==================== sync_frame_tx_1011
[config.mk]
export PLATFORM = sky130hd
export DESIGN_NAME = sync_frame_tx_1011
export DESIGN_NICKNAME = d
export VERILOG_FILES = /design/src/rtl/sync_frame_tx_1011.sv
export SDC_FILE = /design/constraint.sdc
export NUM_CORES = 1
export LEC_CHECK = 0
export CAP_MARGIN = 40
export CORE_MARGIN = 4
export CORE_UTILIZATION = 33
export CTS_CLUSTER_DIAMETER = 150
export DETAILED_ROUTE_END_ITERATION = 10
export SYNTH_ARGS = -nofsm -noshare
export SYNTH_HDL_FRONTEND = slang
export SYNTH_SLANG_ARGS = --single-unit
[constraint.sdc]
create_clock -name clk -period 1.9 [get_ports clk]
set_input_delay 0.57 -clock clk [delete_from_list [all_inputs] [get_ports clk]]
set_output_delay 0.57 -clock clk [all_outputs]
set_load 0.01 [all_outputs]
[src/rtl/sync_frame_tx_1011.sv]
// Serial framer: 1011 sync header, MSB-first payload with zero-stuffing after any 101, then GAP_BITS idle zeros.
// First sync bit is on x the cycle after acceptance; ready is low for the whole frame, so the sender is held off.
module sync_frame_tx_1011 #(
  parameter int DATA_W   = 8,
  parameter int GAP_BITS = 2
) (
  input  logic              clk,
  input  logic              rst,
  input  logic [DATA_W-1:0] data_in,
  input  logic              valid_in,
  output logic              ready,
  output logic              x,
  output logic              busy,
  output logic              done
);

  localparam int         CNT_W    = $clog2(DATA_W + 1);
  localparam logic [3:0] SYNC_HDR = 4'b1011;

  typedef enum logic [2:0] {
    S_IDLE,
    S_SYNC,
    S_DATA,
    S_STUFF,
    S_GAP
  } state_t;

  // State names the kind of bit currently on x.
  state_t            state_q, state_d;
  logic [DATA_W-1:0] shreg_q, shreg_d;
  logic [CNT_W-1:0]  bit_cnt_q, bit_cnt_d;
  logic [1:0]        sync_cnt_q, sync_cnt_d;
  logic [3:0]        gap_cnt_q, gap_cnt_d;
  logic [2:0]        hist_q, hist_d;
  logic              x_q, x_d;
  logic              busy_q, busy_d;
  logic              done_q, done_d;
  logic              drive_payload;

  always_comb begin
    state_d       = state_q;
    shreg_d       = shreg_q;
    bit_cnt_d     = bit_cnt_q;
    sync_cnt_d    = sync_cnt_q;
    gap_cnt_d     = gap_cnt_q;
    x_d           = 1'b0;
    done_d        = 1'b0;
    drive_payload = 1'b0;
    ready         = (state_q == S_IDLE);

    case (state_q)
      S_IDLE: begin
        if (valid_in) begin
          state_d    = S_SYNC;
          shreg_d    = data_in;
          bit_cnt_d  = CNT_W'(DATA_W);
          sync_cnt_d = 2'd0;
          x_d        = SYNC_HDR[3];
        end
      end
      S_SYNC: begin
        if (sync_cnt_q == 2'd3) begin
          state_d       = S_DATA;
          drive_payload = 1'b1;
        end else begin
          sync_cnt_d = sync_cnt_q + 2'd1;
          x_d        = SYNC_HDR[2'd2 - sync_cnt_q];
        end
      end
      S_DATA: begin
        // Count test comes first so the frame never ends on a stuff bit.
        if (bit_cnt_q == '0) begin
          state_d   = S_GAP;
          gap_cnt_d = 4'(GAP_BITS - 1);
        end else if (hist_q == 3'b101) begin
          state_d = S_STUFF;
        end else begin
          drive_payload = 1'b1;
        end
      end
      S_STUFF: begin
        state_d       = S_DATA;
        drive_payload = 1'b1;
      end
      S_GAP: begin
        if (gap_cnt_q == 4'd0) begin
          state_d = S_IDLE;
        end else begin
          gap_cnt_d = gap_cnt_q - 4'd1;
        end
      end
      default: state_d = S_IDLE;
    endcase

    if (drive_payload) begin
      x_d       = shreg_q[DATA_W-1];
      shreg_d   = {shreg_q[DATA_W-2:0], 1'b0};
      bit_cnt_d = bit_cnt_q - CNT_W'(1);
      done_d    = (bit_cnt_q == CNT_W'(1));
    end

    busy_d = (state_d != S_IDLE);
    hist_d = {hist_q[1:0], x_d};
  end

  always_ff @(posedge clk) begin
    if (rst) begin
      state_q    <= S_IDLE;
      shreg_q    <= '0;
      bit_cnt_q  <= '0;
      sync_cnt_q <= 2'd0;
      gap_cnt_q  <= 4'd0;
      hist_q     <= 3'b000;
      x_q        <= 1'b0;
      busy_q     <= 1'b0;
      done_q     <= 1'b0;
    end else begin
      state_q    <= state_d;
      shreg_q    <= shreg_d;
      bit_cnt_q  <= bit_cnt_d;
      sync_cnt_q <= sync_cnt_d;
      gap_cnt_q  <= gap_cnt_d;
      hist_q     <= hist_d;
      x_q        <= x_d;
      busy_q     <= busy_d;
      done_q     <= done_d;
    end
  end

  assign x    = x_q;
  assign busy = busy_q;
  assign done = done_q;

endmodule

==================== qmfir_run_ctrl
[src/rtl/qmfir_run_ctrl.sv]
// Run sequencer for the QM-FIR datapath: frequency reload, paced input feed, output drain/steering.
// Optional drain timeout enabled by defining QMFIR_RUN_TIMEOUT_EN.
module qmfir_run_ctrl #(
  parameter int IADDR_W  = 12,
  parameter int OADDR_W  = 7,
  parameter int GAP      = 0,
  parameter int DRAIN_TO = 1024
) (
  input  logic               clk_i,
  input  logic               arst_i,
  input  logic               start_i,
  input  logic               abort_i,
  input  logic [IADDR_W-1:0] icnt_i,
  input  logic [OADDR_W:0]   ocnt_i,
  input  logic               freq_ld_i,
  input  logic [6:0]         freq_in_i,
  input  logic               fir_valid_i,
  output logic [IADDR_W-1:0] rd_addr_o,
  output logic               in_valid_o,
  output logic               new_freq_o,
  output logic [6:0]         freq_o,
  output logic               wr_en_o,
  output logic [OADDR_W-1:0] wr_addr_o,
  output logic               busy_o,
  output logic               done_o,
  output logic               ovf_o,
  output logic               tmo_o,
  output logic [2:0]         state_o
);

  localparam int GAP_W  = (GAP > 0) ? $clog2(GAP + 1) : 1;
  localparam int OCNT_W = OADDR_W + 1;

  if (GAP < 0 || DRAIN_TO < 1) begin : g_bad_param
    $error("qmfir_run_ctrl: GAP must be >= 0 and DRAIN_TO >= 1");
  end

  typedef enum logic [2:0] {S_IDLE, S_FREQ, S_FEED, S_DRAIN, S_DONE} state_t;

  state_t              state_q, state_d;
  logic [IADDR_W-1:0]  icnt_q, icnt_d, rd_addr_q, rd_addr_d;
  logic [OCNT_W-1:0]   ocnt_q, ocnt_d, out_cnt_q, out_cnt_d;
  logic [OADDR_W-1:0]  wr_addr_q, wr_addr_d;
  logic [GAP_W-1:0]    gap_q, gap_d;
  logic [6:0]          freq_q, freq_d, pend_code_q, pend_code_d;
  logic                pend_q, pend_d, in_valid_q, in_valid_d;
  logic                ovf_q, ovf_d, tmo_q, tmo_d, wr_en;

`ifdef QMFIR_RUN_TIMEOUT_EN
  localparam int DT_W = $clog2(DRAIN_TO + 1);
  logic [DT_W-1:0] drain_cnt_q, drain_cnt_d;

  always_ff @(posedge clk_i or posedge arst_i) begin
    if (arst_i) drain_cnt_q <= '0;
    else        drain_cnt_q <= drain_cnt_d;
  end
`endif

  always_ff @(posedge clk_i or posedge arst_i) begin
    if (arst_i) state_q <= S_IDLE;
    else        state_q <= state_d;
  end

  always_ff @(posedge clk_i or posedge arst_i) begin
    if (arst_i) begin
      icnt_q      <= '0;
      ocnt_q      <= '0;
      rd_addr_q   <= '0;
      out_cnt_q   <= '0;
      wr_addr_q   <= '0;
      gap_q       <= '0;
      freq_q      <= '0;
      pend_code_q <= '0;
      pend_q      <= 1'b0;
      in_valid_q  <= 1'b0;
      ovf_q       <= 1'b0;
      tmo_q       <= 1'b0;
    end else begin
      icnt_q      <= icnt_d;
      ocnt_q      <= ocnt_d;
      rd_addr_q   <= rd_addr_d;
      out_cnt_q   <= out_cnt_d;
      wr_addr_q   <= wr_addr_d;
      gap_q       <= gap_d;
      freq_q      <= freq_d;
      pend_code_q <= pend_code_d;
      pend_q      <= pend_d;
      in_valid_q  <= in_valid_d;
      ovf_q       <= ovf_d;
      tmo_q       <= tmo_d;
    end
  end

  always_comb begin
    state_d     = state_q;
    icnt_d      = icnt_q;
    ocnt_d      = ocnt_q;
    rd_addr_d   = rd_addr_q;
    out_cnt_d   = out_cnt_q;
    wr_addr_d   = wr_addr_q;
    gap_d       = gap_q;
    freq_d      = freq_q;
    pend_code_d = pend_code_q;
    pend_d      = pend_q;
    in_valid_d  = 1'b0;
    ovf_d       = ovf_q;
    tmo_d       = tmo_q;
`ifdef QMFIR_RUN_TIMEOUT_EN
    drain_cnt_d = drain_cnt_q;
`endif

    if (freq_ld_i) begin
      pend_d      = 1'b1;
      pend_code_d = freq_in_i;
    end

    // Output steering is live only while a run is feeding or draining.
    wr_en = fir_valid_i && !abort_i && (state_q == S_FEED || state_q == S_DRAIN);
    if (wr_en) begin
      wr_addr_d = wr_addr_q + OADDR_W'(1);
      if (out_cnt_q != '1) out_cnt_d = out_cnt_q + OCNT_W'(1);
      if (&wr_addr_q) ovf_d = 1'b1;
    end

    if (abort_i) begin
      state_d = S_IDLE;
    end else begin
      case (state_q)
        S_IDLE: begin
          if (start_i && icnt_i != '0) begin
            icnt_d    = icnt_i;
            ocnt_d    = ocnt_i;
            rd_addr_d = '0;
            wr_addr_d = '0;
            out_cnt_d = '0;
            gap_d     = '0;
            ovf_d     = 1'b0;
            tmo_d     = 1'b0;
            if (pend_q || freq_ld_i) begin
              state_d = S_FREQ;
              freq_d  = freq_ld_i ? freq_in_i : pend_code_q;
            end else begin
              state_d = S_FEED;
            end
          end
        end
        S_FREQ: begin
          if (!freq_ld_i) pend_d = 1'b0;
          state_d = S_FEED;
        end
        S_FEED: begin
          if (gap_q == '0) begin
            in_valid_d = 1'b1;
            rd_addr_d  = rd_addr_q + IADDR_W'(1);
            gap_d      = GAP_W'(GAP);
            if (rd_addr_q == icnt_q - IADDR_W'(1)) begin
              state_d = S_DRAIN;
`ifdef QMFIR_RUN_TIMEOUT_EN
              drain_cnt_d = '0;
`endif
            end
          end else begin
            gap_d = gap_q - GAP_W'(1);
          end
        end
        S_DRAIN: begin
          if (out_cnt_q >= ocnt_q) begin
            state_d = S_DONE;
          end
`ifdef QMFIR_RUN_TIMEOUT_EN
          else if (drain_cnt_q == DT_W'(DRAIN_TO - 1)) begin
            tmo_d   = 1'b1;
            state_d = S_DONE;
          end else begin
            drain_cnt_d = drain_cnt_q + DT_W'(1);
          end
`endif
        end
        S_DONE:  state_d = S_IDLE;
        default: state_d = S_IDLE;
      endcase
    end
  end

  assign rd_addr_o  = rd_addr_q;
  assign in_valid_o = in_valid_q;
  assign new_freq_o = (state_q == S_FREQ);
  assign freq_o     = freq_q;
  assign wr_en_o    = wr_en;
  assign wr_addr_o  = wr_addr_q;
  assign busy_o     = (state_q == S_FREQ) || (state_q == S_FEED) || (state_q == S_DRAIN);
  assign done_o     = (state_q == S_DONE);
  assign ovf_o      = ovf_q;
  assign tmo_o      = tmo_q;
  assign state_o    = state_q;

endmodule

[config.mk]
export PLATFORM = sky130hd
export DESIGN_NAME = qmfir_run_ctrl
export DESIGN_NICKNAME = d
export VERILOG_FILES = /design/src/rtl/qmfir_run_ctrl.sv
export SDC_FILE = /design/constraint.sdc
export NUM_CORES = 1
export LEC_CHECK = 0
export CAP_MARGIN = 25
export CORE_ASPECT_RATIO = 2
export CORE_MARGIN = 5
export CORE_UTILIZATION = 52
export DETAILED_ROUTE_END_ITERATION = 8
export PLACE_DENSITY = 0.84
export SLEW_MARGIN = 20
export SYNTH_ARGS = -nofsm -noshare
export SYNTH_HDL_FRONTEND = slang
export SYNTH_SLANG_ARGS = --single-unit
[constraint.sdc]
create_clock -name clk_i -period 2.35 [get_ports clk_i]
set_input_delay 0.3525 -clock clk_i [delete_from_list [all_inputs] [get_ports clk_i]]
set_output_delay 0.3525 -clock clk_i [all_outputs]
set_load 0.01 [all_outputs]
==================== bcd_counter
File: config.mk
export PLATFORM = sky130hd
export DESIGN_NAME = bcd_counter
export DESIGN_NICKNAME = d
export VERILOG_FILES = /design/src/rtl/bcd_pkg.sv /design/src/rtl/bcd_digit.sv /design/src/rtl/bcd_counter.sv
export SDC_FILE = /design/constraint.sdc
export NUM_CORES = 1
export LEC_CHECK = 0
export CAP_MARGIN = 20
export CORE_MARGIN = 2
export CORE_UTILIZATION = 45
export CTS_CLUSTER_SIZE = 24
export DETAILED_ROUTE_END_ITERATION = 10
export PLACE_DENSITY = 0.79
export SYNTH_ARGS = -nofsm -noshare
export SYNTH_HDL_FRONTEND = slang
export SYNTH_HIERARCHICAL = 1
export SYNTH_SLANG_ARGS = --single-unit
File: constraint.sdc
create_clock -name clk -period 1.9 [get_ports clk]
set_input_delay 0.19 -clock clk [delete_from_list [all_inputs] [get_ports clk]]
set_output_delay 0.19 -clock clk [all_outputs]
set_load 0.005 [all_outputs]
File: src/rtl/bcd_pkg.sv
// rtl/bcd_pkg.sv - shared BCD constants and digit legality helper
// Purpose: common definitions for the BCD counter and its decade cells.
// Contents: BCD_W (digit width), BCD_MAX/BCD_MIN (digit range), is_bcd().
package bcd_pkg;

  localparam int         BCD_W   = 4;
  localparam logic [3:0] BCD_MAX = 4'd9;
  localparam logic [3:0] BCD_MIN = 4'd0;

  // 1 when the 4-bit code is a legal decimal digit (0-9)
  function automatic logic is_bcd(input logic [3:0] v);
    return (v <= BCD_MAX);
  endfunction

endpackage

File: src/rtl/bcd_digit.sv
// rtl/bcd_digit.sv - one decade cell of the BCD up/down counter
// Purpose: holds one BCD digit, steps it up or down, and passes a
//          carry/borrow to the next cell.
// Ports:
//   clk        in   system clock
//   rst        in   synchronous active-high reset
//   load       in   parallel load strobe
//   load_digit in   4-bit load value (codes >9 are stored as 0)
//   step_in    in   step request from the previous cell (or enable)
//   up         in   direction, 1 = increment
//   digit      out  current digit, always 0-9
//   step_out   out  carry (up) or borrow (down) into the next cell
module bcd_digit
  import bcd_pkg::*;
(
  input  logic       clk,
  input  logic       rst,
  input  logic       load,
  input  logic [3:0] load_digit,
  input  logic       step_in,
  input  logic       up,
  output logic [3:0] digit,
  output logic       step_out
);

  always_ff @(posedge clk) begin
    if (rst) begin
      digit <= BCD_MIN;
    end else if (load) begin
      digit <= is_bcd(load_digit) ? load_digit : BCD_MIN;
    end else if (step_in) begin
      if (up) begin
        digit <= (digit == BCD_MAX) ? BCD_MIN : digit + 4'd1;
      end else begin
        digit <= (digit == BCD_MIN) ? BCD_MAX : digit - 4'd1;
      end
    end
  end

  // Combinational so a carry ripples through every cell in one cycle
  assign step_out = step_in & (up ? (digit == BCD_MAX) : (digit == BCD_MIN));

endmodule

File: src/rtl/bcd_counter.sv
// rtl/bcd_counter.sv - multi-digit BCD up/down counter with parallel load
// Purpose: cascades NUM_DIGITS decade cells; flags wrap-around and
//          illegal load digits with one-cycle registered pulses.
// Ports:
//   clk       in   system clock
//   rst       in   synchronous active-high reset
//   en        in   count enable
//   up        in   direction, 1 = increment
//   load      in   parallel load strobe (wins over en)
//   load_val  in   packed BCD load value, digit 0 in [3:0]
//   count     out  packed BCD count, digit 0 in [3:0]
//   wrap      out  pulse in the cycle the count shows the wrapped value
//   load_err  out  pulse in the cycle after a load with a digit >9
module bcd_counter
  import bcd_pkg::*;
#(
  parameter int NUM_DIGITS = 2
) (
  input  logic                        clk,
  input  logic                        rst,
  input  logic                        en,
  input  logic                        up,
  input  logic                        load,
  input  logic [BCD_W*NUM_DIGITS-1:0] load_val,
  output logic [BCD_W*NUM_DIGITS-1:0] count,
  output logic                        wrap,
  output logic                        load_err
);

  logic [NUM_DIGITS:0]   step;
  logic [NUM_DIGITS-1:0] invalid;

  // Load masks the step chain, so a load cycle can never report a wrap
  assign step[0] = en & ~load;

  for (genvar i = 0; i < NUM_DIGITS; i++) begin : g_digit
    bcd_digit u_digit (
      .clk        (clk),
      .rst        (rst),
      .load       (load),
      .load_digit (load_val[BCD_W*i +: BCD_W]),
      .step_in    (step[i]),
      .up         (up),
      .digit      (count[BCD_W*i +: BCD_W]),
      .step_out   (step[i+1])
    );
    assign invalid[i] = ~is_bcd(load_val[BCD_W*i +: BCD_W]);
  end

  // A step leaving the top cell means every digit rolled over
  always_ff @(posedge clk) begin
    if (rst) begin
      wrap     <= 1'b0;
      load_err <= 1'b0;
    end else begin
      wrap     <= step[NUM_DIGITS];
      load_err <= load & (|invalid);
    end
  end

endmodule

==================== fetch_unit
===== src/rtl/fetch_unit.sv =====
// Instruction fetch stage: drives the instruction-memory request and holds the
// IF/ID register, buffering one returned word while decode is stalled.
module fetch_unit #(
  parameter logic [31:0] RESET_PC = 32'h0000_0000
) (
  input  logic        clk,
  input  logic        reset,
  input  logic        stall,
  input  logic        redirect,
  input  logic [31:0] redirect_pc,
  output logic        imem_req,
  output logic [31:0] imem_addr,
  input  logic        imem_ready,
  input  logic [31:0] imem_rdata,
  output logic [31:0] instruction,
  output logic [31:0] pc_plus4,
  output logic        instr_valid
);

  typedef enum logic [1:0] {S_IDLE, S_REQ, S_HOLD} state_t;

  function automatic logic [31:0] word_align(input logic [31:0] a);
    return a & 32'hFFFF_FFFC;
  endfunction

  function automatic logic [31:0] pc_inc(input logic [31:0] a);
    return a + 32'd4;
  endfunction

  localparam logic [31:0] RESET_PC_ALIGNED = word_align(RESET_PC);

  state_t      state, state_nxt;
  logic [31:0] pc, pc_nxt;
  logic [31:0] hold_buf, hold_nxt;
  logic [31:0] instr_nxt, pp4_nxt;
  logic        vld_nxt;

  assign imem_req  = (state == S_REQ) && !reset;
  assign imem_addr = word_align(pc);

  always_comb begin
    state_nxt = state;
    pc_nxt    = pc;
    hold_nxt  = hold_buf;
    instr_nxt = instruction;
    pp4_nxt   = pc_plus4;
    vld_nxt   = instr_valid;
    if (redirect) begin
      // Flush: anything buffered or arriving this cycle is on the wrong path.
      state_nxt = S_REQ;
      pc_nxt    = word_align(redirect_pc);
      hold_nxt  = 32'h0000_0000;
      instr_nxt = 32'h0000_0000;
      pp4_nxt   = 32'h0000_0000;
      vld_nxt   = 1'b0;
    end else begin
      unique case (state)
        S_IDLE: state_nxt = S_REQ;
        S_REQ: begin
          if (imem_ready && !stall) begin
            instr_nxt = imem_rdata;
            pp4_nxt   = pc_inc(pc);
            vld_nxt   = 1'b1;
            pc_nxt    = pc_inc(pc);
          end else if (imem_ready && stall) begin
            hold_nxt  = imem_rdata;
            state_nxt = S_HOLD;
          end else if (!stall) begin
            instr_nxt = 32'h0000_0000;
            vld_nxt   = 1'b0;
          end
        end
        S_HOLD: begin
          if (!stall) begin
            instr_nxt = hold_buf;
            pp4_nxt   = pc_inc(pc);
            vld_nxt   = 1'b1;
            pc_nxt    = pc_inc(pc);
            state_nxt = S_REQ;
          end
        end
        default: state_nxt = S_IDLE;
      endcase
    end
  end

  always_ff @(posedge clk) begin
    if (reset) begin
      state       <= S_IDLE;
      pc          <= RESET_PC_ALIGNED;
      hold_buf    <= 32'h0000_0000;
      instruction <= 32'h0000_0000;
      pc_plus4    <= 32'h0000_0000;
      instr_valid <= 1'b0;
    end else begin
      state       <= state_nxt;
      pc          <= pc_nxt;
      hold_buf    <= hold_nxt;
      instruction <= instr_nxt;
      pc_plus4    <= pp4_nxt;
      instr_valid <= vld_nxt;
    end
  end

endmodule


===== config.mk =====
export PLATFORM = sky130hd
export DESIGN_NAME = fetch_unit
export DESIGN_NICKNAME = d
export VERILOG_FILES = /design/src/rtl/fetch_unit.sv
export SDC_FILE = /design/constraint.sdc
export NUM_CORES = 1
export LEC_CHECK = 0
export ABC_AREA = 1
export CAP_MARGIN = 20
export CORE_UTILIZATION = 34
export CTS_BUF_LIST = sky130_fd_sc_hd__clkbuf_2 sky130_fd_sc_hd__clkbuf_4 sky130_fd_sc_hd__clkbuf_8
export CTS_CLUSTER_DIAMETER = 200
export DETAILED_ROUTE_END_ITERATION = 12
export SYNTH_ARGS = -nofsm -noshare
export SYNTH_HDL_FRONTEND = slang
export SYNTH_SLANG_ARGS = --single-unit

===== constraint.sdc =====
create_clock -name clk -period 4.7 [get_ports clk]
set_clock_uncertainty 0.1 [all_clocks]
set_input_delay 0.705 -clock clk [delete_from_list [all_inputs] [get_ports clk]]
set_output_delay 0.705 -clock clk [all_outputs]
set_load 0.01 [all_outputs]

qmfir_run_ctrl/clocks.png
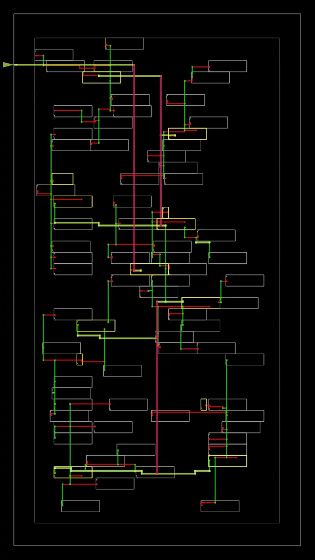
Clk power: 1160 uW
Late-Pin Clk Latency: 330 ps
Worst Skew: 4.496 ps
clock buffer count from CTS: 9

==> results.cfg, qmfir_run_ctrl <==
; synthesis and place-and-route metrics
[logic_synthesis]
ys_async_sr_fraction_pct = 100.0
syn_avg_cell_area_um2 = 9.269
fp_nets = 437
ys_top_cells_by_area = dfrtp_1 (46%), nand2_1 (5.6%), ha_1 (4.1%)
adder_share_pct = 4.132

[global_routing]
antenna_found_initial = 0

[clocking]
cts_hold_buf = 0
clkTransAtPathRegs_ps = 50
cts.sinks = 67

[power]
powerDensity_nw_per_um2 = 749.1
power_leader = registers

[routing]
vias = 3234
wl_per_cell_um = 16.57
drc_errors = 0

[layout]
seq_share_pct = 34.64
n_all_inverters = 19
area_dominant_class = multi-input combinational cells
antenna-diode-count = 0

[die]
chipArea_um2 = 8860
core_area_um2 = 6887

[setup_path]
endpoint = state_o[0]
worstRegToRegCells = 9

[timing]
period_needed_ps = 2235
hold_ws_ps = 418.2
fmax_ghz = 0.4474
finalSetupViolations = 0

[place]
placed_cell_area_um2 = 4583

[status]
status = completed
sync_frame_tx_1011/wires.png
(6 px per um)
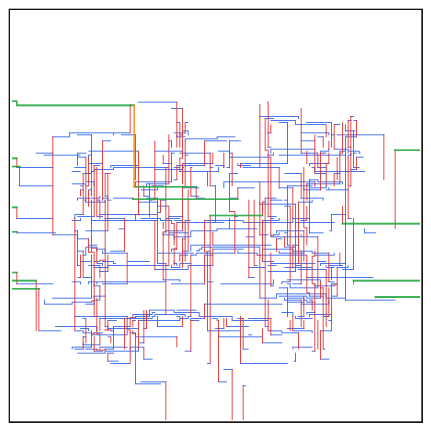
[orange] metal 4 | wire length: 13.6 um
[green] metal 3 | wire length: 105 um
[blue] metal 1 | wire length: 1160 um
[red] metal 2 | wire length: 1200 um
final wirelength: 2471 um
WL per Instance: 11.88 um
DR vias: 1056
total global-route track usage: 12.15%

sync_frame_tx_1011/layer_met2.png
(4 px per um)
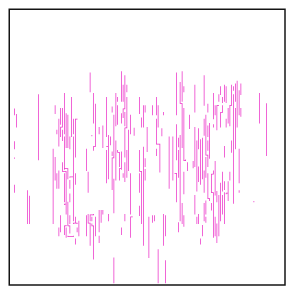
longest straight run: 27.2 um
wire length on this layer: 1200 um
met2 global-route usage: 21.22%

==> results.cfg, sync_frame_tx_1011 <==
; synthesis and place-and-route metrics
[status]
status = completed

[routing]
via_per_inst = 5.077
wl_met3_um = 104
firstDrtPassIters = 2
first_iter_violations = 102

[logic_synthesis]
yosys-stat-area_um2 = 1211
yosysMostFrequentCell = dfxtp_1
syn_area_um2 = 1211

[timing]
fin_crit_sh_pct = 95.08
relSlewSlack_pct = 69.34
worst_clock_skew_ps = 4.233

[layout]
n_all_inverters = 4
comb_cells = 105
reg_top3 = shreg_q (8), bit_cnt_q (4), gap_cnt_q (4)
nets = 180

[clocking]
cts.sinks = 26
cts_hold_buf = 0

[setup_path]
critPathArrivalTime_ps = 2000
required_ps = 2100

[global_routing]
grt_pass1_wl_um = 4450

[die]
tap_cells = 46
fp_util_pct = 35.19
core_area_um2 = 3442

[hold_path]
holdPathStages = 1

[power]
p_clk_share_pct = 30.4
bcd_counter/power_grid.png
(8 px per um) Pins as bars on the die edge. Tap cells in grey.
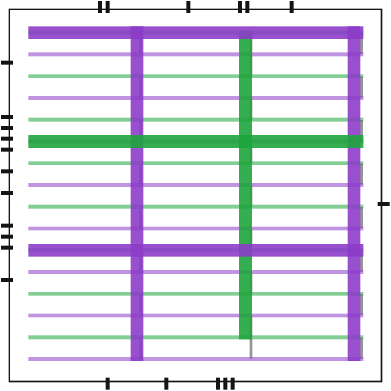
[purple] VSS
[green] VDD
signal pins: 23
met4 straps: 3
met1 rails: 16
rows: 15
met5 straps: 3

bcd_counter/wires.png
(8 px per um)
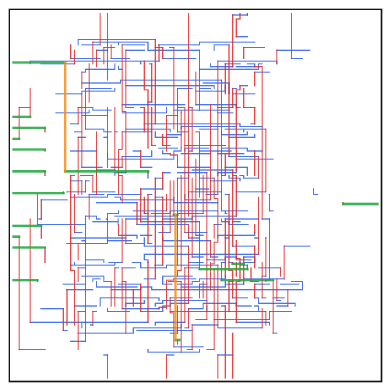
[green] metal 3 | wire length: 67.1 um
[blue] metal 1 | wire length: 910 um
[red] metal 2 | wire length: 889 um
[orange] metal 4 | wire length: 29.2 um
DR vias: 822
final wirelength: 1895 um
total global-route track usage: 19.42%
WL per Instance: 12.98 um

==> results.cfg, bcd_counter <==
; synthesis and place-and-route metrics
[status]
status = completed

[logic_synthesis]
synth_warnings = 6
ys_top_cells_by_area = dfxtp_1 (25%), nor2_1 (4.7%), a21oi_1 (4.3%)
synthTopLogicFamily = AND-OR/OR-AND gates
syn-instance-count = 100
ys_async_sr_fraction_pct = 0
ff_type = dfxtp_1
largest_area_cell = dfxtp_1

[layout]
area_dominant_class = multi-input combinational cells
seq_share_pct = 18.67
nets = 135

[setup_path]
endpoint = g_digit[1].u_digit/digit[2]
cp.depth = 6
crit_start = g_digit[0].u_digit/digit[0]
crit_path_end_kind = register
critPathMaxStageDelay_ps = 570

[routing]
firstDrtPassIters = 5
drc_errors = 0
drt-met1-wl_um = 910
wl_met2_um = 888

[clocking]
cts_resized = 0
cts_root_buf = clkbuf_4

[global_routing]
grt_use_met1_pct = 25.59

[power]
powerSeq_uw = 250

[run]
warning_count = 26

[die]
num_rows = 15
fetch_unit/layer_met2.png
(2 px per um)
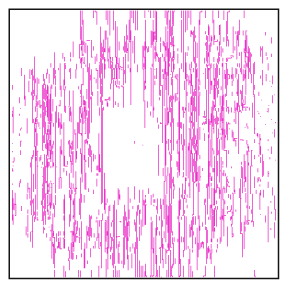
longest straight run: 59.2 um
main direction: vertical
nets with wire on the layer: 803
share of all routed wire: 47%
wire length on this layer: 8330 um
DR vias: 6038
final wirelength: 17690 um
met2 global-route usage: 33.62%

fetch_unit/wires.png
(3 px per um)
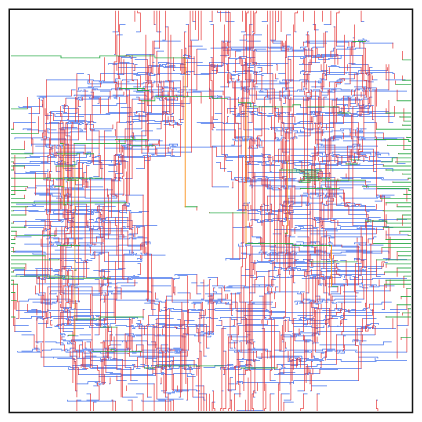
[blue] metal 1 | wire length: 8130 um
[orange] metal 4 | wire length: 211 um
[red] metal 2 | wire length: 8330 um
[green] metal 3 | wire length: 1020 um

==> results.cfg, fetch_unit <==
; synthesis and place-and-route metrics
[timing]
finalHoldViolCount = 0
timing.final.ws_setup_ps = 1749
fin_crit_sh_pct = 62.79

[layout]
comb_cells = 648
finalNonFillerCells = 1252
final-clk-cell-share_pct = 5.710
stdcell_area_um2 = 8085
combAreaFraction_pct = 35.86

[power]
power_leader = registers
powerSeq_uw = 1150
powerDensity_nw_per_um2 = 320.7

[routing]
drt-met1-wl_um = 8129
drtAntennaViolNets = 0
top_layer_used = met4

[global_routing]
overflow = 0
antenna_found_initial = 0

[status]
status = completed

[die]
die_w_um = 133.9

[setup_path]
cp.depth = 5
worstSetupStartpointType = register
cp_max_fo = 15

[hold_path]
min-delay-start = hold_buf[0]
hp-class = reg -> reg

[clocking]
post_cts_buffers = 0

[logic_synthesis]
synth_cell_type_count = 28

==> notes/layouts.md <==
Pictures saved along the way, in no particular order.

The metal 3 layer.
panel A
(4 px per um)
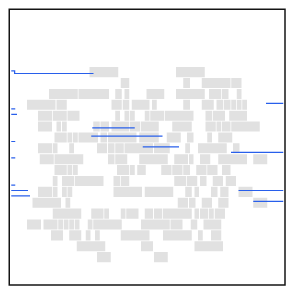
panel B
(2 px per um)
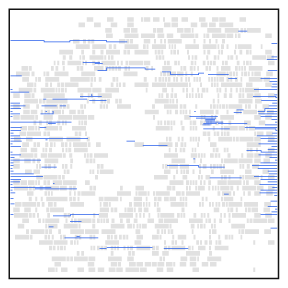
panel C
(6 px per um)
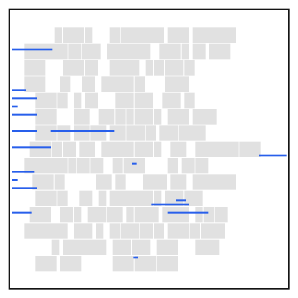
panel D
(3 px per um)
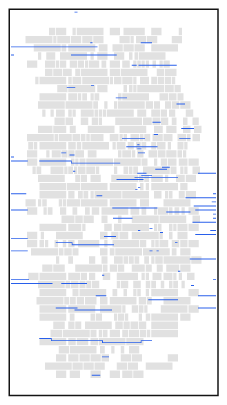
qmfir_run_ctrl -> panel D
sync_frame_tx_1011 -> panel A
bcd_counter -> panel C
fetch_unit -> panel B


==================== shift_sequencer
shift_sequencer/layer_met3.png
(4 px per um)
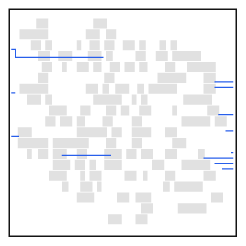

File: src/rtl/shift_sequencer_pkg.sv
// -----------------------------------------------------------------------------
// shift_sequencer_pkg
// Shared encodings for the shift-datapath sequencer: operation codes,
// shift-amount mux selects, shift-input mux selects, shift-register control
// codes and FSM states, plus the combinational operation decoder.
// No ports (package).
// -----------------------------------------------------------------------------
package shift_sequencer_pkg;

    localparam int SHAMT_W_DEF = 5;
    localparam int OPC_W_DEF   = 3;
    localparam int SHCTL_W_DEF = 3;

    typedef enum logic [2:0] {
        OP_SLL     = 3'b000,
        OP_SRL     = 3'b001,
        OP_SRA     = 3'b010,
        OP_SLLV    = 3'b011,
        OP_SRLV    = 3'b100,
        OP_SRAV    = 3'b101,
        OP_LUI     = 3'b110,
        OP_ILLEGAL = 3'b111
    } op_e;

    typedef enum logic [1:0] {
        AMT_SHAMT = 2'd0,   // instruction shamt field
        AMT_RS    = 2'd1,   // rs[4:0]
        AMT_C16   = 2'd2,   // constant 16
        AMT_C24   = 2'd3    // constant 24
    } shamt_sel_e;

    typedef enum logic {
        SRC_RT    = 1'b0,
        SRC_IMM16 = 1'b1
    } src_sel_e;

    typedef enum logic [2:0] {
        SHCTL_HOLD    = 3'b000,
        SHCTL_LOAD    = 3'b001,
        SHCTL_LEFT    = 3'b010,
        SHCTL_RIGHT_L = 3'b011,
        SHCTL_RIGHT_A = 3'b100
    } shctl_e;

    typedef enum logic [1:0] {
        S_IDLE  = 2'd0,
        S_LOAD  = 2'd1,
        S_SHIFT = 2'd2,
        S_WB    = 2'd3
    } state_e;

    typedef struct packed {
        shamt_sel_e shamt_sel;
        src_sel_e   src_sel;
        shctl_e     shift_code;
        logic       illegal;
    } op_dec_t;

    // Maps an operation to its amount source, input source and shift direction.
    function automatic op_dec_t decode_op(input op_e op);
        op_dec_t d;
        d = '{shamt_sel: AMT_SHAMT, src_sel: SRC_RT, shift_code: SHCTL_LEFT, illegal: 1'b0};
        case (op)
            OP_SLL:  d.shift_code = SHCTL_LEFT;
            OP_SRL:  d.shift_code = SHCTL_RIGHT_L;
            OP_SRA:  d.shift_code = SHCTL_RIGHT_A;
            OP_SLLV: begin d.shamt_sel = AMT_RS; d.shift_code = SHCTL_LEFT;    end
            OP_SRLV: begin d.shamt_sel = AMT_RS; d.shift_code = SHCTL_RIGHT_L; end
            OP_SRAV: begin d.shamt_sel = AMT_RS; d.shift_code = SHCTL_RIGHT_A; end
            // LUI is the immediate shifted left by a constant 16.
            OP_LUI:  begin d.shamt_sel = AMT_C16; d.src_sel = SRC_IMM16; d.shift_code = SHCTL_LEFT; end
            default: d.illegal = 1'b1;
        endcase
        return d;
    endfunction

endpackage

File: src/rtl/shift_sequencer.sv
// -----------------------------------------------------------------------------
// shift_sequencer
// Multicycle controller for the shift datapath. Accepts one shift-class
// operation and steps the shift register through LOAD -> SHIFT -> WB,
// skipping SHIFT when the selected shift amount is zero.
//
// Ports:
//   clk          system clock
//   reset        synchronous, active-high reset
//   start        request pulse, sampled only when idle
//   op           operation code (SLL/SRL/SRA/SLLV/SRLV/SRAV/LUI, 111 illegal)
//   shamt_value  current output of the shift-amount mux (zero test only)
//   shamt_sel    shift-amount mux select
//   src_sel      shift-input mux select
//   shift_ctl    shift-register control code
//   reg_write    register-file write strobe for the shifter result
//   busy         operation in flight (LOAD/SHIFT)
//   done         one-cycle completion pulse
//   err          one-cycle illegal-operation pulse
//
// Build option: define SHIFT_SEQ_B2B_EN to also accept a new request in the
// WB cycle (back-to-back issue). Without it, start in WB is ignored.
// -----------------------------------------------------------------------------
module shift_sequencer
    import shift_sequencer_pkg::*;
#(
    parameter int SHAMT_W = SHAMT_W_DEF,
    parameter int OPC_W   = OPC_W_DEF,
    parameter int SHCTL_W = SHCTL_W_DEF
) (
    input  logic               clk,
    input  logic               reset,
    input  logic               start,
    input  logic [OPC_W-1:0]   op,
    input  logic [SHAMT_W-1:0] shamt_value,
    output logic [1:0]         shamt_sel,
    output logic               src_sel,
    output logic [SHCTL_W-1:0] shift_ctl,
    output logic               reg_write,
    output logic               busy,
    output logic               done,
    output logic               err
);

    state_e  state_q;
    shctl_e  shift_code_q;   // direction of the accepted op, applied in SHIFT
    op_dec_t dec_in;
    logic    accept_window;

    assign dec_in = decode_op(op_e'(op));

`ifdef SHIFT_SEQ_B2B_EN
    assign accept_window = (state_q == S_IDLE) || (state_q == S_WB);
`else
    assign accept_window = (state_q == S_IDLE);
`endif

    // NOTE: every output is a flop updated with non-blocking assignments, so
    // the value written here becomes visible in the cycle of the new state.
    always_ff @(posedge clk) begin
        if (reset) begin
            state_q      <= S_IDLE;
            shift_code_q <= SHCTL_HOLD;
            shamt_sel    <= '0;
            src_sel      <= 1'b0;
            shift_ctl    <= '0;
            reg_write    <= 1'b0;
            busy         <= 1'b0;
            done         <= 1'b0;
            err          <= 1'b0;
        end else begin
            done      <= 1'b0;
            err       <= 1'b0;
            reg_write <= 1'b0;

            case (state_q)
                S_IDLE: begin
                    shift_ctl <= SHCTL_W'(SHCTL_HOLD);
                    busy      <= 1'b0;
                end
                S_LOAD: begin
                    if (shamt_value != '0) begin
                        state_q   <= S_SHIFT;
                        shift_ctl <= SHCTL_W'(shift_code_q);
                    end else begin
                        state_q   <= S_WB;
                        shift_ctl <= SHCTL_W'(SHCTL_HOLD);
                        reg_write <= 1'b1;
                        done      <= 1'b1;
                        busy      <= 1'b0;
                    end
                end
                S_SHIFT: begin
                    state_q   <= S_WB;
                    shift_ctl <= SHCTL_W'(SHCTL_HOLD);
                    reg_write <= 1'b1;
                    done      <= 1'b1;
                    busy      <= 1'b0;
                end
                S_WB: begin
                    state_q   <= S_IDLE;
                    shift_ctl <= SHCTL_W'(SHCTL_HOLD);
                    busy      <= 1'b0;
                end
                default: state_q <= S_IDLE;
            endcase

            // Acceptance overrides the state-specific defaults above; the
            // selectors change only here, so they hold for the whole operation.
            if (start && accept_window) begin
                if (dec_in.illegal) begin
                    state_q   <= S_IDLE;
                    shift_ctl <= SHCTL_W'(SHCTL_HOLD);
                    busy      <= 1'b0;
                    err       <= 1'b1;
                    done      <= 1'b1;
                end else begin
                    state_q      <= S_LOAD;
                    shamt_sel    <= dec_in.shamt_sel;
                    src_sel      <= dec_in.src_sel;
                    shift_code_q <= dec_in.shift_code;
                    shift_ctl    <= SHCTL_W'(SHCTL_LOAD);
                    busy         <= 1'b1;
                end
            end
        end
    end

endmodule

File: config.mk
export PLATFORM = sky130hd
export DESIGN_NAME = shift_sequencer
export DESIGN_NICKNAME = d
export VERILOG_FILES = /design/src/rtl/shift_sequencer_pkg.sv /design/src/rtl/shift_sequencer.sv
export SDC_FILE = /design/constraint.sdc
export NUM_CORES = 1
export LEC_CHECK = 0
export CAP_MARGIN = 20
export CELL_PAD_IN_SITES_DETAIL_PLACEMENT = 1
export CELL_PAD_IN_SITES_GLOBAL_PLACEMENT = 2
export CORE_UTILIZATION = 23
export DETAILED_ROUTE_END_ITERATION = 8
export PLACE_DENSITY_LB_ADDON = 0.1
export SYNTH_ARGS = -nofsm -noshare
export SYNTH_HDL_FRONTEND = slang
export SYNTH_SLANG_ARGS = --single-unit
File: constraint.sdc
create_clock -name clk -period 1.35 [get_ports clk]
set_input_delay 0.3375 -clock clk [delete_from_list [all_inputs] [get_ports clk]]
set_output_delay 0.3375 -clock clk [all_outputs]
set_load 0.02 [all_outputs]
==================== drop_controller_flat
$ cat src/rtl/connect4_pkg.sv
// Shared Connect-4 definitions: board geometry, winner-detector status codes
// and the drop controller FSM state encoding.
package connect4_pkg;

    localparam int ROWS  = 4;
    localparam int CELLS = 16;

    typedef enum logic [1:0] {
        still_playing = 2'b00,
        p1_wins       = 2'b01,
        p2_wins       = 2'b10,
        tie           = 2'b11
    } status_t;

    typedef enum logic [2:0] {
        IDLE      = 3'd0,
        SEARCH    = 3'd1,
        PLACE     = 3'd2,
        SETTLE    = 3'd3,
        DONE      = 3'd4,
        REJECT    = 3'd5,
        GAME_OVER = 3'd6
    } state_t;

endpackage

$ cat src/rtl/drop_controller_if.sv
// Move handshake, board and status signals between the drop controller and its parent.
// move_valid/move_ready: a move is taken on a rising edge where both are high; move_col must be stable with move_valid.
interface drop_controller_if;
    import connect4_pkg::*;

    logic             new_game;
    logic             move_valid;
    logic [1:0]       move_col;
    logic             move_ready;
    status_t          game_status;
    logic [CELLS-1:0] game_board;
    logic [CELLS-1:0] player_cells;
    logic             current_player;
    logic             move_done;
    logic             move_reject;
    logic             game_over;
    state_t           state_dbg;

    modport slave (
        input  new_game, move_valid, move_col, game_status,
        output move_ready, game_board, player_cells, current_player,
               move_done, move_reject, game_over, state_dbg
    );

    modport master (
        output new_game, move_valid, move_col, game_status,
        input  move_ready, game_board, player_cells, current_player,
               move_done, move_reject, game_over, state_dbg
    );
endinterface

$ cat src/rtl/drop_controller.sv
// Connect-4 piece drop controller: searches a column bottom-up, places the piece,
// waits for the external winner detector, then reports done/reject/game over.
module drop_controller
    import connect4_pkg::*;
#(
    parameter int COLS = 4
)
(
    input  logic         clk,
    input  logic         rst,
    drop_controller_if.slave ctl
);

    localparam int IDX_W = $clog2(CELLS);

    state_t           state_q, state_nx;
    logic [CELLS-1:0] board_q, cells_q;
    logic [1:0]       col_q, row_q;
    logic             settle_q;
    logic             player_q;
    logic [IDX_W-1:0] idx;
    logic             cell_full, at_top, playing;

    assign idx       = IDX_W'(int'(row_q) * COLS + int'(col_q));
    assign cell_full = board_q[idx];
    assign at_top    = (row_q == 2'(ROWS - 1));
    assign playing   = (ctl.game_status == still_playing);

    always_ff @(posedge clk) begin
        if (rst || ctl.new_game) begin
            state_q <= IDLE;
        end else begin
            state_q <= state_nx;
        end
    end

    always_comb begin
        state_nx = state_q;
        case (state_q)
            IDLE:      if (ctl.move_valid) state_nx = SEARCH;
            SEARCH: begin
                if (!cell_full)  state_nx = PLACE;
                else if (at_top) state_nx = REJECT;
            end
            PLACE:     state_nx = SETTLE;
            // Two cycles so the registered detector sees the new board before DONE samples it
            SETTLE:    if (settle_q) state_nx = DONE;
            DONE:      state_nx = playing ? IDLE : GAME_OVER;
            REJECT:    state_nx = IDLE;
            GAME_OVER: state_nx = GAME_OVER;
            default:   state_nx = IDLE;
        endcase
    end

    always_ff @(posedge clk) begin
        if (rst || ctl.new_game) begin
            board_q  <= '0;
            cells_q  <= '0;
            player_q <= 1'b0;
            col_q    <= '0;
            row_q    <= '0;
            settle_q <= 1'b0;
        end else begin
            case (state_q)
                IDLE: begin
                    if (ctl.move_valid) begin
                        col_q <= ctl.move_col;
                        row_q <= '0;
                    end
                end
                SEARCH: begin
                    if (cell_full && !at_top) row_q <= row_q + 2'd1;
                end
                PLACE: begin
                    if (!cell_full) begin
                        board_q[idx] <= 1'b1;
                        cells_q[idx] <= player_q;
                    end
                    settle_q <= 1'b0;
                end
                SETTLE: settle_q <= 1'b1;
                DONE: begin
                    if (playing) player_q <= ~player_q;
                end
                default: ;
            endcase
        end
    end

    assign ctl.move_ready     = (state_q == IDLE);
    assign ctl.move_done      = (state_q == DONE);
    assign ctl.move_reject    = (state_q == REJECT);
    assign ctl.game_over      = (state_q == GAME_OVER);
    assign ctl.game_board     = board_q;
    assign ctl.player_cells   = cells_q;
    assign ctl.current_player = player_q;
    assign ctl.state_dbg      = state_q;

endmodule
$ cat src/flat_wrapper.sv
// flat-port wrapper written by rule: the top's interface ports become plain ports
module drop_controller_flat import connect4_pkg::*;
#(
    parameter int COLS = 4
)
  (clk, rst, ctl_new_game, ctl_move_valid, ctl_move_col, ctl_game_status, ctl_move_ready, ctl_game_board, ctl_player_cells, ctl_current_player, ctl_move_done, ctl_move_reject, ctl_game_over, ctl_state_dbg);
  drop_controller_if ctl_i ();
  input  logic clk;
  input  logic rst;
  input wire logic [$bits(ctl_i.new_game)-1:0] ctl_new_game;
  input wire logic [$bits(ctl_i.move_valid)-1:0] ctl_move_valid;
  input wire logic [$bits(ctl_i.move_col)-1:0] ctl_move_col;
  input wire logic [$bits(ctl_i.game_status)-1:0] ctl_game_status;
  output wire logic [$bits(ctl_i.move_ready)-1:0] ctl_move_ready;
  output wire logic [$bits(ctl_i.game_board)-1:0] ctl_game_board;
  output wire logic [$bits(ctl_i.player_cells)-1:0] ctl_player_cells;
  output wire logic [$bits(ctl_i.current_player)-1:0] ctl_current_player;
  output wire logic [$bits(ctl_i.move_done)-1:0] ctl_move_done;
  output wire logic [$bits(ctl_i.move_reject)-1:0] ctl_move_reject;
  output wire logic [$bits(ctl_i.game_over)-1:0] ctl_game_over;
  output wire logic [$bits(ctl_i.state_dbg)-1:0] ctl_state_dbg;
  assign ctl_i.new_game = ctl_new_game;
  assign ctl_i.move_valid = ctl_move_valid;
  assign ctl_i.move_col = ctl_move_col;
  assign ctl_i.game_status = ctl_game_status;
  assign ctl_move_ready = ctl_i.move_ready;
  assign ctl_game_board = ctl_i.game_board;
  assign ctl_player_cells = ctl_i.player_cells;
  assign ctl_current_player = ctl_i.current_player;
  assign ctl_move_done = ctl_i.move_done;
  assign ctl_move_reject = ctl_i.move_reject;
  assign ctl_game_over = ctl_i.game_over;
  assign ctl_state_dbg = ctl_i.state_dbg;
  drop_controller #(.COLS(COLS)) u_core (.clk(clk), .rst(rst), .ctl(ctl_i));
endmodule
$ cat config.mk
export PLATFORM = sky130hd
export DESIGN_NAME = drop_controller_flat
export DESIGN_NICKNAME = d
export VERILOG_FILES = /design/src/rtl/connect4_pkg.sv /design/src/rtl/drop_controller_if.sv /design/src/rtl/drop_controller.sv /design/src/flat_wrapper.sv
export SDC_FILE = /design/constraint.sdc
export NUM_CORES = 1
export LEC_CHECK = 0
export ABC_CLOCK_PERIOD_IN_PS = 1900
export CORE_AREA = 2 2 69 71
export DETAILED_ROUTE_END_ITERATION = 6
export DIE_AREA = 0 0 71 73
export HOLD_SLACK_MARGIN = 0.06
export PLACE_DENSITY = 0.74
export SYNTH_ARGS = -nofsm -noshare
export SYNTH_HDL_FRONTEND = slang
export SYNTH_SLANG_ARGS = --single-unit
export TNS_END_PERCENT = 30
$ cat constraint.sdc
create_clock -name clk -period 1.9 [get_ports clk]
set_input_delay 0.285 -clock clk [delete_from_list [all_inputs] [get_ports clk]]
set_output_delay 0.285 -clock clk [all_outputs]
set_load 0.01 [all_outputs]
==================== instr_fetch_stage
File: src/rtl/instr_fetch_stage.sv
// Purpose : IF stage - owns the PC, addresses the instruction ROM and registers the returned
//           word into the IF/ID pipeline register; handles stall, flush, redirect, sticky fault.
// Latency : ROM word at PC appears on o_if_id_instr one edge after PC is presented.
// Backpr. : i_stall holds PC and all IF/ID fields; i_flush bubbles IF/ID and refetches the same PC.
//
// Ports:
//   i_clk, i_rst                  clock (rising edge), asynchronous active-high reset
//   i_stall, i_flush              hazard-unit hold / IF/ID invalidate
//   i_redirect_valid/_pc          EX-stage branch/jump target (byte address)
//   o_rom_adr, i_rom_instr        combinational ROM address out / instruction word in
//   o_if_id_valid/_pc/_pc4/_instr IF/ID pipeline register
//   o_fetch_fault                 sticky: PC misaligned or past end of ROM
//   o_fetch_count                 saturating count of valid instructions written to IF/ID
//
// XLEN encoding: 1 = 32-bit, 2 = 64-bit; PC width is 1 << (XLEN+4).
module instr_fetch_stage #(
   parameter  int              XLEN     = 2,
   localparam int              PC_W     = 1 << (XLEN + 4),
   parameter  logic [PC_W-1:0] RESET_PC = '0,
   parameter  logic [PC_W-1:0] TEXT_HI  = PC_W'('h3FF),
   parameter  logic [31:0]     NOP      = 32'h0000_0013
) (
   input  logic            i_clk,
   input  logic            i_rst,
   input  logic            i_stall,
   input  logic            i_flush,
   input  logic            i_redirect_valid,
   input  logic [PC_W-1:0] i_redirect_pc,
   output logic [PC_W-1:0] o_rom_adr,
   input  logic [31:0]     i_rom_instr,
   output logic            o_if_id_valid,
   output logic [PC_W-1:0] o_if_id_pc,
   output logic [PC_W-1:0] o_if_id_pc4,
   output logic [31:0]     o_if_id_instr,
   output logic            o_fetch_fault,
   output logic [31:0]     o_fetch_count
);

   typedef enum logic [1:0] {
      ST_BOOT = 2'd0,
      ST_RUN  = 2'd1,
      ST_HALT = 2'd2
   } state_t;

   localparam logic [PC_W-1:0] LAST_WORD = TEXT_HI - PC_W'(3);

   state_t          state_q, state_d;
   logic [PC_W-1:0] pc_q, pc_d;
   logic            valid_q, valid_d;
   logic [PC_W-1:0] if_pc_q, if_pc_d;
   logic [PC_W-1:0] if_pc4_q, if_pc4_d;
   logic [31:0]     instr_q, instr_d;
   logic            fault_q, fault_d;
   logic [31:0]     count_q, count_d;

   logic            pc_illegal;
   logic [PC_W-1:0] pc_plus4;

   // A word fetch must be aligned and lie entirely inside the ROM.
   assign pc_illegal = (pc_q[1:0] != 2'b00) || (pc_q > LAST_WORD);
   assign pc_plus4   = pc_q + PC_W'(4);

   // Steer an illegal PC to address 0 so the ROM index never leaves its array.
   assign o_rom_adr  = pc_illegal ? '0 : pc_q;

   always_comb begin
      state_d  = state_q;
      pc_d     = pc_q;
      valid_d  = valid_q;
      if_pc_d  = if_pc_q;
      if_pc4_d = if_pc4_q;
      instr_d  = instr_q;
      fault_d  = fault_q;
      count_d  = count_q;

      unique case (state_q)
         ST_BOOT: begin
            // One settling cycle: IF/ID stays invalid, PC untouched.
            state_d = ST_RUN;
         end
         ST_RUN, ST_HALT: begin
            if (i_redirect_valid) begin
               // Redirect wins over everything, including stall, and clears a fault.
               state_d = ST_RUN;
               pc_d    = i_redirect_pc;
               valid_d = 1'b0;
               instr_d = NOP;
               fault_d = 1'b0;
            end else if (state_q == ST_RUN) begin
               if (i_flush) begin
                  valid_d = 1'b0;
                  instr_d = NOP;
               end else if (i_stall) begin
                  // hold everything
               end else if (pc_illegal) begin
                  state_d = ST_HALT;
                  fault_d = 1'b1;
                  valid_d = 1'b0;
                  instr_d = NOP;
               end else begin
                  valid_d  = 1'b1;
                  if_pc_d  = pc_q;
                  if_pc4_d = pc_plus4;
                  instr_d  = i_rom_instr;
                  pc_d     = pc_plus4;
                  count_d  = (count_q == 32'hFFFF_FFFF) ? count_q : count_q + 32'd1;
               end
            end
            // HALT without redirect: PC, fault and bubble simply hold.
         end
         default: begin
            state_d = ST_BOOT;
         end
      endcase
   end

   always_ff @(posedge i_clk or posedge i_rst) begin
      if (i_rst) begin
         state_q  <= ST_BOOT;
         pc_q     <= RESET_PC;
         valid_q  <= 1'b0;
         if_pc_q  <= '0;
         if_pc4_q <= '0;
         instr_q  <= NOP;
         fault_q  <= 1'b0;
         count_q  <= '0;
      end else begin
         state_q  <= state_d;
         pc_q     <= pc_d;
         valid_q  <= valid_d;
         if_pc_q  <= if_pc_d;
         if_pc4_q <= if_pc4_d;
         instr_q  <= instr_d;
         fault_q  <= fault_d;
         count_q  <= count_d;
      end
   end

   assign o_if_id_valid = valid_q;
   assign o_if_id_pc    = if_pc_q;
   assign o_if_id_pc4   = if_pc4_q;
   assign o_if_id_instr = instr_q;
   assign o_fetch_fault = fault_q;
   assign o_fetch_count = count_q;

endmodule

File: config.mk
export PLATFORM = sky130hd
export DESIGN_NAME = instr_fetch_stage
export DESIGN_NICKNAME = d
export VERILOG_FILES = /design/src/rtl/instr_fetch_stage.sv
export SDC_FILE = /design/constraint.sdc
export NUM_CORES = 1
export LEC_CHECK = 0
export CAP_MARGIN = 20
export CORE_UTILIZATION = 49
export DETAILED_ROUTE_END_ITERATION = 10
export GPL_ROUTABILITY_DRIVEN = 0
export PLACE_DENSITY = 0.85
export SLEW_MARGIN = 5
export SYNTH_ARGS = -nofsm -noshare
export SYNTH_HDL_FRONTEND = slang
export SYNTH_SLANG_ARGS = --single-unit
File: constraint.sdc
create_clock -name i_clk -period 16.5 [get_ports i_clk]
set_input_delay 4.95 -clock i_clk [delete_from_list [all_inputs] [get_ports i_clk]]
set_output_delay 4.95 -clock i_clk [all_outputs]
set_load 0.05 [all_outputs]
==================== divider_64b_seq
--- config.mk ---
export PLATFORM = sky130hd
export DESIGN_NAME = divider_64b_seq
export DESIGN_NICKNAME = d
export VERILOG_FILES = /design/src/rtl/divider_64b_seq.sv
export SDC_FILE = /design/constraint.sdc
export NUM_CORES = 1
export LEC_CHECK = 0
export ABC_AREA = 0
export CORE_MARGIN = 2
export CORE_UTILIZATION = 55
export DETAILED_ROUTE_END_ITERATION = 8
export PLACE_DENSITY_LB_ADDON = 0.2
export SYNTH_ARGS = -nofsm -noshare
export SYNTH_HDL_FRONTEND = slang
export SYNTH_SLANG_ARGS = --single-unit
--- constraint.sdc ---
create_clock -name iClk -period 5 [get_ports iClk]
set_input_delay 0.5 -clock iClk [delete_from_list [all_inputs] [get_ports iClk]]
set_output_delay 0.5 -clock iClk [all_outputs]
set_load 0.05 [all_outputs]
--- src/rtl/divider_64b_seq.sv ---
`timescale 1ns/1ps
// Iterative radix-2 restoring unsigned divider: one quotient bit per enabled cycle,
// valid/ready handshake on operand and result sides, divide-by-zero flagged in one edge.
module divider_64b_seq #(
  parameter  int WIDTH = 64,
  localparam int CW    = $clog2(WIDTH) + 1
) (
  input  logic             iClk,
  input  logic             iRst,
  input  logic             iEn,
  input  logic             iClr,
  input  logic             iValid,
  output logic             oReady,
  input  logic [WIDTH-1:0] iData0,
  input  logic [WIDTH-1:0] iData1,
  output logic             oValid,
  input  logic             iReady,
  output logic [WIDTH-1:0] oQuot,
  output logic [WIDTH-1:0] oRem,
  output logic             oDivZero
);

  typedef enum logic [1:0] {
    S_IDLE = 2'd0,
    S_CALC = 2'd1,
    S_DONE = 2'd2
  } state_t;

  state_t           r_state;
  state_t           w_state_nxt;
  logic [WIDTH-1:0] r_div;
  logic [WIDTH-1:0] r_rem_acc;
  logic [WIDTH-1:0] r_q;
  logic [WIDTH-1:0] r_quot;
  logic [WIDTH-1:0] r_rem;
  logic             r_divzero;
  logic [CW-1:0]    r_cnt;

  logic [WIDTH:0]   w_trial;
  logic             w_fit;
  logic [WIDTH-1:0] w_rem_nxt;
  logic [WIDTH-1:0] w_q_nxt;
  logic             w_accept;
  logic             w_last;
  logic             w_div_zero_in;

  assign oReady        = (r_state == S_IDLE) && iEn;
  assign w_accept      = oReady && iValid;
  assign w_last        = (r_cnt == CW'(1));
  assign w_div_zero_in = (iData1 == {WIDTH{1'b0}});

  assign oValid   = (r_state == S_DONE);
  assign oQuot    = r_quot;
  assign oRem     = r_rem;
  assign oDivZero = r_divzero;

  // Restoring step: the remainder stays below the divisor, so a WIDTH+1 bit trial
  // subtraction is enough and its MSB is the borrow.
  always_comb begin
    w_trial   = {r_rem_acc, r_q[WIDTH-1]} - {1'b0, r_div};
    w_fit     = ~w_trial[WIDTH];
    w_rem_nxt = w_fit ? w_trial[WIDTH-1:0] : {r_rem_acc[WIDTH-2:0], r_q[WIDTH-1]};
    w_q_nxt   = {r_q[WIDTH-2:0], w_fit};
  end

  always_comb begin
    w_state_nxt = r_state;
    case (r_state)
      S_IDLE: begin
        if (w_accept) begin
          w_state_nxt = w_div_zero_in ? S_DONE : S_CALC;
        end else begin
          w_state_nxt = S_IDLE;
        end
      end
      S_CALC: begin
        if (iEn && w_last) begin
          w_state_nxt = S_DONE;
        end else begin
          w_state_nxt = S_CALC;
        end
      end
      S_DONE: begin
        if (iEn && iReady) begin
          w_state_nxt = S_IDLE;
        end else begin
          w_state_nxt = S_DONE;
        end
      end
      default: w_state_nxt = S_IDLE;
    endcase
  end

  always_ff @(posedge iClk) begin
    if (iRst || iClr) begin
      r_state <= S_IDLE;
    end else begin
      r_state <= w_state_nxt;
    end
  end

  always_ff @(posedge iClk) begin
    if (iRst || iClr) begin
      r_div     <= {WIDTH{1'b0}};
      r_rem_acc <= {WIDTH{1'b0}};
      r_q       <= {WIDTH{1'b0}};
      r_quot    <= {WIDTH{1'b0}};
      r_rem     <= {WIDTH{1'b0}};
      r_divzero <= 1'b0;
      r_cnt     <= {CW{1'b0}};
    end else if (iEn) begin
      case (r_state)
        S_IDLE: begin
          if (w_accept) begin
            if (w_div_zero_in) begin
              r_quot    <= {WIDTH{1'b1}};
              r_rem     <= iData0;
              r_divzero <= 1'b1;
            end else begin
              r_div     <= iData1;
              r_rem_acc <= {WIDTH{1'b0}};
              r_q       <= iData0;
              r_cnt     <= CW'(WIDTH);
            end
          end
        end
        S_CALC: begin
          r_rem_acc <= w_rem_nxt;
          r_q       <= w_q_nxt;
          r_cnt     <= r_cnt - CW'(1);
          if (w_last) begin
            r_quot    <= w_q_nxt;
            r_rem     <= w_rem_nxt;
            r_divzero <= 1'b0;
          end
        end
        default: begin
          r_cnt <= r_cnt;
        end
      endcase
    end
  end

endmodule

==================== inv_selftest
## src/rtl/inv_selftest.sv

```systemverilog
// Self-test engine for a WIDTH-bit inverter: steps six fixed vectors, checks q against ~d at end of each hold window.
// Latency: done rises 6*HOLD edges after the start edge. No backpressure; start is ignored while a run is active.
module inv_selftest #(
  parameter int WIDTH = 4,
  parameter int HOLD  = 4
) (
  input  logic             clk,
  input  logic             reset,
  input  logic             start,
  output logic [WIDTH-1:0] d_out,
  input  logic [WIDTH-1:0] q_in,
  output logic             busy,
  output logic             done,
  output logic             pass,
  output logic [2:0]       err_count,
  output logic [2:0]       fail_index
);

  localparam int HW   = (HOLD > 1) ? $clog2(HOLD) : 1;
  localparam int HALF = WIDTH / 2;

  typedef enum logic [1:0] {IDLE, DRIVE, DONE} state_t;

  state_t           state_q, state_d;
  logic [2:0]       vec_q, vec_d;
  logic [HW-1:0]    hold_q, hold_d;
  logic [WIDTH-1:0] d_out_q, d_out_d;
  logic [2:0]       err_q, err_d;
  logic [2:0]       fidx_q, fidx_d;
  logic             pass_q, pass_d;

  function automatic logic [WIDTH-1:0] pat(input logic [2:0] idx);
    logic [WIDTH-1:0] alt;
    for (int i = 0; i < WIDTH; i++) alt[i] = ((i % 2) == 1);
    case (idx)
      3'd0:    pat = '1;
      3'd1:    pat = '0;
      3'd2:    pat = {{HALF{1'b1}}, {HALF{1'b0}}};
      3'd3:    pat = {{HALF{1'b0}}, {HALF{1'b1}}};
      3'd4:    pat = alt;
      3'd5:    pat = '1;
      default: pat = '0;
    endcase
  endfunction

  always_comb begin
    state_d = state_q;
    vec_d   = vec_q;
    hold_d  = hold_q;
    d_out_d = d_out_q;
    err_d   = err_q;
    fidx_d  = fidx_q;
    pass_d  = pass_q;
    case (state_q)
      IDLE, DONE: begin
        if (start) begin
          state_d = DRIVE;
          vec_d   = 3'd0;
          hold_d  = '0;
          d_out_d = pat(3'd0);
          err_d   = 3'd0;
          fidx_d  = 3'd7;
          pass_d  = 1'b0;
        end
      end
      DRIVE: begin
        if (hold_q == HW'(HOLD - 1)) begin
          hold_d = '0;
          // Only the last cycle of the window is checked; earlier cycles absorb settling.
          if (q_in != ~pat(vec_q)) begin
            err_d = err_q + 3'd1;
            if (fidx_q == 3'd7) fidx_d = vec_q;
          end
          if (vec_q == 3'd5) begin
            state_d = DONE;
            d_out_d = '0;
            pass_d  = (err_d == 3'd0);
          end else begin
            vec_d   = vec_q + 3'd1;
            d_out_d = pat(vec_q + 3'd1);
          end
        end else begin
          hold_d = hold_q + HW'(1);
        end
      end
      default: state_d = IDLE;
    endcase
  end

  always_ff @(posedge clk or posedge reset) begin
    if (reset) begin
      state_q <= IDLE;
      vec_q   <= 3'd0;
      hold_q  <= '0;
      d_out_q <= '0;
      err_q   <= 3'd0;
      fidx_q  <= 3'd7;
      pass_q  <= 1'b0;
    end else begin
      state_q <= state_d;
      vec_q   <= vec_d;
      hold_q  <= hold_d;
      d_out_q <= d_out_d;
      err_q   <= err_d;
      fidx_q  <= fidx_d;
      pass_q  <= pass_d;
    end
  end

  assign d_out      = d_out_q;
  assign busy       = (state_q == DRIVE);
  assign done       = (state_q == DONE);
  assign pass       = pass_q;
  assign err_count  = err_q;
  assign fail_index = fidx_q;

endmodule

```

## config.mk

```make
export PLATFORM = sky130hd
export DESIGN_NAME = inv_selftest
export DESIGN_NICKNAME = d
export VERILOG_FILES = /design/src/rtl/inv_selftest.sv
export SDC_FILE = /design/constraint.sdc
export NUM_CORES = 1
export LEC_CHECK = 0
export CAP_MARGIN = 20
export CORE_ASPECT_RATIO = 2
export CORE_MARGIN = 5
export CORE_UTILIZATION = 40
export CTS_CLUSTER_DIAMETER = 30
export CTS_CLUSTER_SIZE = 10
export DETAILED_ROUTE_END_ITERATION = 12
export PLACE_DENSITY_LB_ADDON = 0.08
export SLEW_MARGIN = 0
export SYNTH_ARGS = -nofsm -noshare
export SYNTH_HDL_FRONTEND = slang
export SYNTH_SLANG_ARGS = --single-unit
```

## constraint.sdc

```tcl
create_clock -name clk -period 2.3 [get_ports clk]
set_input_delay 0.345 -clock clk [delete_from_list [all_inputs] [get_ports clk]]
set_output_delay 0.345 -clock clk [all_outputs]
set_load 0.01 [all_outputs]
```

drop_controller_flat/wires.png
(4 px per um)
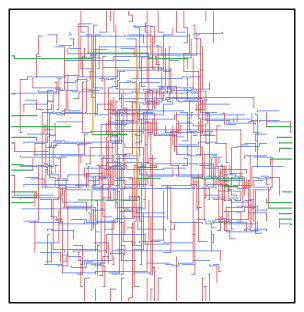
[red] metal 2 | wire length: 2190 um
[orange] metal 4 | wire length: 55.8 um
[green] metal 3 | wire length: 197 um
[blue] metal 1 | wire length: 2000 um

==> results.cfg, drop_controller_flat <==
; synthesis and place-and-route metrics
[run]
warning_count = 32

[global_routing]
grt_pass1_vias = 1603
overflow = 0

[clocking]
ctsLongestPathBuffers = 2

[logic_synthesis]
fp_nets = 224
yosysTopAreaCellShare_pct = 43.07
syn-instance-count = 212

[timing]
timing.final.ws_setup_ps = -109.5
slew_violations = 0
finalSetupViolations = 34
relSlewSlack_pct = 74.36

[setup_path]
cp.depth = 6
required_ps = 2080
crit_chain = mux4_2, mux2_4, a22oi_2, buf_4, nand3_1, mux2i_1

[hold_path]
holdPathStages = 2

[routing]
routed_wl_um = 4442
first_iter_violations = 52

[status]
violations = negative setup slack
status = finished with violations

[layout]
utilization_pct = 58.46
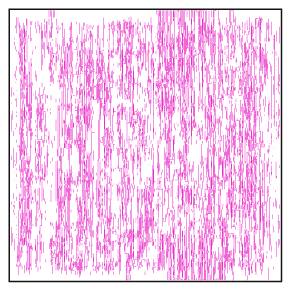
divider_64b_seq/layer_met2.png
(1.5 px per um)
nets with wire on the layer: 2247
main direction: vertical
longest straight run: 73.3 um
wire length on this layer: 23.6 mm

==> results.cfg, divider_64b_seq <==
; synthesis and place-and-route metrics
[layout]
antenna-diode-count = 0
layout-drive-gt1-share_pct = 4.196
finalNonFillerCells = 2851
n_fill_cell = 2592
clock_buffers = 49

[die]
core_area_um2 = 30590

[routing]
first_iter_violations = 2043
via_per_inst = 6.188

[logic_synthesis]
ff_type = dfxtp_1
synth_cell_type_count = 75
yosys.area_share.aoi_pct = 24.34

[global_routing]
met2_usage_pct = 48.02
grt_pass1_vias = 16000

[power]
powerDensity_nw_per_um2 = 318.0
power.total_uw = 6676
powerComb_uw = 1300

[clocking]
ctsLongestPathBuffers = 3
cts_root_buf = clkbuf_16
cts.sinks = 330
cts_tree = done

[setup_path]
crit_top_cell = a21oi_1
cp.depth = 12
path_buffers = 2

[hold_path]
min-delay-start = r_div[21]

[place]
dp_hpwl_um = 41170

[status]
status = completed
instr_fetch_stage/wires.png
(2 px per um)
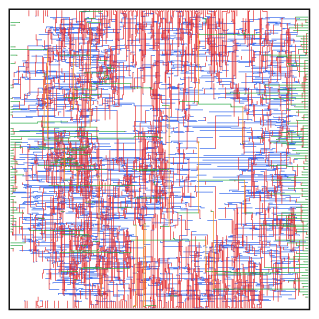
[blue] metal 1 | wire length: 11300 um
[red] metal 2 | wire length: 12800 um
[orange] metal 4 | wire length: 560 um
[green] metal 3 | wire length: 1960 um

==> results.cfg, instr_fetch_stage <==
; synthesis and place-and-route metrics
[logic_synthesis]
yosysMostFrequentCell = dfrtp_1
simple_gate_area_share_pct = 19.00
synth_warnings = 0

[die]
num_rows = 53
dieHeight_um = 149.4
ios = 359

[setup_path]
crit_chain = nor4_1, and4_1, and4_1, and2_1, clkdlybuf4s50_1
critPathArrivalTime_ps = 3650

[clocking]
clock_latency_ps = 520
cts_buffers = 26
cts_tree = done

[layout]
seq_cells = 258
signal_buffers = 311
clock_buffers = 37
comb_area_um2 = 3669

[routing]
top_layer_used = met4
drt-met1-wl_um = 11260

[global_routing]
met3_usage_pct = 4.679

[place]
dp_hpwl_um = 18440

[power]
p_clk_share_pct = 34.6

[timing]
timing.final.ws_setup_ps = 7895

[hold_path]
min-delay-start = o_if_id_pc4[48]

[status]
status = completed
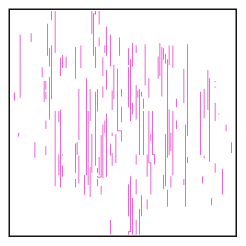
shift_sequencer/layer_met2.png
(4 px per um)
wire length on this layer: 902 um
longest straight run: 24.5 um

## Picture notes: shift_sequencer/layer_met3.png
nets with wire on the layer: 12
wire length on this layer: 67.1 um
share of all routed wire: 3.7%
main direction: horizontal
longest straight run: 21.8 um
DR vias: 636
final wirelength: 1820 um
met3 Usage GRT: 2.765%

==> results.cfg, shift_sequencer <==
; synthesis and place-and-route metrics
[timing]
slew_violations = 0
finalSetupViolations = 1
timing.final.ws_setup_ps = -0.4291
period_needed_ps = 1350
relSlewSlack_pct = 83.81
tightest_slew_ps = 242.1

[setup_path]
crit_path_end_kind = register

[logic_synthesis]
ys_top_cells_by_area = dfxtp_1 (41%), ha_1 (11%), a21oi_1 (5.1%)
fp_nets = 88

[layout]
clock_buffers = 4

[global_routing]
grt_pass1_wl_um = 2946

[status]
violations = negative setup slack
status = finished with violations

[power]
p_clk_uw = 311

[clocking]
cts_tree = done

[routing]
drtAntennaViolNets = 0

[place]
gp_congestion = 0.7427
inv_selftest/power_grid.png
(6 px per um) Pins as bars on the die edge. Tap cells in grey.
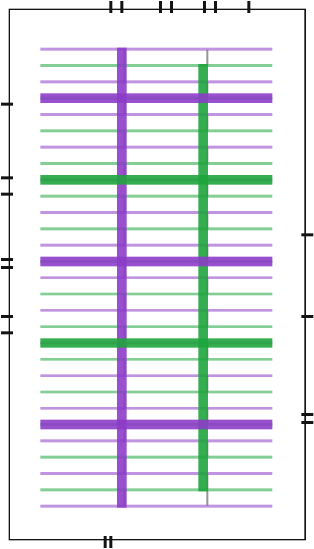
[green] VDD
[purple] VSS
tap cells: 30
signal pins: 20
met4 straps: 2
met1 rails: 29
die y size: 88.14 um
core area: 2943 um2
Die X: 49.07 um
Peak VDD IR: 0.0008277 V

==> results.cfg, inv_selftest <==
; synthesis and place-and-route metrics
[logic_synthesis]
ys_async_sr_fraction_pct = 100.0
synthTopLogicFamily = AND-OR/OR-AND gates
largest_area_cell = dfrtp_1

[hold_path]
min-delay-start = d_out[0]

[power]
powerSeq_uw = 619
pwr-share-seq_pct = 28.8

[global_routing]
grt_pass1_vias = 1067

[setup_path]
critPathMaxStageDelay_ps = 460
slowest_stage = dfrtp_1

[routing]
first_iter_violations = 35
wl_per_cell_um = 17.09

[place]
dp_hpwl_um = 2413
gp_congestion = 0.8213

[clocking]
post_cts_buffers = 0

[status]
status = completed

[layout]
regArea_um2 = 454.2
layout_top_cells = clkdlybuf4s50_1 (19), dfrtp_1 (15), nor2_1 (12)

[timing]
tightest_slew_ps = 726.7

==> layout pictures side by side <==
The metal 3 layer.
shot_01.png
(2 px per um)
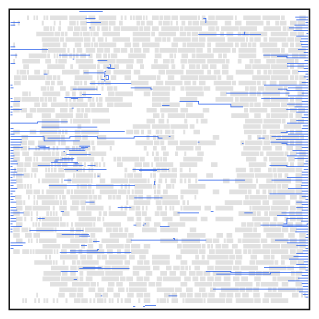
shot_02.png
(4 px per um)
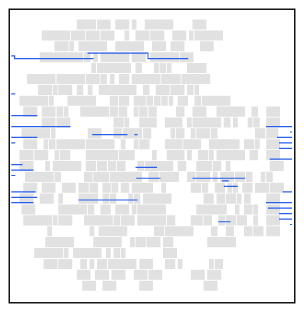
shot_03.png
(1.5 px per um)
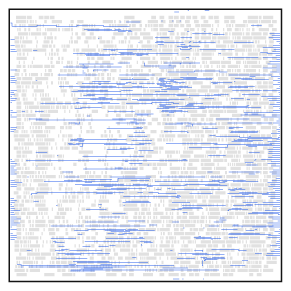
shot_04.png
(4 px per um)
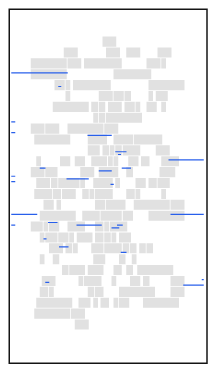
shot_02.png is drop_controller_flat.
shot_01.png is instr_fetch_stage.
shot_04.png is inv_selftest.
shot_03.png is divider_64b_seq.

Key to shot_04.png:
share of all routed wire: 2.6%
wire length on this layer: 80.5 um


==================== inst_sram_fetch_ctrl
### src/rtl/inst_sram_fetch_ctrl.sv
// Shared-SRAM controller: IF fetches through a one-entry instruction buffer,
// MEM loads/stores arbitrated ahead of fetches, programmable wait states.
module inst_sram_fetch_ctrl #(
  parameter int unsigned        ADDR_W      = 16,
  parameter int unsigned        DATA_W      = 16,
  parameter int unsigned        SRAM_ADDR_W = 18,
  parameter int unsigned        WAIT_CYC    = 1,
  parameter logic [DATA_W-1:0]  NOP_WORD    = 16'h0800
) (
  input  logic                   clk,
  input  logic                   rst,
  input  logic                   if_req,
  input  logic [ADDR_W-1:0]      if_addr,
  output logic [DATA_W-1:0]      if_data,
  output logic                   if_valid,
  output logic                   if_stall,
  input  logic                   mem_req,
  input  logic                   mem_we,
  input  logic [ADDR_W-1:0]      mem_addr,
  input  logic [DATA_W-1:0]      mem_wdata,
  output logic [DATA_W-1:0]      mem_rdata,
  output logic                   mem_done,
  output logic [SRAM_ADDR_W-1:0] sram_addr,
  output logic [DATA_W-1:0]      sram_wdata,
  output logic                   sram_dq_oe,
  input  logic [DATA_W-1:0]      sram_rdata,
  output logic                   sram_ce_n,
  output logic                   sram_oe_n,
  output logic                   sram_we_n
);

  typedef enum logic [2:0] {IDLE, IF_RD, MEM_RD, MEM_WR, WR_REC} state_t;

  localparam logic [3:0] WAIT_LD = 4'(WAIT_CYC);

  state_t              state, state_n;
  logic [3:0]          cnt;
  logic [ADDR_W-1:0]   acc_addr;
  logic [DATA_W-1:0]   wdata_q;
  logic                buf_valid;
  logic [ADDR_W-1:0]   buf_addr;
  logic [DATA_W-1:0]   buf_data;
  logic                pulse, hit, last;

  // A completion pulse blocks arbitration for one cycle so requesters can drop
  assign pulse = if_valid | mem_done;
  assign hit   = if_req & buf_valid & (buf_addr == if_addr);
  assign last  = (cnt == 4'd0);

  assign if_stall   = if_req & ~if_valid;
  assign sram_addr  = {{(SRAM_ADDR_W-ADDR_W){1'b0}}, acc_addr};
  assign sram_wdata = wdata_q;

  always_comb begin
    state_n    = state;
    sram_ce_n  = 1'b1;
    sram_oe_n  = 1'b1;
    sram_we_n  = 1'b1;
    sram_dq_oe = 1'b0;
    unique case (state)
      IDLE: begin
        if (!pulse) begin
          if (mem_req)             state_n = mem_we ? MEM_WR : MEM_RD;
          else if (if_req && !hit) state_n = IF_RD;
        end
      end
      IF_RD, MEM_RD: begin
        sram_ce_n = 1'b0;
        sram_oe_n = 1'b0;
        if (last) state_n = IDLE;
      end
      MEM_WR: begin
        sram_ce_n  = 1'b0;
        sram_we_n  = 1'b0;
        sram_dq_oe = 1'b1;
        if (last) state_n = WR_REC;
      end
      WR_REC: begin
        // strobe released, bus still driven for data hold time
        sram_ce_n  = 1'b0;
        sram_dq_oe = 1'b1;
        state_n    = IDLE;
      end
      default: state_n = IDLE;
    endcase
  end

  always_ff @(posedge clk) begin
    if (rst) begin
      state     <= IDLE;
      cnt       <= 4'd0;
      acc_addr  <= '0;
      wdata_q   <= '0;
      buf_valid <= 1'b0;
      buf_addr  <= '0;
      buf_data  <= '0;
      if_data   <= NOP_WORD;
      if_valid  <= 1'b0;
      mem_rdata <= '0;
      mem_done  <= 1'b0;
    end else begin
      state    <= state_n;
      if_valid <= 1'b0;
      mem_done <= 1'b0;
      unique case (state)
        IDLE: begin
          if (!pulse) begin
            cnt <= WAIT_LD;
            if (mem_req) begin
              acc_addr <= mem_addr;
              if (mem_we) begin
                wdata_q <= mem_wdata;
                if (buf_addr == mem_addr) buf_valid <= 1'b0;
              end
            end else if (hit) begin
              if_valid <= 1'b1;
              if_data  <= buf_data;
            end else if (if_req) begin
              acc_addr <= if_addr;
            end
          end
        end
        IF_RD: begin
          if (!last) cnt <= cnt - 4'd1;
          else begin
            // buffer fills even if the fetch was redirected meanwhile
            buf_valid <= 1'b1;
            buf_addr  <= acc_addr;
            buf_data  <= sram_rdata;
            if (if_addr == acc_addr) begin
              if_valid <= 1'b1;
              if_data  <= sram_rdata;
            end
          end
        end
        MEM_RD: begin
          if (!last) cnt <= cnt - 4'd1;
          else begin
            mem_rdata <= sram_rdata;
            mem_done  <= 1'b1;
          end
        end
        MEM_WR: begin
          if (!last) cnt <= cnt - 4'd1;
        end
        WR_REC: mem_done <= 1'b1;
        default: ;
      endcase
    end
  end

endmodule
### config.mk
export PLATFORM = sky130hd
export DESIGN_NAME = inst_sram_fetch_ctrl
export DESIGN_NICKNAME = d
export VERILOG_FILES = /design/src/rtl/inst_sram_fetch_ctrl.sv
export SDC_FILE = /design/constraint.sdc
export NUM_CORES = 1
export LEC_CHECK = 0
export ABC_AREA = 1
export CAP_MARGIN = 10
export CORE_MARGIN = 3
export CORE_UTILIZATION = 45
export DETAILED_ROUTE_END_ITERATION = 12
export PLACE_DENSITY_LB_ADDON = 0.08
export SLEW_MARGIN = 20
export SYNTH_ARGS = -nofsm -noshare
export SYNTH_HDL_FRONTEND = slang
export SYNTH_SLANG_ARGS = --single-unit
### constraint.sdc
create_clock -name clk -period 3.85 [get_ports clk]
set_input_delay 0.77 -clock clk [delete_from_list [all_inputs] [get_ports clk]]
set_output_delay 0.77 -clock clk [all_outputs]
set_load 0.05 [all_outputs]
==================== addsub_cla_pipe
**src/rtl/addsub_cla_pipe.sv**
```systemverilog
// Pipelined add/subtract unit: WIDTH bits split into STAGES carry-lookahead segments,
// one segment per register stage, with valid/ready flow control and a global enable.
module addsub_cla_pipe #(
  parameter int WIDTH  = 32,
  parameter int STAGES = 4
) (
  input  logic             clk,
  input  logic             rst,
  input  logic             enable,
  input  logic             in_valid,
  output logic             in_ready,
  input  logic [WIDTH-1:0] a,
  input  logic [WIDTH-1:0] b,
  input  logic             cin,
  input  logic             sub,
  output logic             out_valid,
  input  logic             out_ready,
  output logic [WIDTH-1:0] sum_r,
  output logic             cout_r,
  output logic             ovf_r
);

  localparam int SEG  = WIDTH / STAGES;
  localparam int LAST = STAGES - 1;

  // Stage k holds a beat whose segments 0..k-1 are already summed into acc.
  logic [STAGES-1:0] vld_q, vld_d;
  logic [STAGES-1:0] cy_q, cy_d;
  logic [WIDTH-1:0]  opa_q [STAGES];
  logic [WIDTH-1:0]  opa_d [STAGES];
  logic [WIDTH-1:0]  opb_q [STAGES];
  logic [WIDTH-1:0]  opb_d [STAGES];
  logic [WIDTH-1:0]  acc_q [STAGES];
  logic [WIDTH-1:0]  acc_d [STAGES];

  logic [SEG:0]      seg_c   [STAGES];
  logic [WIDTH-1:0]  seg_acc [STAGES];

  logic              out_valid_q, out_valid_d;
  logic [WIDTH-1:0]  sum_q, sum_d;
  logic              cout_q, cout_d;
  logic              ovf_q, ovf_d;
  logic              adv;

  // Carries c[0..SEG] of one segment, each written as a flat generate/propagate product.
  function automatic logic [SEG:0] cla_carries(input logic [SEG-1:0] g,
                                               input logic [SEG-1:0] p,
                                               input logic           ci);
    logic [SEG:0] c;
    logic         term;
    c    = '0;
    c[0] = ci;
    for (int i = 1; i <= SEG; i++) begin
      term = ci;
      for (int j = 0; j < i; j++) term = term & p[j];
      c[i] = term;
      for (int j = 0; j < i; j++) begin
        term = g[j];
        for (int m = j + 1; m < i; m++) term = term & p[m];
        c[i] = c[i] | term;
      end
    end
    return c;
  endfunction

  always_comb begin
    for (int k = 0; k < STAGES; k++) begin
      seg_c[k]   = cla_carries(opa_q[k][k*SEG +: SEG] & opb_q[k][k*SEG +: SEG],
                               opa_q[k][k*SEG +: SEG] ^ opb_q[k][k*SEG +: SEG],
                               cy_q[k]);
      seg_acc[k] = acc_q[k];
      seg_acc[k][k*SEG +: SEG] = opa_q[k][k*SEG +: SEG] ^ opb_q[k][k*SEG +: SEG]
                                 ^ seg_c[k][SEG-1:0];
    end
  end

  assign adv      = enable & (~out_valid_q | out_ready);
  assign in_ready = adv;

  always_comb begin
    vld_d       = vld_q;
    cy_d        = cy_q;
    opa_d       = opa_q;
    opb_d       = opb_q;
    acc_d       = acc_q;
    out_valid_d = out_valid_q;
    sum_d       = sum_q;
    cout_d      = cout_q;
    ovf_d       = ovf_q;
    if (adv) begin
      vld_d[0] = in_valid;
      opa_d[0] = a;
      opb_d[0] = sub ? ~b : b;
      cy_d[0]  = sub ? ~cin : cin;
      acc_d[0] = '0;
      for (int k = 1; k < STAGES; k++) begin
        vld_d[k] = vld_q[k-1];
        opa_d[k] = opa_q[k-1];
        opb_d[k] = opb_q[k-1];
        cy_d[k]  = seg_c[k-1][SEG];
        acc_d[k] = seg_acc[k-1];
      end
      out_valid_d = vld_q[LAST];
      if (vld_q[LAST]) begin
        sum_d  = seg_acc[LAST];
        cout_d = seg_c[LAST][SEG];
        ovf_d  = seg_c[LAST][SEG] ^ seg_c[LAST][SEG-1];
      end
    end
  end

  always_ff @(posedge clk) begin
    if (rst) begin
      vld_q       <= '0;
      out_valid_q <= 1'b0;
      sum_q       <= '0;
      cout_q      <= 1'b0;
      ovf_q       <= 1'b0;
    end else begin
      vld_q       <= vld_d;
      out_valid_q <= out_valid_d;
      sum_q       <= sum_d;
      cout_q      <= cout_d;
      ovf_q       <= ovf_d;
    end
  end

  // Payload needs no reset: it is qualified by vld_q everywhere it is consumed.
  always_ff @(posedge clk) begin
    cy_q  <= cy_d;
    opa_q <= opa_d;
    opb_q <= opb_d;
    acc_q <= acc_d;
  end

  assign out_valid = out_valid_q;
  assign sum_r     = sum_q;
  assign cout_r    = cout_q;
  assign ovf_r     = ovf_q;

endmodule

```
**config.mk**
```make
export PLATFORM = sky130hd
export DESIGN_NAME = addsub_cla_pipe
export DESIGN_NICKNAME = d
export VERILOG_FILES = /design/src/rtl/addsub_cla_pipe.sv
export SDC_FILE = /design/constraint.sdc
export NUM_CORES = 1
export LEC_CHECK = 0
export CAP_MARGIN = 0
export CORE_UTILIZATION = 35
export DETAILED_ROUTE_END_ITERATION = 10
export PLACE_DENSITY_LB_ADDON = 0.08
export SLEW_MARGIN = 20
export SYNTH_ARGS = -nofsm -noshare
export SYNTH_HDL_FRONTEND = slang
export SYNTH_SLANG_ARGS = --single-unit
```
**constraint.sdc**
```tcl
create_clock -name clk -period 13.3 [get_ports clk]
set_input_delay 3.99 -clock clk [delete_from_list [all_inputs] [get_ports clk]]
set_output_delay 3.99 -clock clk [all_outputs]
set_load 0.005 [all_outputs]
```
==================== univ_reg
File: src/rtl/univ_reg.sv
// univ_reg: parametrised universal register with load, shift, rotate and count.
//
// Parameters:
//   W       register width, 2..32
//   RST_VAL value taken on async reset and on synchronous clear
// Ports:
//   C    clock, rising edge active
//   aRn  asynchronous reset, active-low (Q = RST_VAL, CO = 0)
//   CLR  synchronous clear, overrides E and M
//   E    clock enable; when low, Q and CO hold
//   M    mode: 0 hold, 1 load, 2 shl, 3 shr, 4 rol, 5 ror, 6 inc, 7 dec
//   D    parallel load data
//   SIL  serial input into Q[0] on shift left
//   SIR  serial input into Q[W-1] on shift right
//   Q    register contents (registered)
//   CO   carry / borrow / shifted-out bit (registered)
//   Z    combinational zero flag of Q
module univ_reg #(
  parameter int unsigned   W       = 4,
  parameter logic [W-1:0]  RST_VAL = '0
) (
  input  logic         C,
  input  logic         aRn,
  input  logic         CLR,
  input  logic         E,
  input  logic [2:0]   M,
  input  logic [W-1:0] D,
  input  logic         SIL,
  input  logic         SIR,
  output logic [W-1:0] Q,
  output logic         CO,
  output logic         Z
);

  localparam int unsigned MW = 3;

  typedef enum logic [MW-1:0] {
    MODE_HOLD = 3'b000,
    MODE_LOAD = 3'b001,
    MODE_SHL  = 3'b010,
    MODE_SHR  = 3'b011,
    MODE_ROL  = 3'b100,
    MODE_ROR  = 3'b101,
    MODE_INC  = 3'b110,
    MODE_DEC  = 3'b111
  } mode_e;

  logic [W-1:0] q_nxt;
  logic         co_nxt;

  // Next-state selection: CLR first, then enable, then mode.
  always_comb begin
    q_nxt  = Q;
    co_nxt = CO;
    if (CLR) begin
      q_nxt  = RST_VAL;
      co_nxt = 1'b0;
    end else if (E) begin
      case (mode_e'(M))
        MODE_HOLD: begin
          q_nxt  = Q;
          co_nxt = CO;
        end
        MODE_LOAD: begin
          q_nxt  = D;
          co_nxt = 1'b0;
        end
        MODE_SHL: begin
          q_nxt  = {Q[W-2:0], SIL};
          co_nxt = Q[W-1];
        end
        MODE_SHR: begin
          q_nxt  = {SIR, Q[W-1:1]};
          co_nxt = Q[0];
        end
        MODE_ROL: begin
          q_nxt  = {Q[W-2:0], Q[W-1]};
          co_nxt = Q[W-1];
        end
        MODE_ROR: begin
          q_nxt  = {Q[0], Q[W-1:1]};
          co_nxt = Q[0];
        end
        MODE_INC: begin
          q_nxt  = Q + W'(1);
          co_nxt = &Q;
        end
        MODE_DEC: begin
          q_nxt  = Q - W'(1);
          co_nxt = ~|Q;
        end
        default: begin
          q_nxt  = Q;
          co_nxt = CO;
        end
      endcase
    end
  end

  // State register with asynchronous active-low reset.
  always_ff @(posedge C or negedge aRn) begin
    if (!aRn) begin
      Q  <= RST_VAL;
      CO <= 1'b0;
    end else begin
      Q  <= q_nxt;
      CO <= co_nxt;
    end
  end

  // Zero flag follows Q directly, including during reset.
  assign Z = ~|Q;

endmodule

File: config.mk
export PLATFORM = sky130hd
export DESIGN_NAME = univ_reg
export DESIGN_NICKNAME = d
export VERILOG_FILES = /design/src/rtl/univ_reg.sv
export SDC_FILE = /design/constraint.sdc
export NUM_CORES = 1
export LEC_CHECK = 0
export CAP_MARGIN = 0
export CORE_UTILIZATION = 39
export DETAILED_ROUTE_END_ITERATION = 10
export PLACE_DENSITY_LB_ADDON = 0.25
export SYNTH_ARGS = -nofsm -noshare
export SYNTH_HDL_FRONTEND = slang
export SYNTH_SLANG_ARGS = --single-unit
File: constraint.sdc
create_clock -name C -period 1.6 [get_ports C]
set_input_delay 0.16 -clock C [delete_from_list [all_inputs] [get_ports C]]
set_output_delay 0.16 -clock C [all_outputs]
set_load 0.05 [all_outputs]
==================== rs_issue_sched
**src/rtl/rs_issue_sched.sv**
```systemverilog
// Reservation-station issue scheduler: tracks operand readiness and age, picks the oldest ready uop per pipe.
// Define RS_B2B_ISSUE_EN to let same-cycle wakeups reach select (back-to-back issue).
module rs_issue_sched #(
   parameter int unsigned RS_ENTRIES   = 8,
   parameter int unsigned NUM_PREGS    = 128,
   parameter int unsigned NUM_FUS      = 4,
   parameter int unsigned DISP_WIDTH   = 2,
   parameter int unsigned NUM_ROB_ENTS = 64,
   localparam int unsigned PW = $clog2(NUM_PREGS),
   localparam int unsigned RW = $clog2(NUM_ROB_ENTS),
   localparam int unsigned EW = $clog2(RS_ENTRIES),
   localparam int unsigned CW = $clog2(RS_ENTRIES + 1)
) (
   input  logic                       clk,
   input  logic                       rst,
   input  logic                       flush,
   input  logic [DISP_WIDTH-1:0]      disp_valid,
   output logic                       disp_ready,
   input  logic [DISP_WIDTH*PW-1:0]   disp_src1_tag,
   input  logic [DISP_WIDTH*PW-1:0]   disp_src2_tag,
   input  logic [DISP_WIDTH-1:0]      disp_src1_rdy,
   input  logic [DISP_WIDTH-1:0]      disp_src2_rdy,
   input  logic [DISP_WIDTH*2-1:0]    disp_pipe,
   input  logic [DISP_WIDTH*RW-1:0]   disp_rob_idx,
   output logic [DISP_WIDTH*EW-1:0]   disp_entry,
   input  logic [NUM_FUS-1:0]         wk_valid,
   input  logic [NUM_FUS*PW-1:0]      wk_tag,
   output logic [NUM_FUS-1:0]         iss_valid,
   input  logic [NUM_FUS-1:0]         iss_ready,
   output logic [NUM_FUS*EW-1:0]      iss_entry,
   output logic [NUM_FUS*RW-1:0]      iss_rob_idx,
   output logic [CW-1:0]              free_count
);

   logic [RS_ENTRIES-1:0] valid_q, valid_d;
   logic [PW-1:0]         src1_tag_q [RS_ENTRIES];
   logic [PW-1:0]         src1_tag_d [RS_ENTRIES];
   logic [PW-1:0]         src2_tag_q [RS_ENTRIES];
   logic [PW-1:0]         src2_tag_d [RS_ENTRIES];
   logic [RS_ENTRIES-1:0] src1_rdy_q, src1_rdy_d;
   logic [RS_ENTRIES-1:0] src2_rdy_q, src2_rdy_d;
   logic [1:0]            pipe_q [RS_ENTRIES];
   logic [1:0]            pipe_d [RS_ENTRIES];
   logic [RW-1:0]         rob_q [RS_ENTRIES];
   logic [RW-1:0]         rob_d [RS_ENTRIES];
   logic [RS_ENTRIES-1:0] age_q [RS_ENTRIES];
   logic [RS_ENTRIES-1:0] age_d [RS_ENTRIES];
   logic [CW-1:0]         free_count_q, free_count_d;

   logic [RS_ENTRIES-1:0] wk_hit1, wk_hit2;
   logic [RS_ENTRIES-1:0] sel_rdy;
   logic [RS_ENTRIES-1:0] cand [NUM_FUS];
   logic [EW-1:0]         gnt_idx [NUM_FUS];
   logic [NUM_FUS-1:0]    cand_any;
   logic [NUM_FUS-1:0]    iss_hs;
   logic [EW-1:0]         alloc_idx [DISP_WIDTH];
   logic [DISP_WIDTH-1:0] disp_acc;

   // Wakeup hits against the registered source tags
   always_comb begin
      wk_hit1 = '0;
      wk_hit2 = '0;
      for (int unsigned i = 0; i < RS_ENTRIES; i++) begin
         for (int unsigned f = 0; f < NUM_FUS; f++) begin
            if (wk_valid[f] && (wk_tag[f*PW +: PW] == src1_tag_q[i])) wk_hit1[i] = 1'b1;
            if (wk_valid[f] && (wk_tag[f*PW +: PW] == src2_tag_q[i])) wk_hit2[i] = 1'b1;
         end
      end
   end

   always_comb begin
`ifdef RS_B2B_ISSUE_EN
      sel_rdy = (src1_rdy_q | wk_hit1) & (src2_rdy_q | wk_hit2);
`else
      sel_rdy = src1_rdy_q & src2_rdy_q;
`endif
   end

   // Oldest-first select: grant the candidate with no older candidate in the same pipe
   always_comb begin
      logic older;
      older = 1'b0;
      for (int unsigned p = 0; p < NUM_FUS; p++) begin
         cand[p]    = '0;
         gnt_idx[p] = '0;
         for (int unsigned i = 0; i < RS_ENTRIES; i++) begin
            cand[p][i] = valid_q[i] && sel_rdy[i] && (pipe_q[i] == 2'(p));
         end
         cand_any[p] = |cand[p];
         for (int unsigned i = 0; i < RS_ENTRIES; i++) begin
            if (cand[p][i]) begin
               older = 1'b0;
               for (int unsigned j = 0; j < RS_ENTRIES; j++) begin
                  if (cand[p][j] && age_q[j][i]) older = 1'b1;
               end
               if (!older) gnt_idx[p] = EW'(i);
            end
         end
      end
   end

   always_comb begin
      iss_valid = cand_any & {NUM_FUS{!flush && !rst}};
      iss_hs    = iss_valid & iss_ready;
      for (int unsigned p = 0; p < NUM_FUS; p++) begin
         iss_entry[p*EW +: EW]   = iss_valid[p] ? gnt_idx[p] : '0;
         iss_rob_idx[p*RW +: RW] = iss_valid[p] ? rob_q[gnt_idx[p]] : '0;
      end
   end

   // Slot s takes the (s+1)-th lowest free entry, whether or not lower slots dispatch
   always_comb begin
      int unsigned cnt;
      cnt = 0;
      for (int unsigned s = 0; s < DISP_WIDTH; s++) alloc_idx[s] = '0;
      for (int unsigned i = 0; i < RS_ENTRIES; i++) begin
         if (!valid_q[i]) begin
            for (int unsigned s = 0; s < DISP_WIDTH; s++) begin
               if (cnt == s) alloc_idx[s] = EW'(i);
            end
            cnt++;
         end
      end
      for (int unsigned s = 0; s < DISP_WIDTH; s++) disp_entry[s*EW +: EW] = alloc_idx[s];
      disp_ready = (free_count_q >= CW'(DISP_WIDTH)) && !flush && !rst;
      disp_acc   = disp_valid & {DISP_WIDTH{disp_ready}};
   end

   always_comb begin
      logic [CW-1:0] acc_cnt;
      logic [CW-1:0] hs_cnt;
      logic          r1, r2;
      logic [EW-1:0] e;
      valid_d      = valid_q;
      src1_tag_d   = src1_tag_q;
      src2_tag_d   = src2_tag_q;
      src1_rdy_d   = src1_rdy_q | (wk_hit1 & valid_q);
      src2_rdy_d   = src2_rdy_q | (wk_hit2 & valid_q);
      pipe_d       = pipe_q;
      rob_d        = rob_q;
      age_d        = age_q;
      acc_cnt      = '0;
      hs_cnt       = '0;
      r1           = 1'b0;
      r2           = 1'b0;
      e            = '0;
      for (int unsigned p = 0; p < NUM_FUS; p++) begin
         if (iss_hs[p]) valid_d[gnt_idx[p]] = 1'b0;
         hs_cnt = hs_cnt + CW'(iss_hs[p]);
      end
      // New entries are younger than every pre-edge valid entry and than lower slots
      for (int unsigned s = 0; s < DISP_WIDTH; s++) begin
         if (disp_acc[s]) begin
            e  = alloc_idx[s];
            r1 = disp_src1_rdy[s];
            r2 = disp_src2_rdy[s];
            for (int unsigned f = 0; f < NUM_FUS; f++) begin
               if (wk_valid[f] && (wk_tag[f*PW +: PW] == disp_src1_tag[s*PW +: PW])) r1 = 1'b1;
               if (wk_valid[f] && (wk_tag[f*PW +: PW] == disp_src2_tag[s*PW +: PW])) r2 = 1'b1;
            end
            valid_d[e]    = 1'b1;
            src1_tag_d[e] = disp_src1_tag[s*PW +: PW];
            src2_tag_d[e] = disp_src2_tag[s*PW +: PW];
            src1_rdy_d[e] = r1;
            src2_rdy_d[e] = r2;
            pipe_d[e]     = disp_pipe[s*2 +: 2];
            rob_d[e]      = disp_rob_idx[s*RW +: RW];
            age_d[e]      = '0;
            for (int unsigned j = 0; j < RS_ENTRIES; j++) age_d[j][e] = valid_q[j];
            for (int unsigned t = 0; t < s; t++) begin
               if (disp_acc[t]) age_d[alloc_idx[t]][e] = 1'b1;
            end
            acc_cnt = acc_cnt + 1'b1;
         end
      end
      free_count_d = free_count_q - acc_cnt + hs_cnt;
      if (flush) begin
         valid_d      = '0;
         free_count_d = CW'(RS_ENTRIES);
      end
   end

   always_ff @(posedge clk) begin
      if (rst) begin
         valid_q      <= '0;
         src1_rdy_q   <= '0;
         src2_rdy_q   <= '0;
         free_count_q <= CW'(RS_ENTRIES);
         for (int unsigned i = 0; i < RS_ENTRIES; i++) begin
            src1_tag_q[i] <= '0;
            src2_tag_q[i] <= '0;
            pipe_q[i]     <= '0;
            rob_q[i]      <= '0;
            age_q[i]      <= '0;
         end
      end else begin
         valid_q      <= valid_d;
         src1_tag_q   <= src1_tag_d;
         src2_tag_q   <= src2_tag_d;
         src1_rdy_q   <= src1_rdy_d;
         src2_rdy_q   <= src2_rdy_d;
         pipe_q       <= pipe_d;
         rob_q        <= rob_d;
         age_q        <= age_d;
         free_count_q <= free_count_d;
      end
   end

   assign free_count = free_count_q;

endmodule

```
**config.mk**
```make
export PLATFORM = sky130hd
export DESIGN_NAME = rs_issue_sched
export DESIGN_NICKNAME = d
export VERILOG_FILES = /design/src/rtl/rs_issue_sched.sv
export SDC_FILE = /design/constraint.sdc
export NUM_CORES = 1
export LEC_CHECK = 0
export ABC_CLOCK_PERIOD_IN_PS = 10000
export CORE_MARGIN = 1
export CORE_UTILIZATION = 50
export DETAILED_ROUTE_END_ITERATION = 12
export PLACE_DENSITY = 0.69
export REMOVE_ABC_BUFFERS = 1
export SKIP_LAST_GASP = 1
export SLEW_MARGIN = 10
export SYNTH_ARGS = -nofsm -noshare
export SYNTH_HDL_FRONTEND = slang
export SYNTH_SLANG_ARGS = --single-unit
```
**constraint.sdc**
```tcl
create_clock -name clk -period 10 [get_ports clk]
set_clock_uncertainty 0.05 [all_clocks]
set_input_delay 3 -clock clk [delete_from_list [all_inputs] [get_ports clk]]
set_output_delay 3 -clock clk [all_outputs]
set_load 0.02 [all_outputs]
```

==> notes/layouts.md <==
Pictures saved along the way, in no particular order.

The metal 2 layer.
picture 1
(1 px per um)
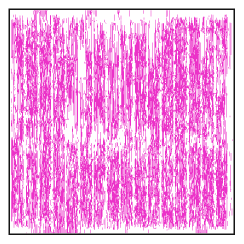
picture 2
(2 px per um)
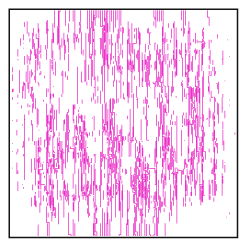
picture 3
(1.5 px per um)
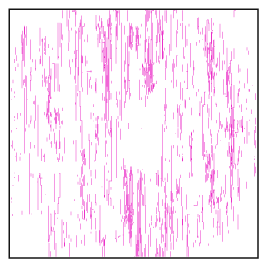
picture 4
(6 px per um)
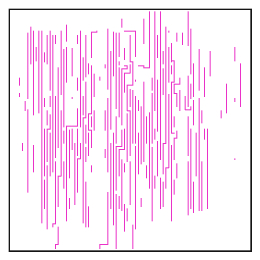
The one with the largest die is picture 1.
The one with the smallest die is picture 4.
picture 3 -> addsub_cla_pipe
picture 1 -> rs_issue_sched
picture 2 -> inst_sram_fetch_ctrl
picture 4 -> univ_reg

inst_sram_fetch_ctrl/power_grid.png
(3 px per um) Pins as bars on the die edge. Tap cells in grey.
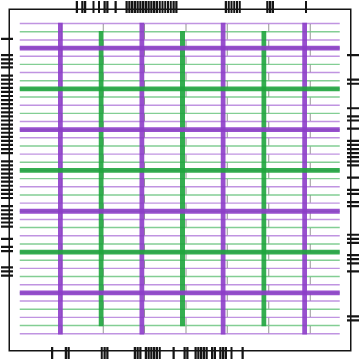
[green] VDD
[purple] VSS
rows: 38
met5 straps: 7

==> results.cfg, inst_sram_fetch_ctrl <==
; synthesis and place-and-route metrics
[status]
status = completed

[logic_synthesis]
edf_count = 0
ys_async_sr_fraction_pct = 0
yosys_cells = 752

[routing]
wl_met3_um = 980
top_layer_used = met4

[setup_path]
cp.depth = 4
crit_top_cell = clkdlybuf4s50_1
worstSetupStartpointType = input pin

[timing]
slew_violations = 0
period_needed_ps = 3007

[power]
powerDensity_nw_per_um2 = 718.2
power.total_uw = 4989

[die]
num_rows = 38

[place]
placed_cell_area_um2 = 6615
dp.cells = 1000
numPortBuffers = 139
dp_slack_ps = 836.5

[layout]
final-clk-cell-share_pct = 4.701
comb_cells = 492
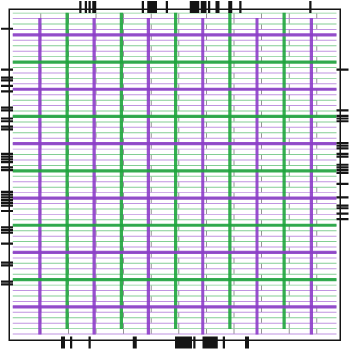
addsub_cla_pipe/power_grid.png
(2 px per um) Pins as bars on the die edge. Tap cells in grey.
[green] VDD
[purple] VSS
met1 rails: 60
signal pins: 107
met5 straps: 11

addsub_cla_pipe/clocks.png
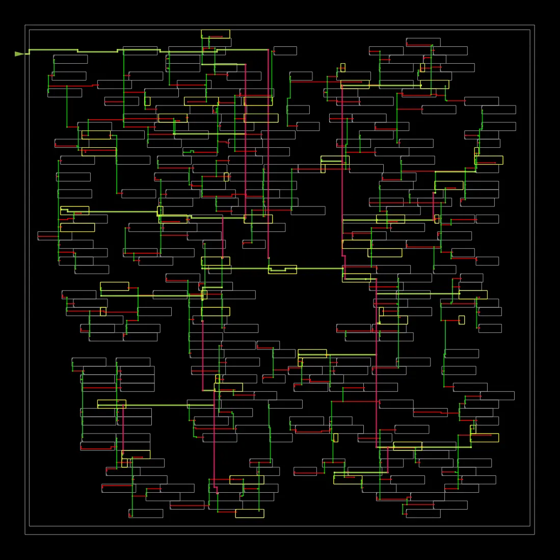
CTS sink cnt: 251
Seq cells: 251
Clk power: 799 uW
Worst Skew: 12.87 ps
clock buffer count from CTS: 28

==> results.cfg, addsub_cla_pipe <==
; synthesis and place-and-route metrics
[die]
ios = 107
die_w_um = 164.8
core_area_um2 = 25980

[setup_path]
r2r_start = out_valid
crit_path_end_kind = output pin
worstSetupStartpointType = input pin
critPathArrivalTime_ps = 6120
cp_top_family = buffers and inverters

[power]
power_leader = registers
peakVddDrop_v = 0.00007921
power_frac_comb_pct = 5.7
powerDensity_nw_per_um2 = 156.7

[status]
status = completed

[place]
dp_slack_ps = 3140

[logic_synthesis]
ys_async_sr_fraction_pct = 0
yosysTopAreaCellShare_pct = 68.66
ys_seq_share_pct = 77.09
yosysMostFrequentCell = edfxtp_1

[routing]
drt-met1-wl_um = 6245
vias = 4619
first_iter_violations = 236
firstDrtPassIters = 4

[clocking]
clock_latency_ps = 530

[layout]
n_fill_cell = 2330
signal_buffers = 108

[hold_path]
holdPathStages = 0

[run]
warning_count = 32

[global_routing]
grtUsageTotal_pct = 11.08
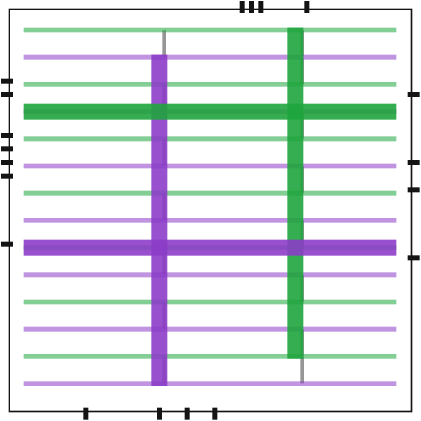
univ_reg/power_grid.png
(10 px per um) Pins as bars on the die edge. Tap cells in grey.
[purple] VSS
[green] VDD
met1 rails: 14
tap cells: 15
signal pins: 19
met5 straps: 2
rows: 13
core area: 1318 um2
Peak VDD IR: 0.0003909 V
Die X: 40.08 um

==> results.cfg, univ_reg <==
; synthesis and place-and-route metrics
[layout]
seq_share_pct = 13.21
area_delta_synth_final_pct = 72.57
stdcell_area_um2 = 975.9
regArea_um2 = 128.9

[timing]
relSlewSlack_pct = 78.66
fin_crit_sh_pct = 99.94
finalHoldViolCount = 0
period_needed_ps = 1599
hold_ws_ps = 145.0

[clocking]
cts_root_buf = clkbuf_4
post_cts_buffers = 4
cts.sinks = 5

[global_routing]
met3_usage_pct = 7.222

[setup_path]
slowest_stage = dfrtp_2
path_buffers = 2
r2r_start = Q[1]
crit_start = Q[1]

[power]
pwr-share-seq_pct = 23.9
power.total_uw = 611.9

[die]
fp_util_pct = 42.92

[routing]
wl_met2_um = 1131

[logic_synthesis]
synth_warnings = 0

[status]
status = completed
rs_issue_sched/clocks.png
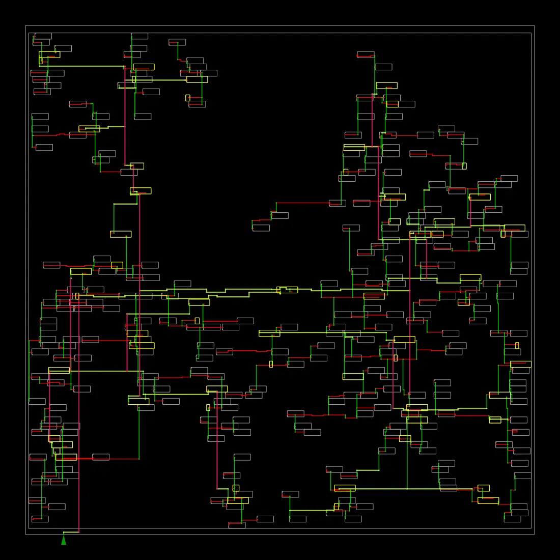
Clk power: 1250 uW
CTS sink cnt: 260
clock buffers: 50
Seq cells: 260
Late-Pin Clk Latency: 570 ps

rs_issue_sched/layer_met3.png
(1 px per um)
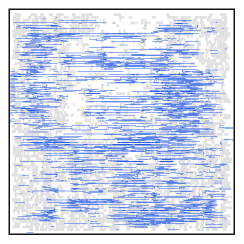
share of all routed wire: 14%
nets with wire on the layer: 556
longest straight run: 152 um
main direction: horizontal

==> results.cfg, rs_issue_sched <==
; synthesis and place-and-route metrics
[status]
status = completed

[die]
tap_cells = 615
ios = 140

[clocking]
h-tree-depth = 2
cts_resized = 0

[routing]
first_iter_violations = 4409
wl_per_cell_um = 32.08

[layout]
stdcell_area_um2 = 26940
layout_top_cells = xor2_1 (411), nand2_1 (374), nor2_1 (338)

[setup_path]
critPathArrivalTime_ps = 6320
crit_path_end_kind = output pin
ff2ff_setup_slack_ps = 2900
required_ps = 6950

[global_routing]
met3_usage_pct = 15.74

[power]
pwr-share-seq_pct = 36.5
intPower_uw = 2027
p_sw_uw = 1031

[timing]
fin_crit_sh_pct = 93.66

[logic_synthesis]
yosys-stat-area_um2 = 24550
edf_count = 0
synth-xor-area-share_pct = 20.72

==================== heartbeat_generator_flat
heartbeat_generator_flat/power_grid.png
(4 px per um) Pins as bars on the die edge. Tap cells in grey.
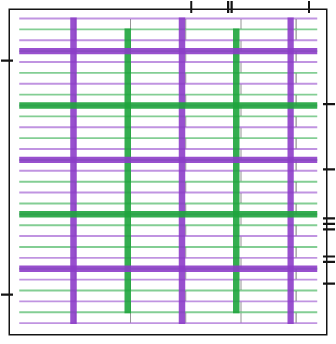

## src/rtl/heartbeat_generator_if.sv

```systemverilog
// Signal bundle between the control loop / watchdog side and the heartbeat
// generator. Inputs are sampled on the rising clock edge. Outputs are
// registered, so a consumer may sample them on any later edge.
interface heartbeat_generator_if;
  logic       enable;       // level: kicking permitted while high
  logic       alive;        // single-cycle liveness strobe from the control loop
  logic       force_reset;  // level from the watchdog, overrides everything
  logic       heartbeat;    // keep-alive pulse to the watchdog
  logic       kicking;      // generator is in RUN
  logic       starved;      // generator is in STARVED
  logic [3:0] miss_cnt;     // consecutive alive-less periods, saturating

  // Control loop / watchdog side.
  modport master (
    output enable, alive, force_reset,
    input  heartbeat, kicking, starved, miss_cnt
  );

  // Heartbeat generator side.
  modport slave (
    input  enable, alive, force_reset,
    output heartbeat, kicking, starved, miss_cnt
  );
endinterface

```

## src/rtl/heartbeat_generator.sv

```systemverilog
// Heartbeat generator: converts control-loop liveness strobes into periodic
// keep-alive pulses for the watchdog. It stops kicking after MISS_LIMIT silent
// periods. After a watchdog force_reset it waits HOLDOFF quiet cycles before
// kicking again.
module heartbeat_generator #(
  parameter int PERIOD     = 1000,
  parameter int PULSE_W    = 1,
  parameter int HOLDOFF    = 16,
  parameter int MISS_LIMIT = 3
) (
  input  logic                  clk,
  input  logic                  rst,
  heartbeat_generator_if.slave  bus,
  output logic [1:0]            state_dbg
);

  localparam int PW  = (PERIOD  > 1) ? $clog2(PERIOD)      : 1;
  localparam int HW  = $clog2(HOLDOFF + 1);
  localparam int PCW = $clog2(PULSE_W + 1);

  typedef enum logic [1:0] {
    S_IDLE    = 2'd0,
    S_RUN     = 2'd1,
    S_STARVED = 2'd2,
    S_HOLDOFF = 2'd3
  } state_t;

  state_t          state_q, state_d;
  logic [PW-1:0]   period_q, period_d;
  logic [HW-1:0]   hold_q, hold_d;
  logic [PCW-1:0]  pcnt_q, pcnt_d;
  logic [3:0]      miss_q, miss_d;
  logic            seen_q, seen_d;
  logic            hb_q, hb_d;
  logic            kick_q, starved_q;
  logic [3:0]      miss_inc;
  logic            boundary;

  assign boundary = (period_q == PW'(PERIOD - 1));
  assign miss_inc = (miss_q == 4'd15) ? 4'd15 : (miss_q + 4'd1);

  // State, counters and registered outputs. rst clears everything asynchronously.
  always_ff @(posedge clk or posedge rst) begin
    if (rst) begin
      state_q   <= S_IDLE;
      period_q  <= '0;
      hold_q    <= '0;
      pcnt_q    <= '0;
      miss_q    <= '0;
      seen_q    <= 1'b0;
      hb_q      <= 1'b0;
      kick_q    <= 1'b0;
      starved_q <= 1'b0;
    end else begin
      state_q   <= state_d;
      period_q  <= period_d;
      hold_q    <= hold_d;
      pcnt_q    <= pcnt_d;
      miss_q    <= miss_d;
      seen_q    <= seen_d;
      hb_q      <= hb_d;
      kick_q    <= (state_d == S_RUN);
      starved_q <= (state_d == S_STARVED);
    end
  end

  // Next state, counters and pulse. Priority: force_reset, then enable low, then the state rules.
  always_comb begin
    state_d  = state_q;
    period_d = period_q;
    hold_d   = hold_q;
    pcnt_d   = pcnt_q;
    miss_d   = miss_q;
    seen_d   = seen_q;
    hb_d     = 1'b0;

    // An active pulse keeps running until its width is used up.
    if (hb_q && (pcnt_q != '0)) begin
      hb_d   = 1'b1;
      pcnt_d = pcnt_q - PCW'(1);
    end

    if (bus.force_reset) begin
      state_d  = S_HOLDOFF;
      hold_d   = '0;
      period_d = '0;
      seen_d   = 1'b0;
      miss_d   = '0;
      pcnt_d   = '0;
      hb_d     = 1'b0;
    end else begin
      case (state_q)
        S_IDLE: begin
          if (bus.enable) begin
            state_d  = S_RUN;
            period_d = '0;
          end
        end
        S_HOLDOFF: begin
          // enable is looked at only when the quiet window has fully elapsed.
          if (hold_q == HW'(HOLDOFF - 1)) begin
            state_d  = bus.enable ? S_RUN : S_IDLE;
            hold_d   = '0;
            period_d = '0;
          end else begin
            hold_d = hold_q + HW'(1);
          end
        end
        default: begin  // S_RUN, S_STARVED
          if (!bus.enable) begin
            state_d  = S_IDLE;
            period_d = '0;
            hold_d   = '0;
            seen_d   = 1'b0;
            miss_d   = '0;
            pcnt_d   = '0;
            hb_d     = 1'b0;
          end else if ((state_q == S_STARVED) && bus.alive) begin
            // Recovery: the strobe that wakes us counts for the new period.
            state_d  = S_RUN;
            period_d = '0;
            miss_d   = '0;
            seen_d   = 1'b1;
          end else if (boundary) begin
            period_d = '0;
            seen_d   = 1'b0;
            if ((state_q == S_RUN) && (seen_q || bus.alive)) begin
              hb_d   = 1'b1;
              pcnt_d = PCW'(PULSE_W - 1);
              miss_d = '0;
            end else begin
              miss_d = miss_inc;
              if ((state_q == S_RUN) && (miss_inc >= 4'(MISS_LIMIT)))
                state_d = S_STARVED;
            end
          end else begin
            period_d = period_q + PW'(1);
            seen_d   = seen_q | bus.alive;
          end
        end
      endcase
    end
  end

  assign bus.heartbeat = hb_q;
  assign bus.kicking   = kick_q;
  assign bus.starved   = starved_q;
  assign bus.miss_cnt  = miss_q;
  assign state_dbg     = state_q;

endmodule

```

## src/flat_wrapper.sv

```systemverilog
// flat-port wrapper written by rule: the top's interface ports become plain ports
module heartbeat_generator_flat 
#(
  parameter int PERIOD     = 1000,
  parameter int PULSE_W    = 1,
  parameter int HOLDOFF    = 16,
  parameter int MISS_LIMIT = 3
)
  (clk, rst, state_dbg, bus_enable, bus_alive, bus_force_reset, bus_heartbeat, bus_kicking, bus_starved, bus_miss_cnt);
  heartbeat_generator_if bus_i ();
  input  logic clk;
  input  logic rst;
  output logic [1:0] state_dbg;
  input wire logic [$bits(bus_i.enable)-1:0] bus_enable;
  input wire logic [$bits(bus_i.alive)-1:0] bus_alive;
  input wire logic [$bits(bus_i.force_reset)-1:0] bus_force_reset;
  output wire logic [$bits(bus_i.heartbeat)-1:0] bus_heartbeat;
  output wire logic [$bits(bus_i.kicking)-1:0] bus_kicking;
  output wire logic [$bits(bus_i.starved)-1:0] bus_starved;
  output wire logic [$bits(bus_i.miss_cnt)-1:0] bus_miss_cnt;
  assign bus_i.enable = bus_enable;
  assign bus_i.alive = bus_alive;
  assign bus_i.force_reset = bus_force_reset;
  assign bus_heartbeat = bus_i.heartbeat;
  assign bus_kicking = bus_i.kicking;
  assign bus_starved = bus_i.starved;
  assign bus_miss_cnt = bus_i.miss_cnt;
  heartbeat_generator #(.PERIOD(PERIOD), .PULSE_W(PULSE_W), .HOLDOFF(HOLDOFF), .MISS_LIMIT(MISS_LIMIT)) u_core (.clk(clk), .rst(rst), .bus(bus_i), .state_dbg(state_dbg));
endmodule
```

## config.mk

```make
export PLATFORM = sky130hd
export DESIGN_NAME = heartbeat_generator_flat
export DESIGN_NICKNAME = d
export VERILOG_FILES = /design/src/rtl/heartbeat_generator_if.sv /design/src/rtl/heartbeat_generator.sv /design/src/flat_wrapper.sv
export SDC_FILE = /design/constraint.sdc
export NUM_CORES = 1
export LEC_CHECK = 0
export ABC_AREA = 1
export CORE_AREA = 2 2 77 79
export CTS_CLUSTER_SIZE = 20
export DETAILED_ROUTE_END_ITERATION = 6
export DIE_AREA = 0 0 79 81
export PLACE_DENSITY_LB_ADDON = 0.15
export SYNTH_ARGS = -nofsm -noshare
export SYNTH_HDL_FRONTEND = slang
export SYNTH_SLANG_ARGS = --single-unit
export TNS_END_PERCENT = 50
```

## constraint.sdc

```tcl
create_clock -name clk -period 1.4 [get_ports clk]
set_input_delay 0.14 -clock clk [delete_from_list [all_inputs] [get_ports clk]]
set_output_delay 0.14 -clock clk [all_outputs]
set_load 0.02 [all_outputs]
```

==================== ifetch_stage
**src/rtl/mips_pkg.sv**
```systemverilog
// Shared definitions for the MIPS pipeline front end.
package mips_pkg;

  // Default instruction memory depth in 32-bit words.
  localparam int IMEM_WORDS_DEF = 128;

  // Encoding of the canonical NOP (sll $0,$0,0).
  localparam logic [31:0] NOP_INSTR = 32'h0000_0000;

  // Default program counter after reset.
  localparam logic [31:0] RESET_PC_DEF = 32'h0000_0000;

  // IF/ID pipeline register contents, also consumed by the decode stage.
  typedef struct packed {
    logic        valid;
    logic [31:0] instr;
    logic [31:0] pc4;
  } if_id_t;

  // Sequential next-instruction address; 32-bit modulo.
  function automatic logic [31:0] pc_plus4(input logic [31:0] pc);
    return pc + 32'd4;
  endfunction

endpackage

```
**src/rtl/pc_reg.sv**
```systemverilog
// Program counter with halt/redirect/stall next-PC mux and bad-address check.
module pc_reg
  import mips_pkg::*;
#(
  parameter logic [31:0] RESET_PC   = RESET_PC_DEF,
  parameter int          IMEM_WORDS = IMEM_WORDS_DEF
) (
  input  logic        clk,
  input  logic        rst_n,
  input  logic        halt,
  input  logic        stall,
  input  logic        redirect_valid,
  input  logic [31:0] redirect_pc,
  output logic [31:0] pc_q,
  output logic        bad
);

  // One bit wider than the PC so the byte limit never truncates.
  localparam logic [32:0] IMEM_LIMIT = 33'(IMEM_WORDS) * 33'd4;

  logic [31:0] pc_next;

  // Misaligned or beyond the end of instruction memory.
  always_comb begin
    bad = (pc_q[1:0] != 2'b00) || ({1'b0, pc_q} >= IMEM_LIMIT);
  end

  // Next-PC selection; a halted stage never moves until reset.
  always_comb begin
    pc_next = pc_q;
    if (halt) begin
      pc_next = pc_q;
    end else if (redirect_valid) begin
      pc_next = redirect_pc;
    end else if (stall || bad) begin
      pc_next = pc_q;
    end else begin
      pc_next = pc_plus4(pc_q);
    end
  end

  // PC register.
  always_ff @(posedge clk or negedge rst_n) begin
    if (!rst_n) begin
      pc_q <= RESET_PC;
    end else begin
      pc_q <= pc_next;
    end
  end

endmodule

```
**src/rtl/ifetch_stage.sv**
```systemverilog
// Instruction-fetch stage: drives the instruction memory address, captures
// the returned word into IF/ID, and halts on a bad fetch address.
module ifetch_stage
  import mips_pkg::*;
#(
  parameter logic [31:0] RESET_PC   = RESET_PC_DEF,
  parameter int          IMEM_WORDS = IMEM_WORDS_DEF,
  parameter logic [31:0] NOP_WORD   = NOP_INSTR
) (
  input  logic        clk,
  input  logic        rst_n,
  output logic [31:0] imem_addr,
  input  logic [31:0] imem_rdata,
  input  logic        stall,
  input  logic        redirect_valid,
  input  logic [31:0] redirect_pc,
  output logic        if_id_valid,
  output logic [31:0] if_id_instr,
  output logic [31:0] if_id_pc4,
  output logic        fetch_fault,
  output logic [31:0] fetch_count
);

  logic [31:0] pc_q;
  logic        bad;
  if_id_t      if_id_q;
  logic        fault_q;
  logic [31:0] count_q;

  pc_reg #(
    .RESET_PC  (RESET_PC),
    .IMEM_WORDS(IMEM_WORDS)
  ) u_pc_reg (
    .clk           (clk),
    .rst_n         (rst_n),
    .halt          (fault_q),
    .stall         (stall),
    .redirect_valid(redirect_valid),
    .redirect_pc   (redirect_pc),
    .pc_q          (pc_q),
    .bad           (bad)
  );

  assign imem_addr   = pc_q;
  assign if_id_valid = if_id_q.valid;
  assign if_id_instr = if_id_q.instr;
  assign if_id_pc4   = if_id_q.pc4;
  assign fetch_fault = fault_q;
  assign fetch_count = count_q;

  // IF/ID capture, sticky fault and delivered-instruction counter.
  always_ff @(posedge clk or negedge rst_n) begin
    if (!rst_n) begin
      if_id_q.valid <= 1'b0;
      if_id_q.instr <= NOP_WORD;
      if_id_q.pc4   <= 32'h0;
      fault_q       <= 1'b0;
      count_q       <= 32'h0;
    end else if (fault_q || redirect_valid) begin
      // Halted, or squashing the wrong-path word: insert a bubble, keep pc4.
      if_id_q.valid <= 1'b0;
      if_id_q.instr <= NOP_WORD;
    end else if (stall) begin
      // Hold everything for the hazard unit.
      if_id_q <= if_id_q;
    end else if (bad) begin
      // The memory word is meaningless here, so it is never captured.
      fault_q       <= 1'b1;
      if_id_q.valid <= 1'b0;
      if_id_q.instr <= NOP_WORD;
    end else begin
      if_id_q.valid <= 1'b1;
      if_id_q.instr <= imem_rdata;
      if_id_q.pc4   <= pc_plus4(pc_q);
      count_q       <= count_q + 32'd1;
    end
  end

endmodule

```
**config.mk**
```make
export PLATFORM = sky130hd
export DESIGN_NAME = ifetch_stage
export DESIGN_NICKNAME = d
export VERILOG_FILES = /design/src/rtl/mips_pkg.sv /design/src/rtl/pc_reg.sv /design/src/rtl/ifetch_stage.sv
export SDC_FILE = /design/constraint.sdc
export NUM_CORES = 1
export LEC_CHECK = 0
export CORE_AREA = 2 2 127 129
export DETAILED_ROUTE_END_ITERATION = 6
export DIE_AREA = 0 0 129 131
export HOLD_SLACK_MARGIN = 0.08
export PLACE_DENSITY_LB_ADDON = 0.08
export SYNTH_ARGS = -nofsm -noshare
export SYNTH_HDL_FRONTEND = slang
export SYNTH_HIERARCHICAL = 1
export SYNTH_SLANG_ARGS = --single-unit
```
**constraint.sdc**
```tcl
create_clock -name clk -period 3.5 [get_ports clk]
set_input_delay 0.35 -clock clk [delete_from_list [all_inputs] [get_ports clk]]
set_output_delay 0.35 -clock clk [all_outputs]
set_load 0.1 [all_outputs]
```
heartbeat_generator_flat/wires.png
(4 px per um)
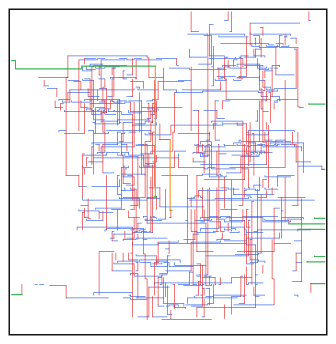
[green] metal 3 | wire length: 77.2 um
[red] metal 2 | wire length: 1700 um
[orange] metal 4 | wire length: 50.3 um
[blue] metal 1 | wire length: 1890 um

About heartbeat_generator_flat/power_grid.png:
[purple] VSS
[green] VDD
rows: 28
tap cells: 75
met4 straps: 5
met5 straps: 5
core area: 5675 um2
die y size: 81 um
Die X: 79 um

==> results.cfg, heartbeat_generator_flat <==
; synthesis and place-and-route metrics
[routing]
first_iter_violations = 62
routed_wl_um = 3718

[layout]
final_common_cell = nand2_1
layout_top_cells = nand2_1 (56), buf_4 (42), inv_1 (27)
n_all_inverters = 35
area_delta_synth_final_pct = 51.63
finalNonFillerCells = 350
seq_cells = 26
final-clk-cell-share_pct = 2.923

[logic_synthesis]
yosys.area_share.aoi_pct = 11.20
synth_warnings = 0
synth_flops = 26
yosys-stat-area_um2 = 1609
syn_area_um2 = 1609

[global_routing]
met2_usage_pct = 21.02
met3_usage_pct = 1.667

[setup_path]
r2r-end = u_core.period_q[8]
slowest_stage = dfrtp_2

[status]
status = finished with violations
violations = negative setup slack

[power]
leakage_uw = 0.001178
p_clk_uw = 635
p_clk_share_pct = 22.2
power_frac_comb_pct = 46.6

[timing]
finalSetupViolations = 14
timing.final.ws_setup_ps = -81.85
ifetch_stage/layer_met3.png
(2 px per um)
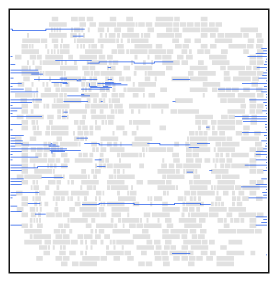
main direction: horizontal
wire length on this layer: 971 um
nets with wire on the layer: 132
final wirelength: 17440 um
DR vias: 5320

==> results.cfg, ifetch_stage <==
; synthesis and place-and-route metrics
[status]
status = completed

[routing]
wl_met3_um = 970
wl_met2_um = 8404

[logic_synthesis]
yosys-stat-area_um2 = 6103
syn_avg_cell_area_um2 = 10.34
yosysMostFrequentCell = dfrtp_1
ff_type = dfrtp_1
ys_async_sr_fraction_pct = 100.0

[place]
dp.cells = 993
numPortBuffers = 197

[layout]
seq_cells = 130
signal_buffers = 212
stdcell_area_um2 = 8941
comb_cells = 429

[setup_path]
critPathArrivalTime_ps = 3350
crit_path_end_kind = register
worst-setup-path-type = reg -> reg
slowest_stage = or4_4

[global_routing]
grt_busiest_layer = met2
overflow = 0

[run]
maxCapViolations = 0

[clocking]
cts_tree = done

[timing]
relSlewSlack_pct = 30.67
tightest_slew_ps = 1037

==> screenshots <==
Clock nets.
(a)
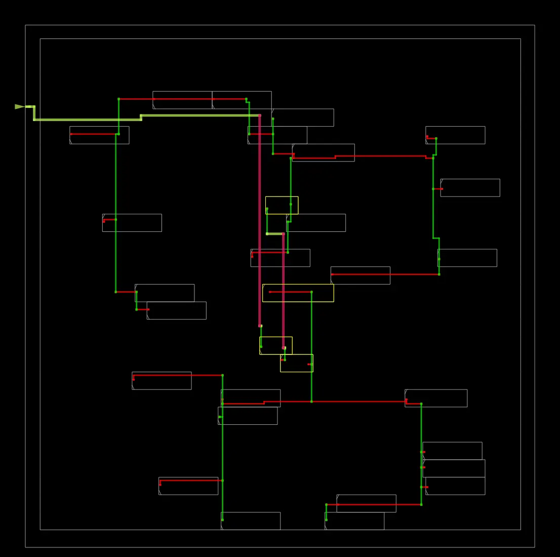
(b)
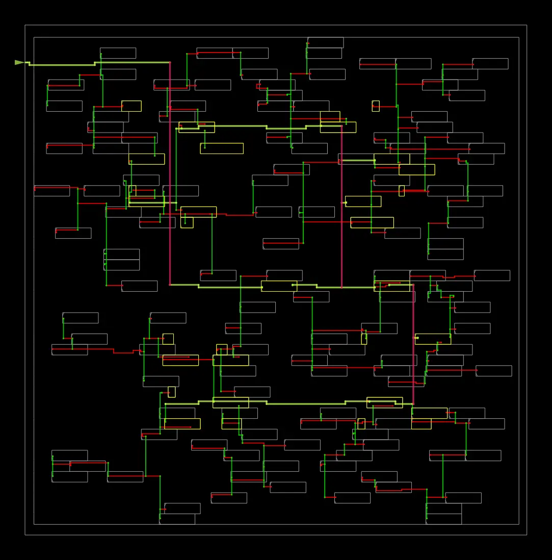
(a): heartbeat_generator_flat
(b): ifetch_stage
Of these, most sequential cells: (b)
Of these, most clock buffers: (b)



==> gallery <==
Clock nets.
Plate I
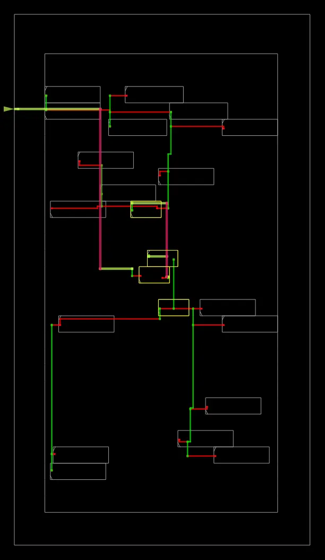
Plate II
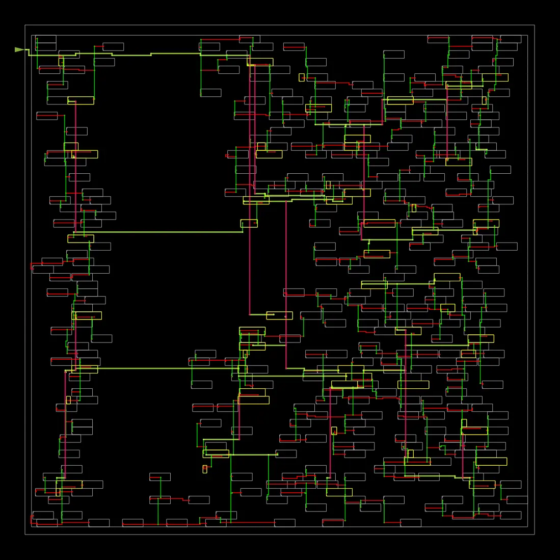
Plate III
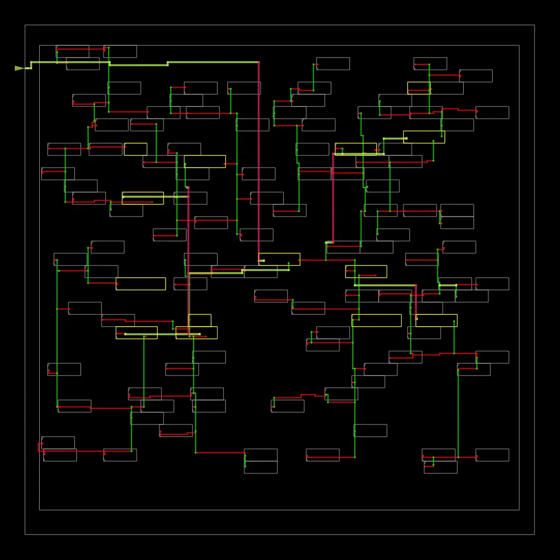
Plate IV
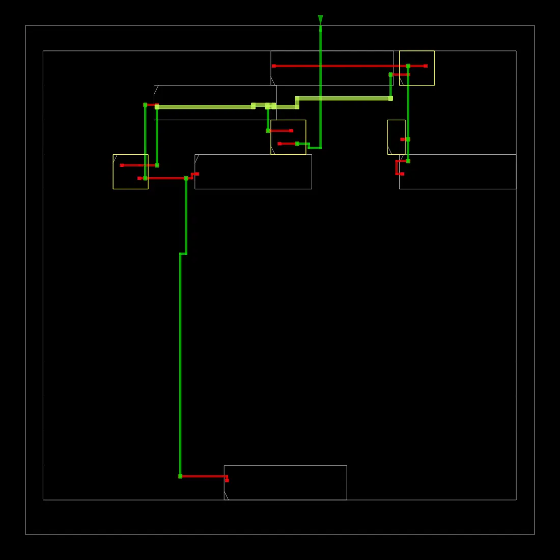
Plate V
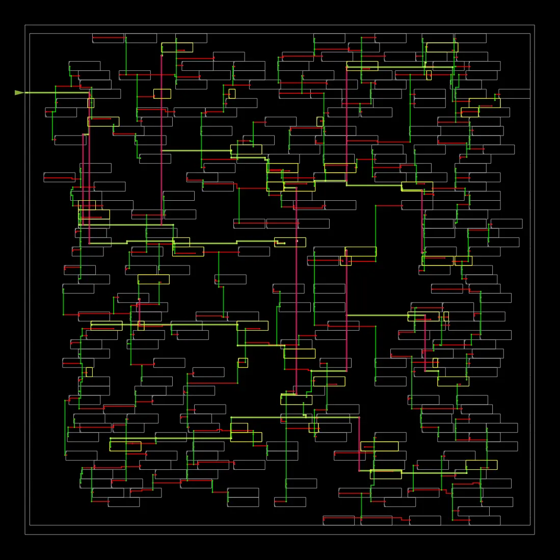
Plate VI
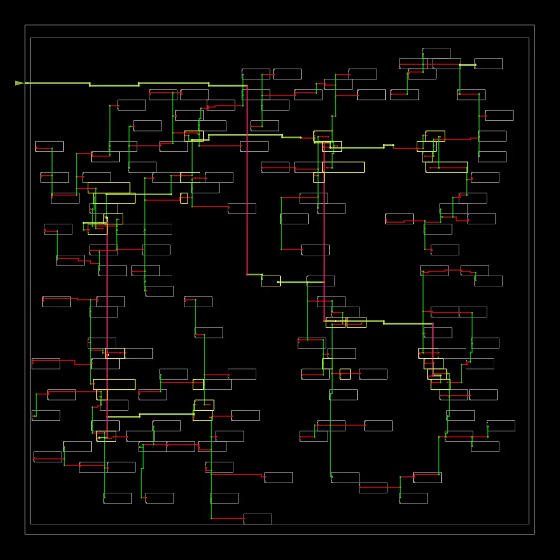
| from | picture |
|---|---|
| instr_fetch_stage | Plate V |
| inv_selftest | Plate I |
| divider_64b_seq | Plate II |
| inst_sram_fetch_ctrl | Plate III |
| fetch_unit | Plate VI |
| univ_reg | Plate IV |
Of these, most sequential cells: Plate II
Of these, fewest sequential cells: Plate IV


==> gallery <==
The metal 2 layer.
image #1
(3 px per um)
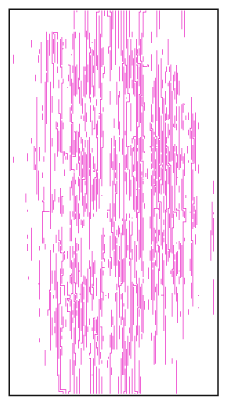
image #2
(3 px per um)
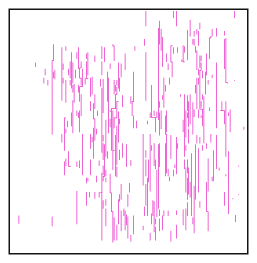
image #3
(4 px per um)
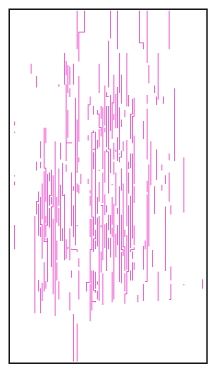
image #4
(4 px per um)
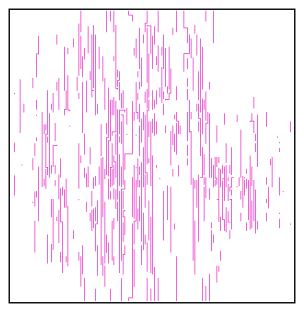
image #5
(2 px per um)
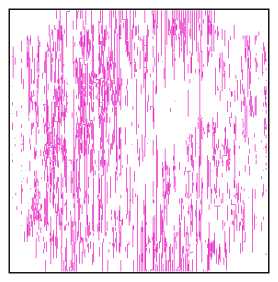
image #6
(6 px per um)
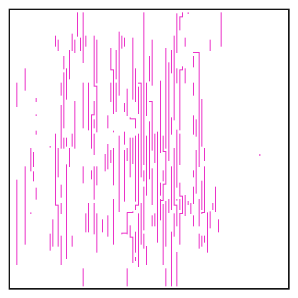
- qmfir_run_ctrl = image #1
- heartbeat_generator_flat = image #2
- ifetch_stage = image #5
- bcd_counter = image #6
- drop_controller_flat = image #4
- inv_selftest = image #3
The one with the smallest die is image #6.
The one with the largest die is image #5.

Power figures rest on the tool's default switching activity, not on a simulated workload.
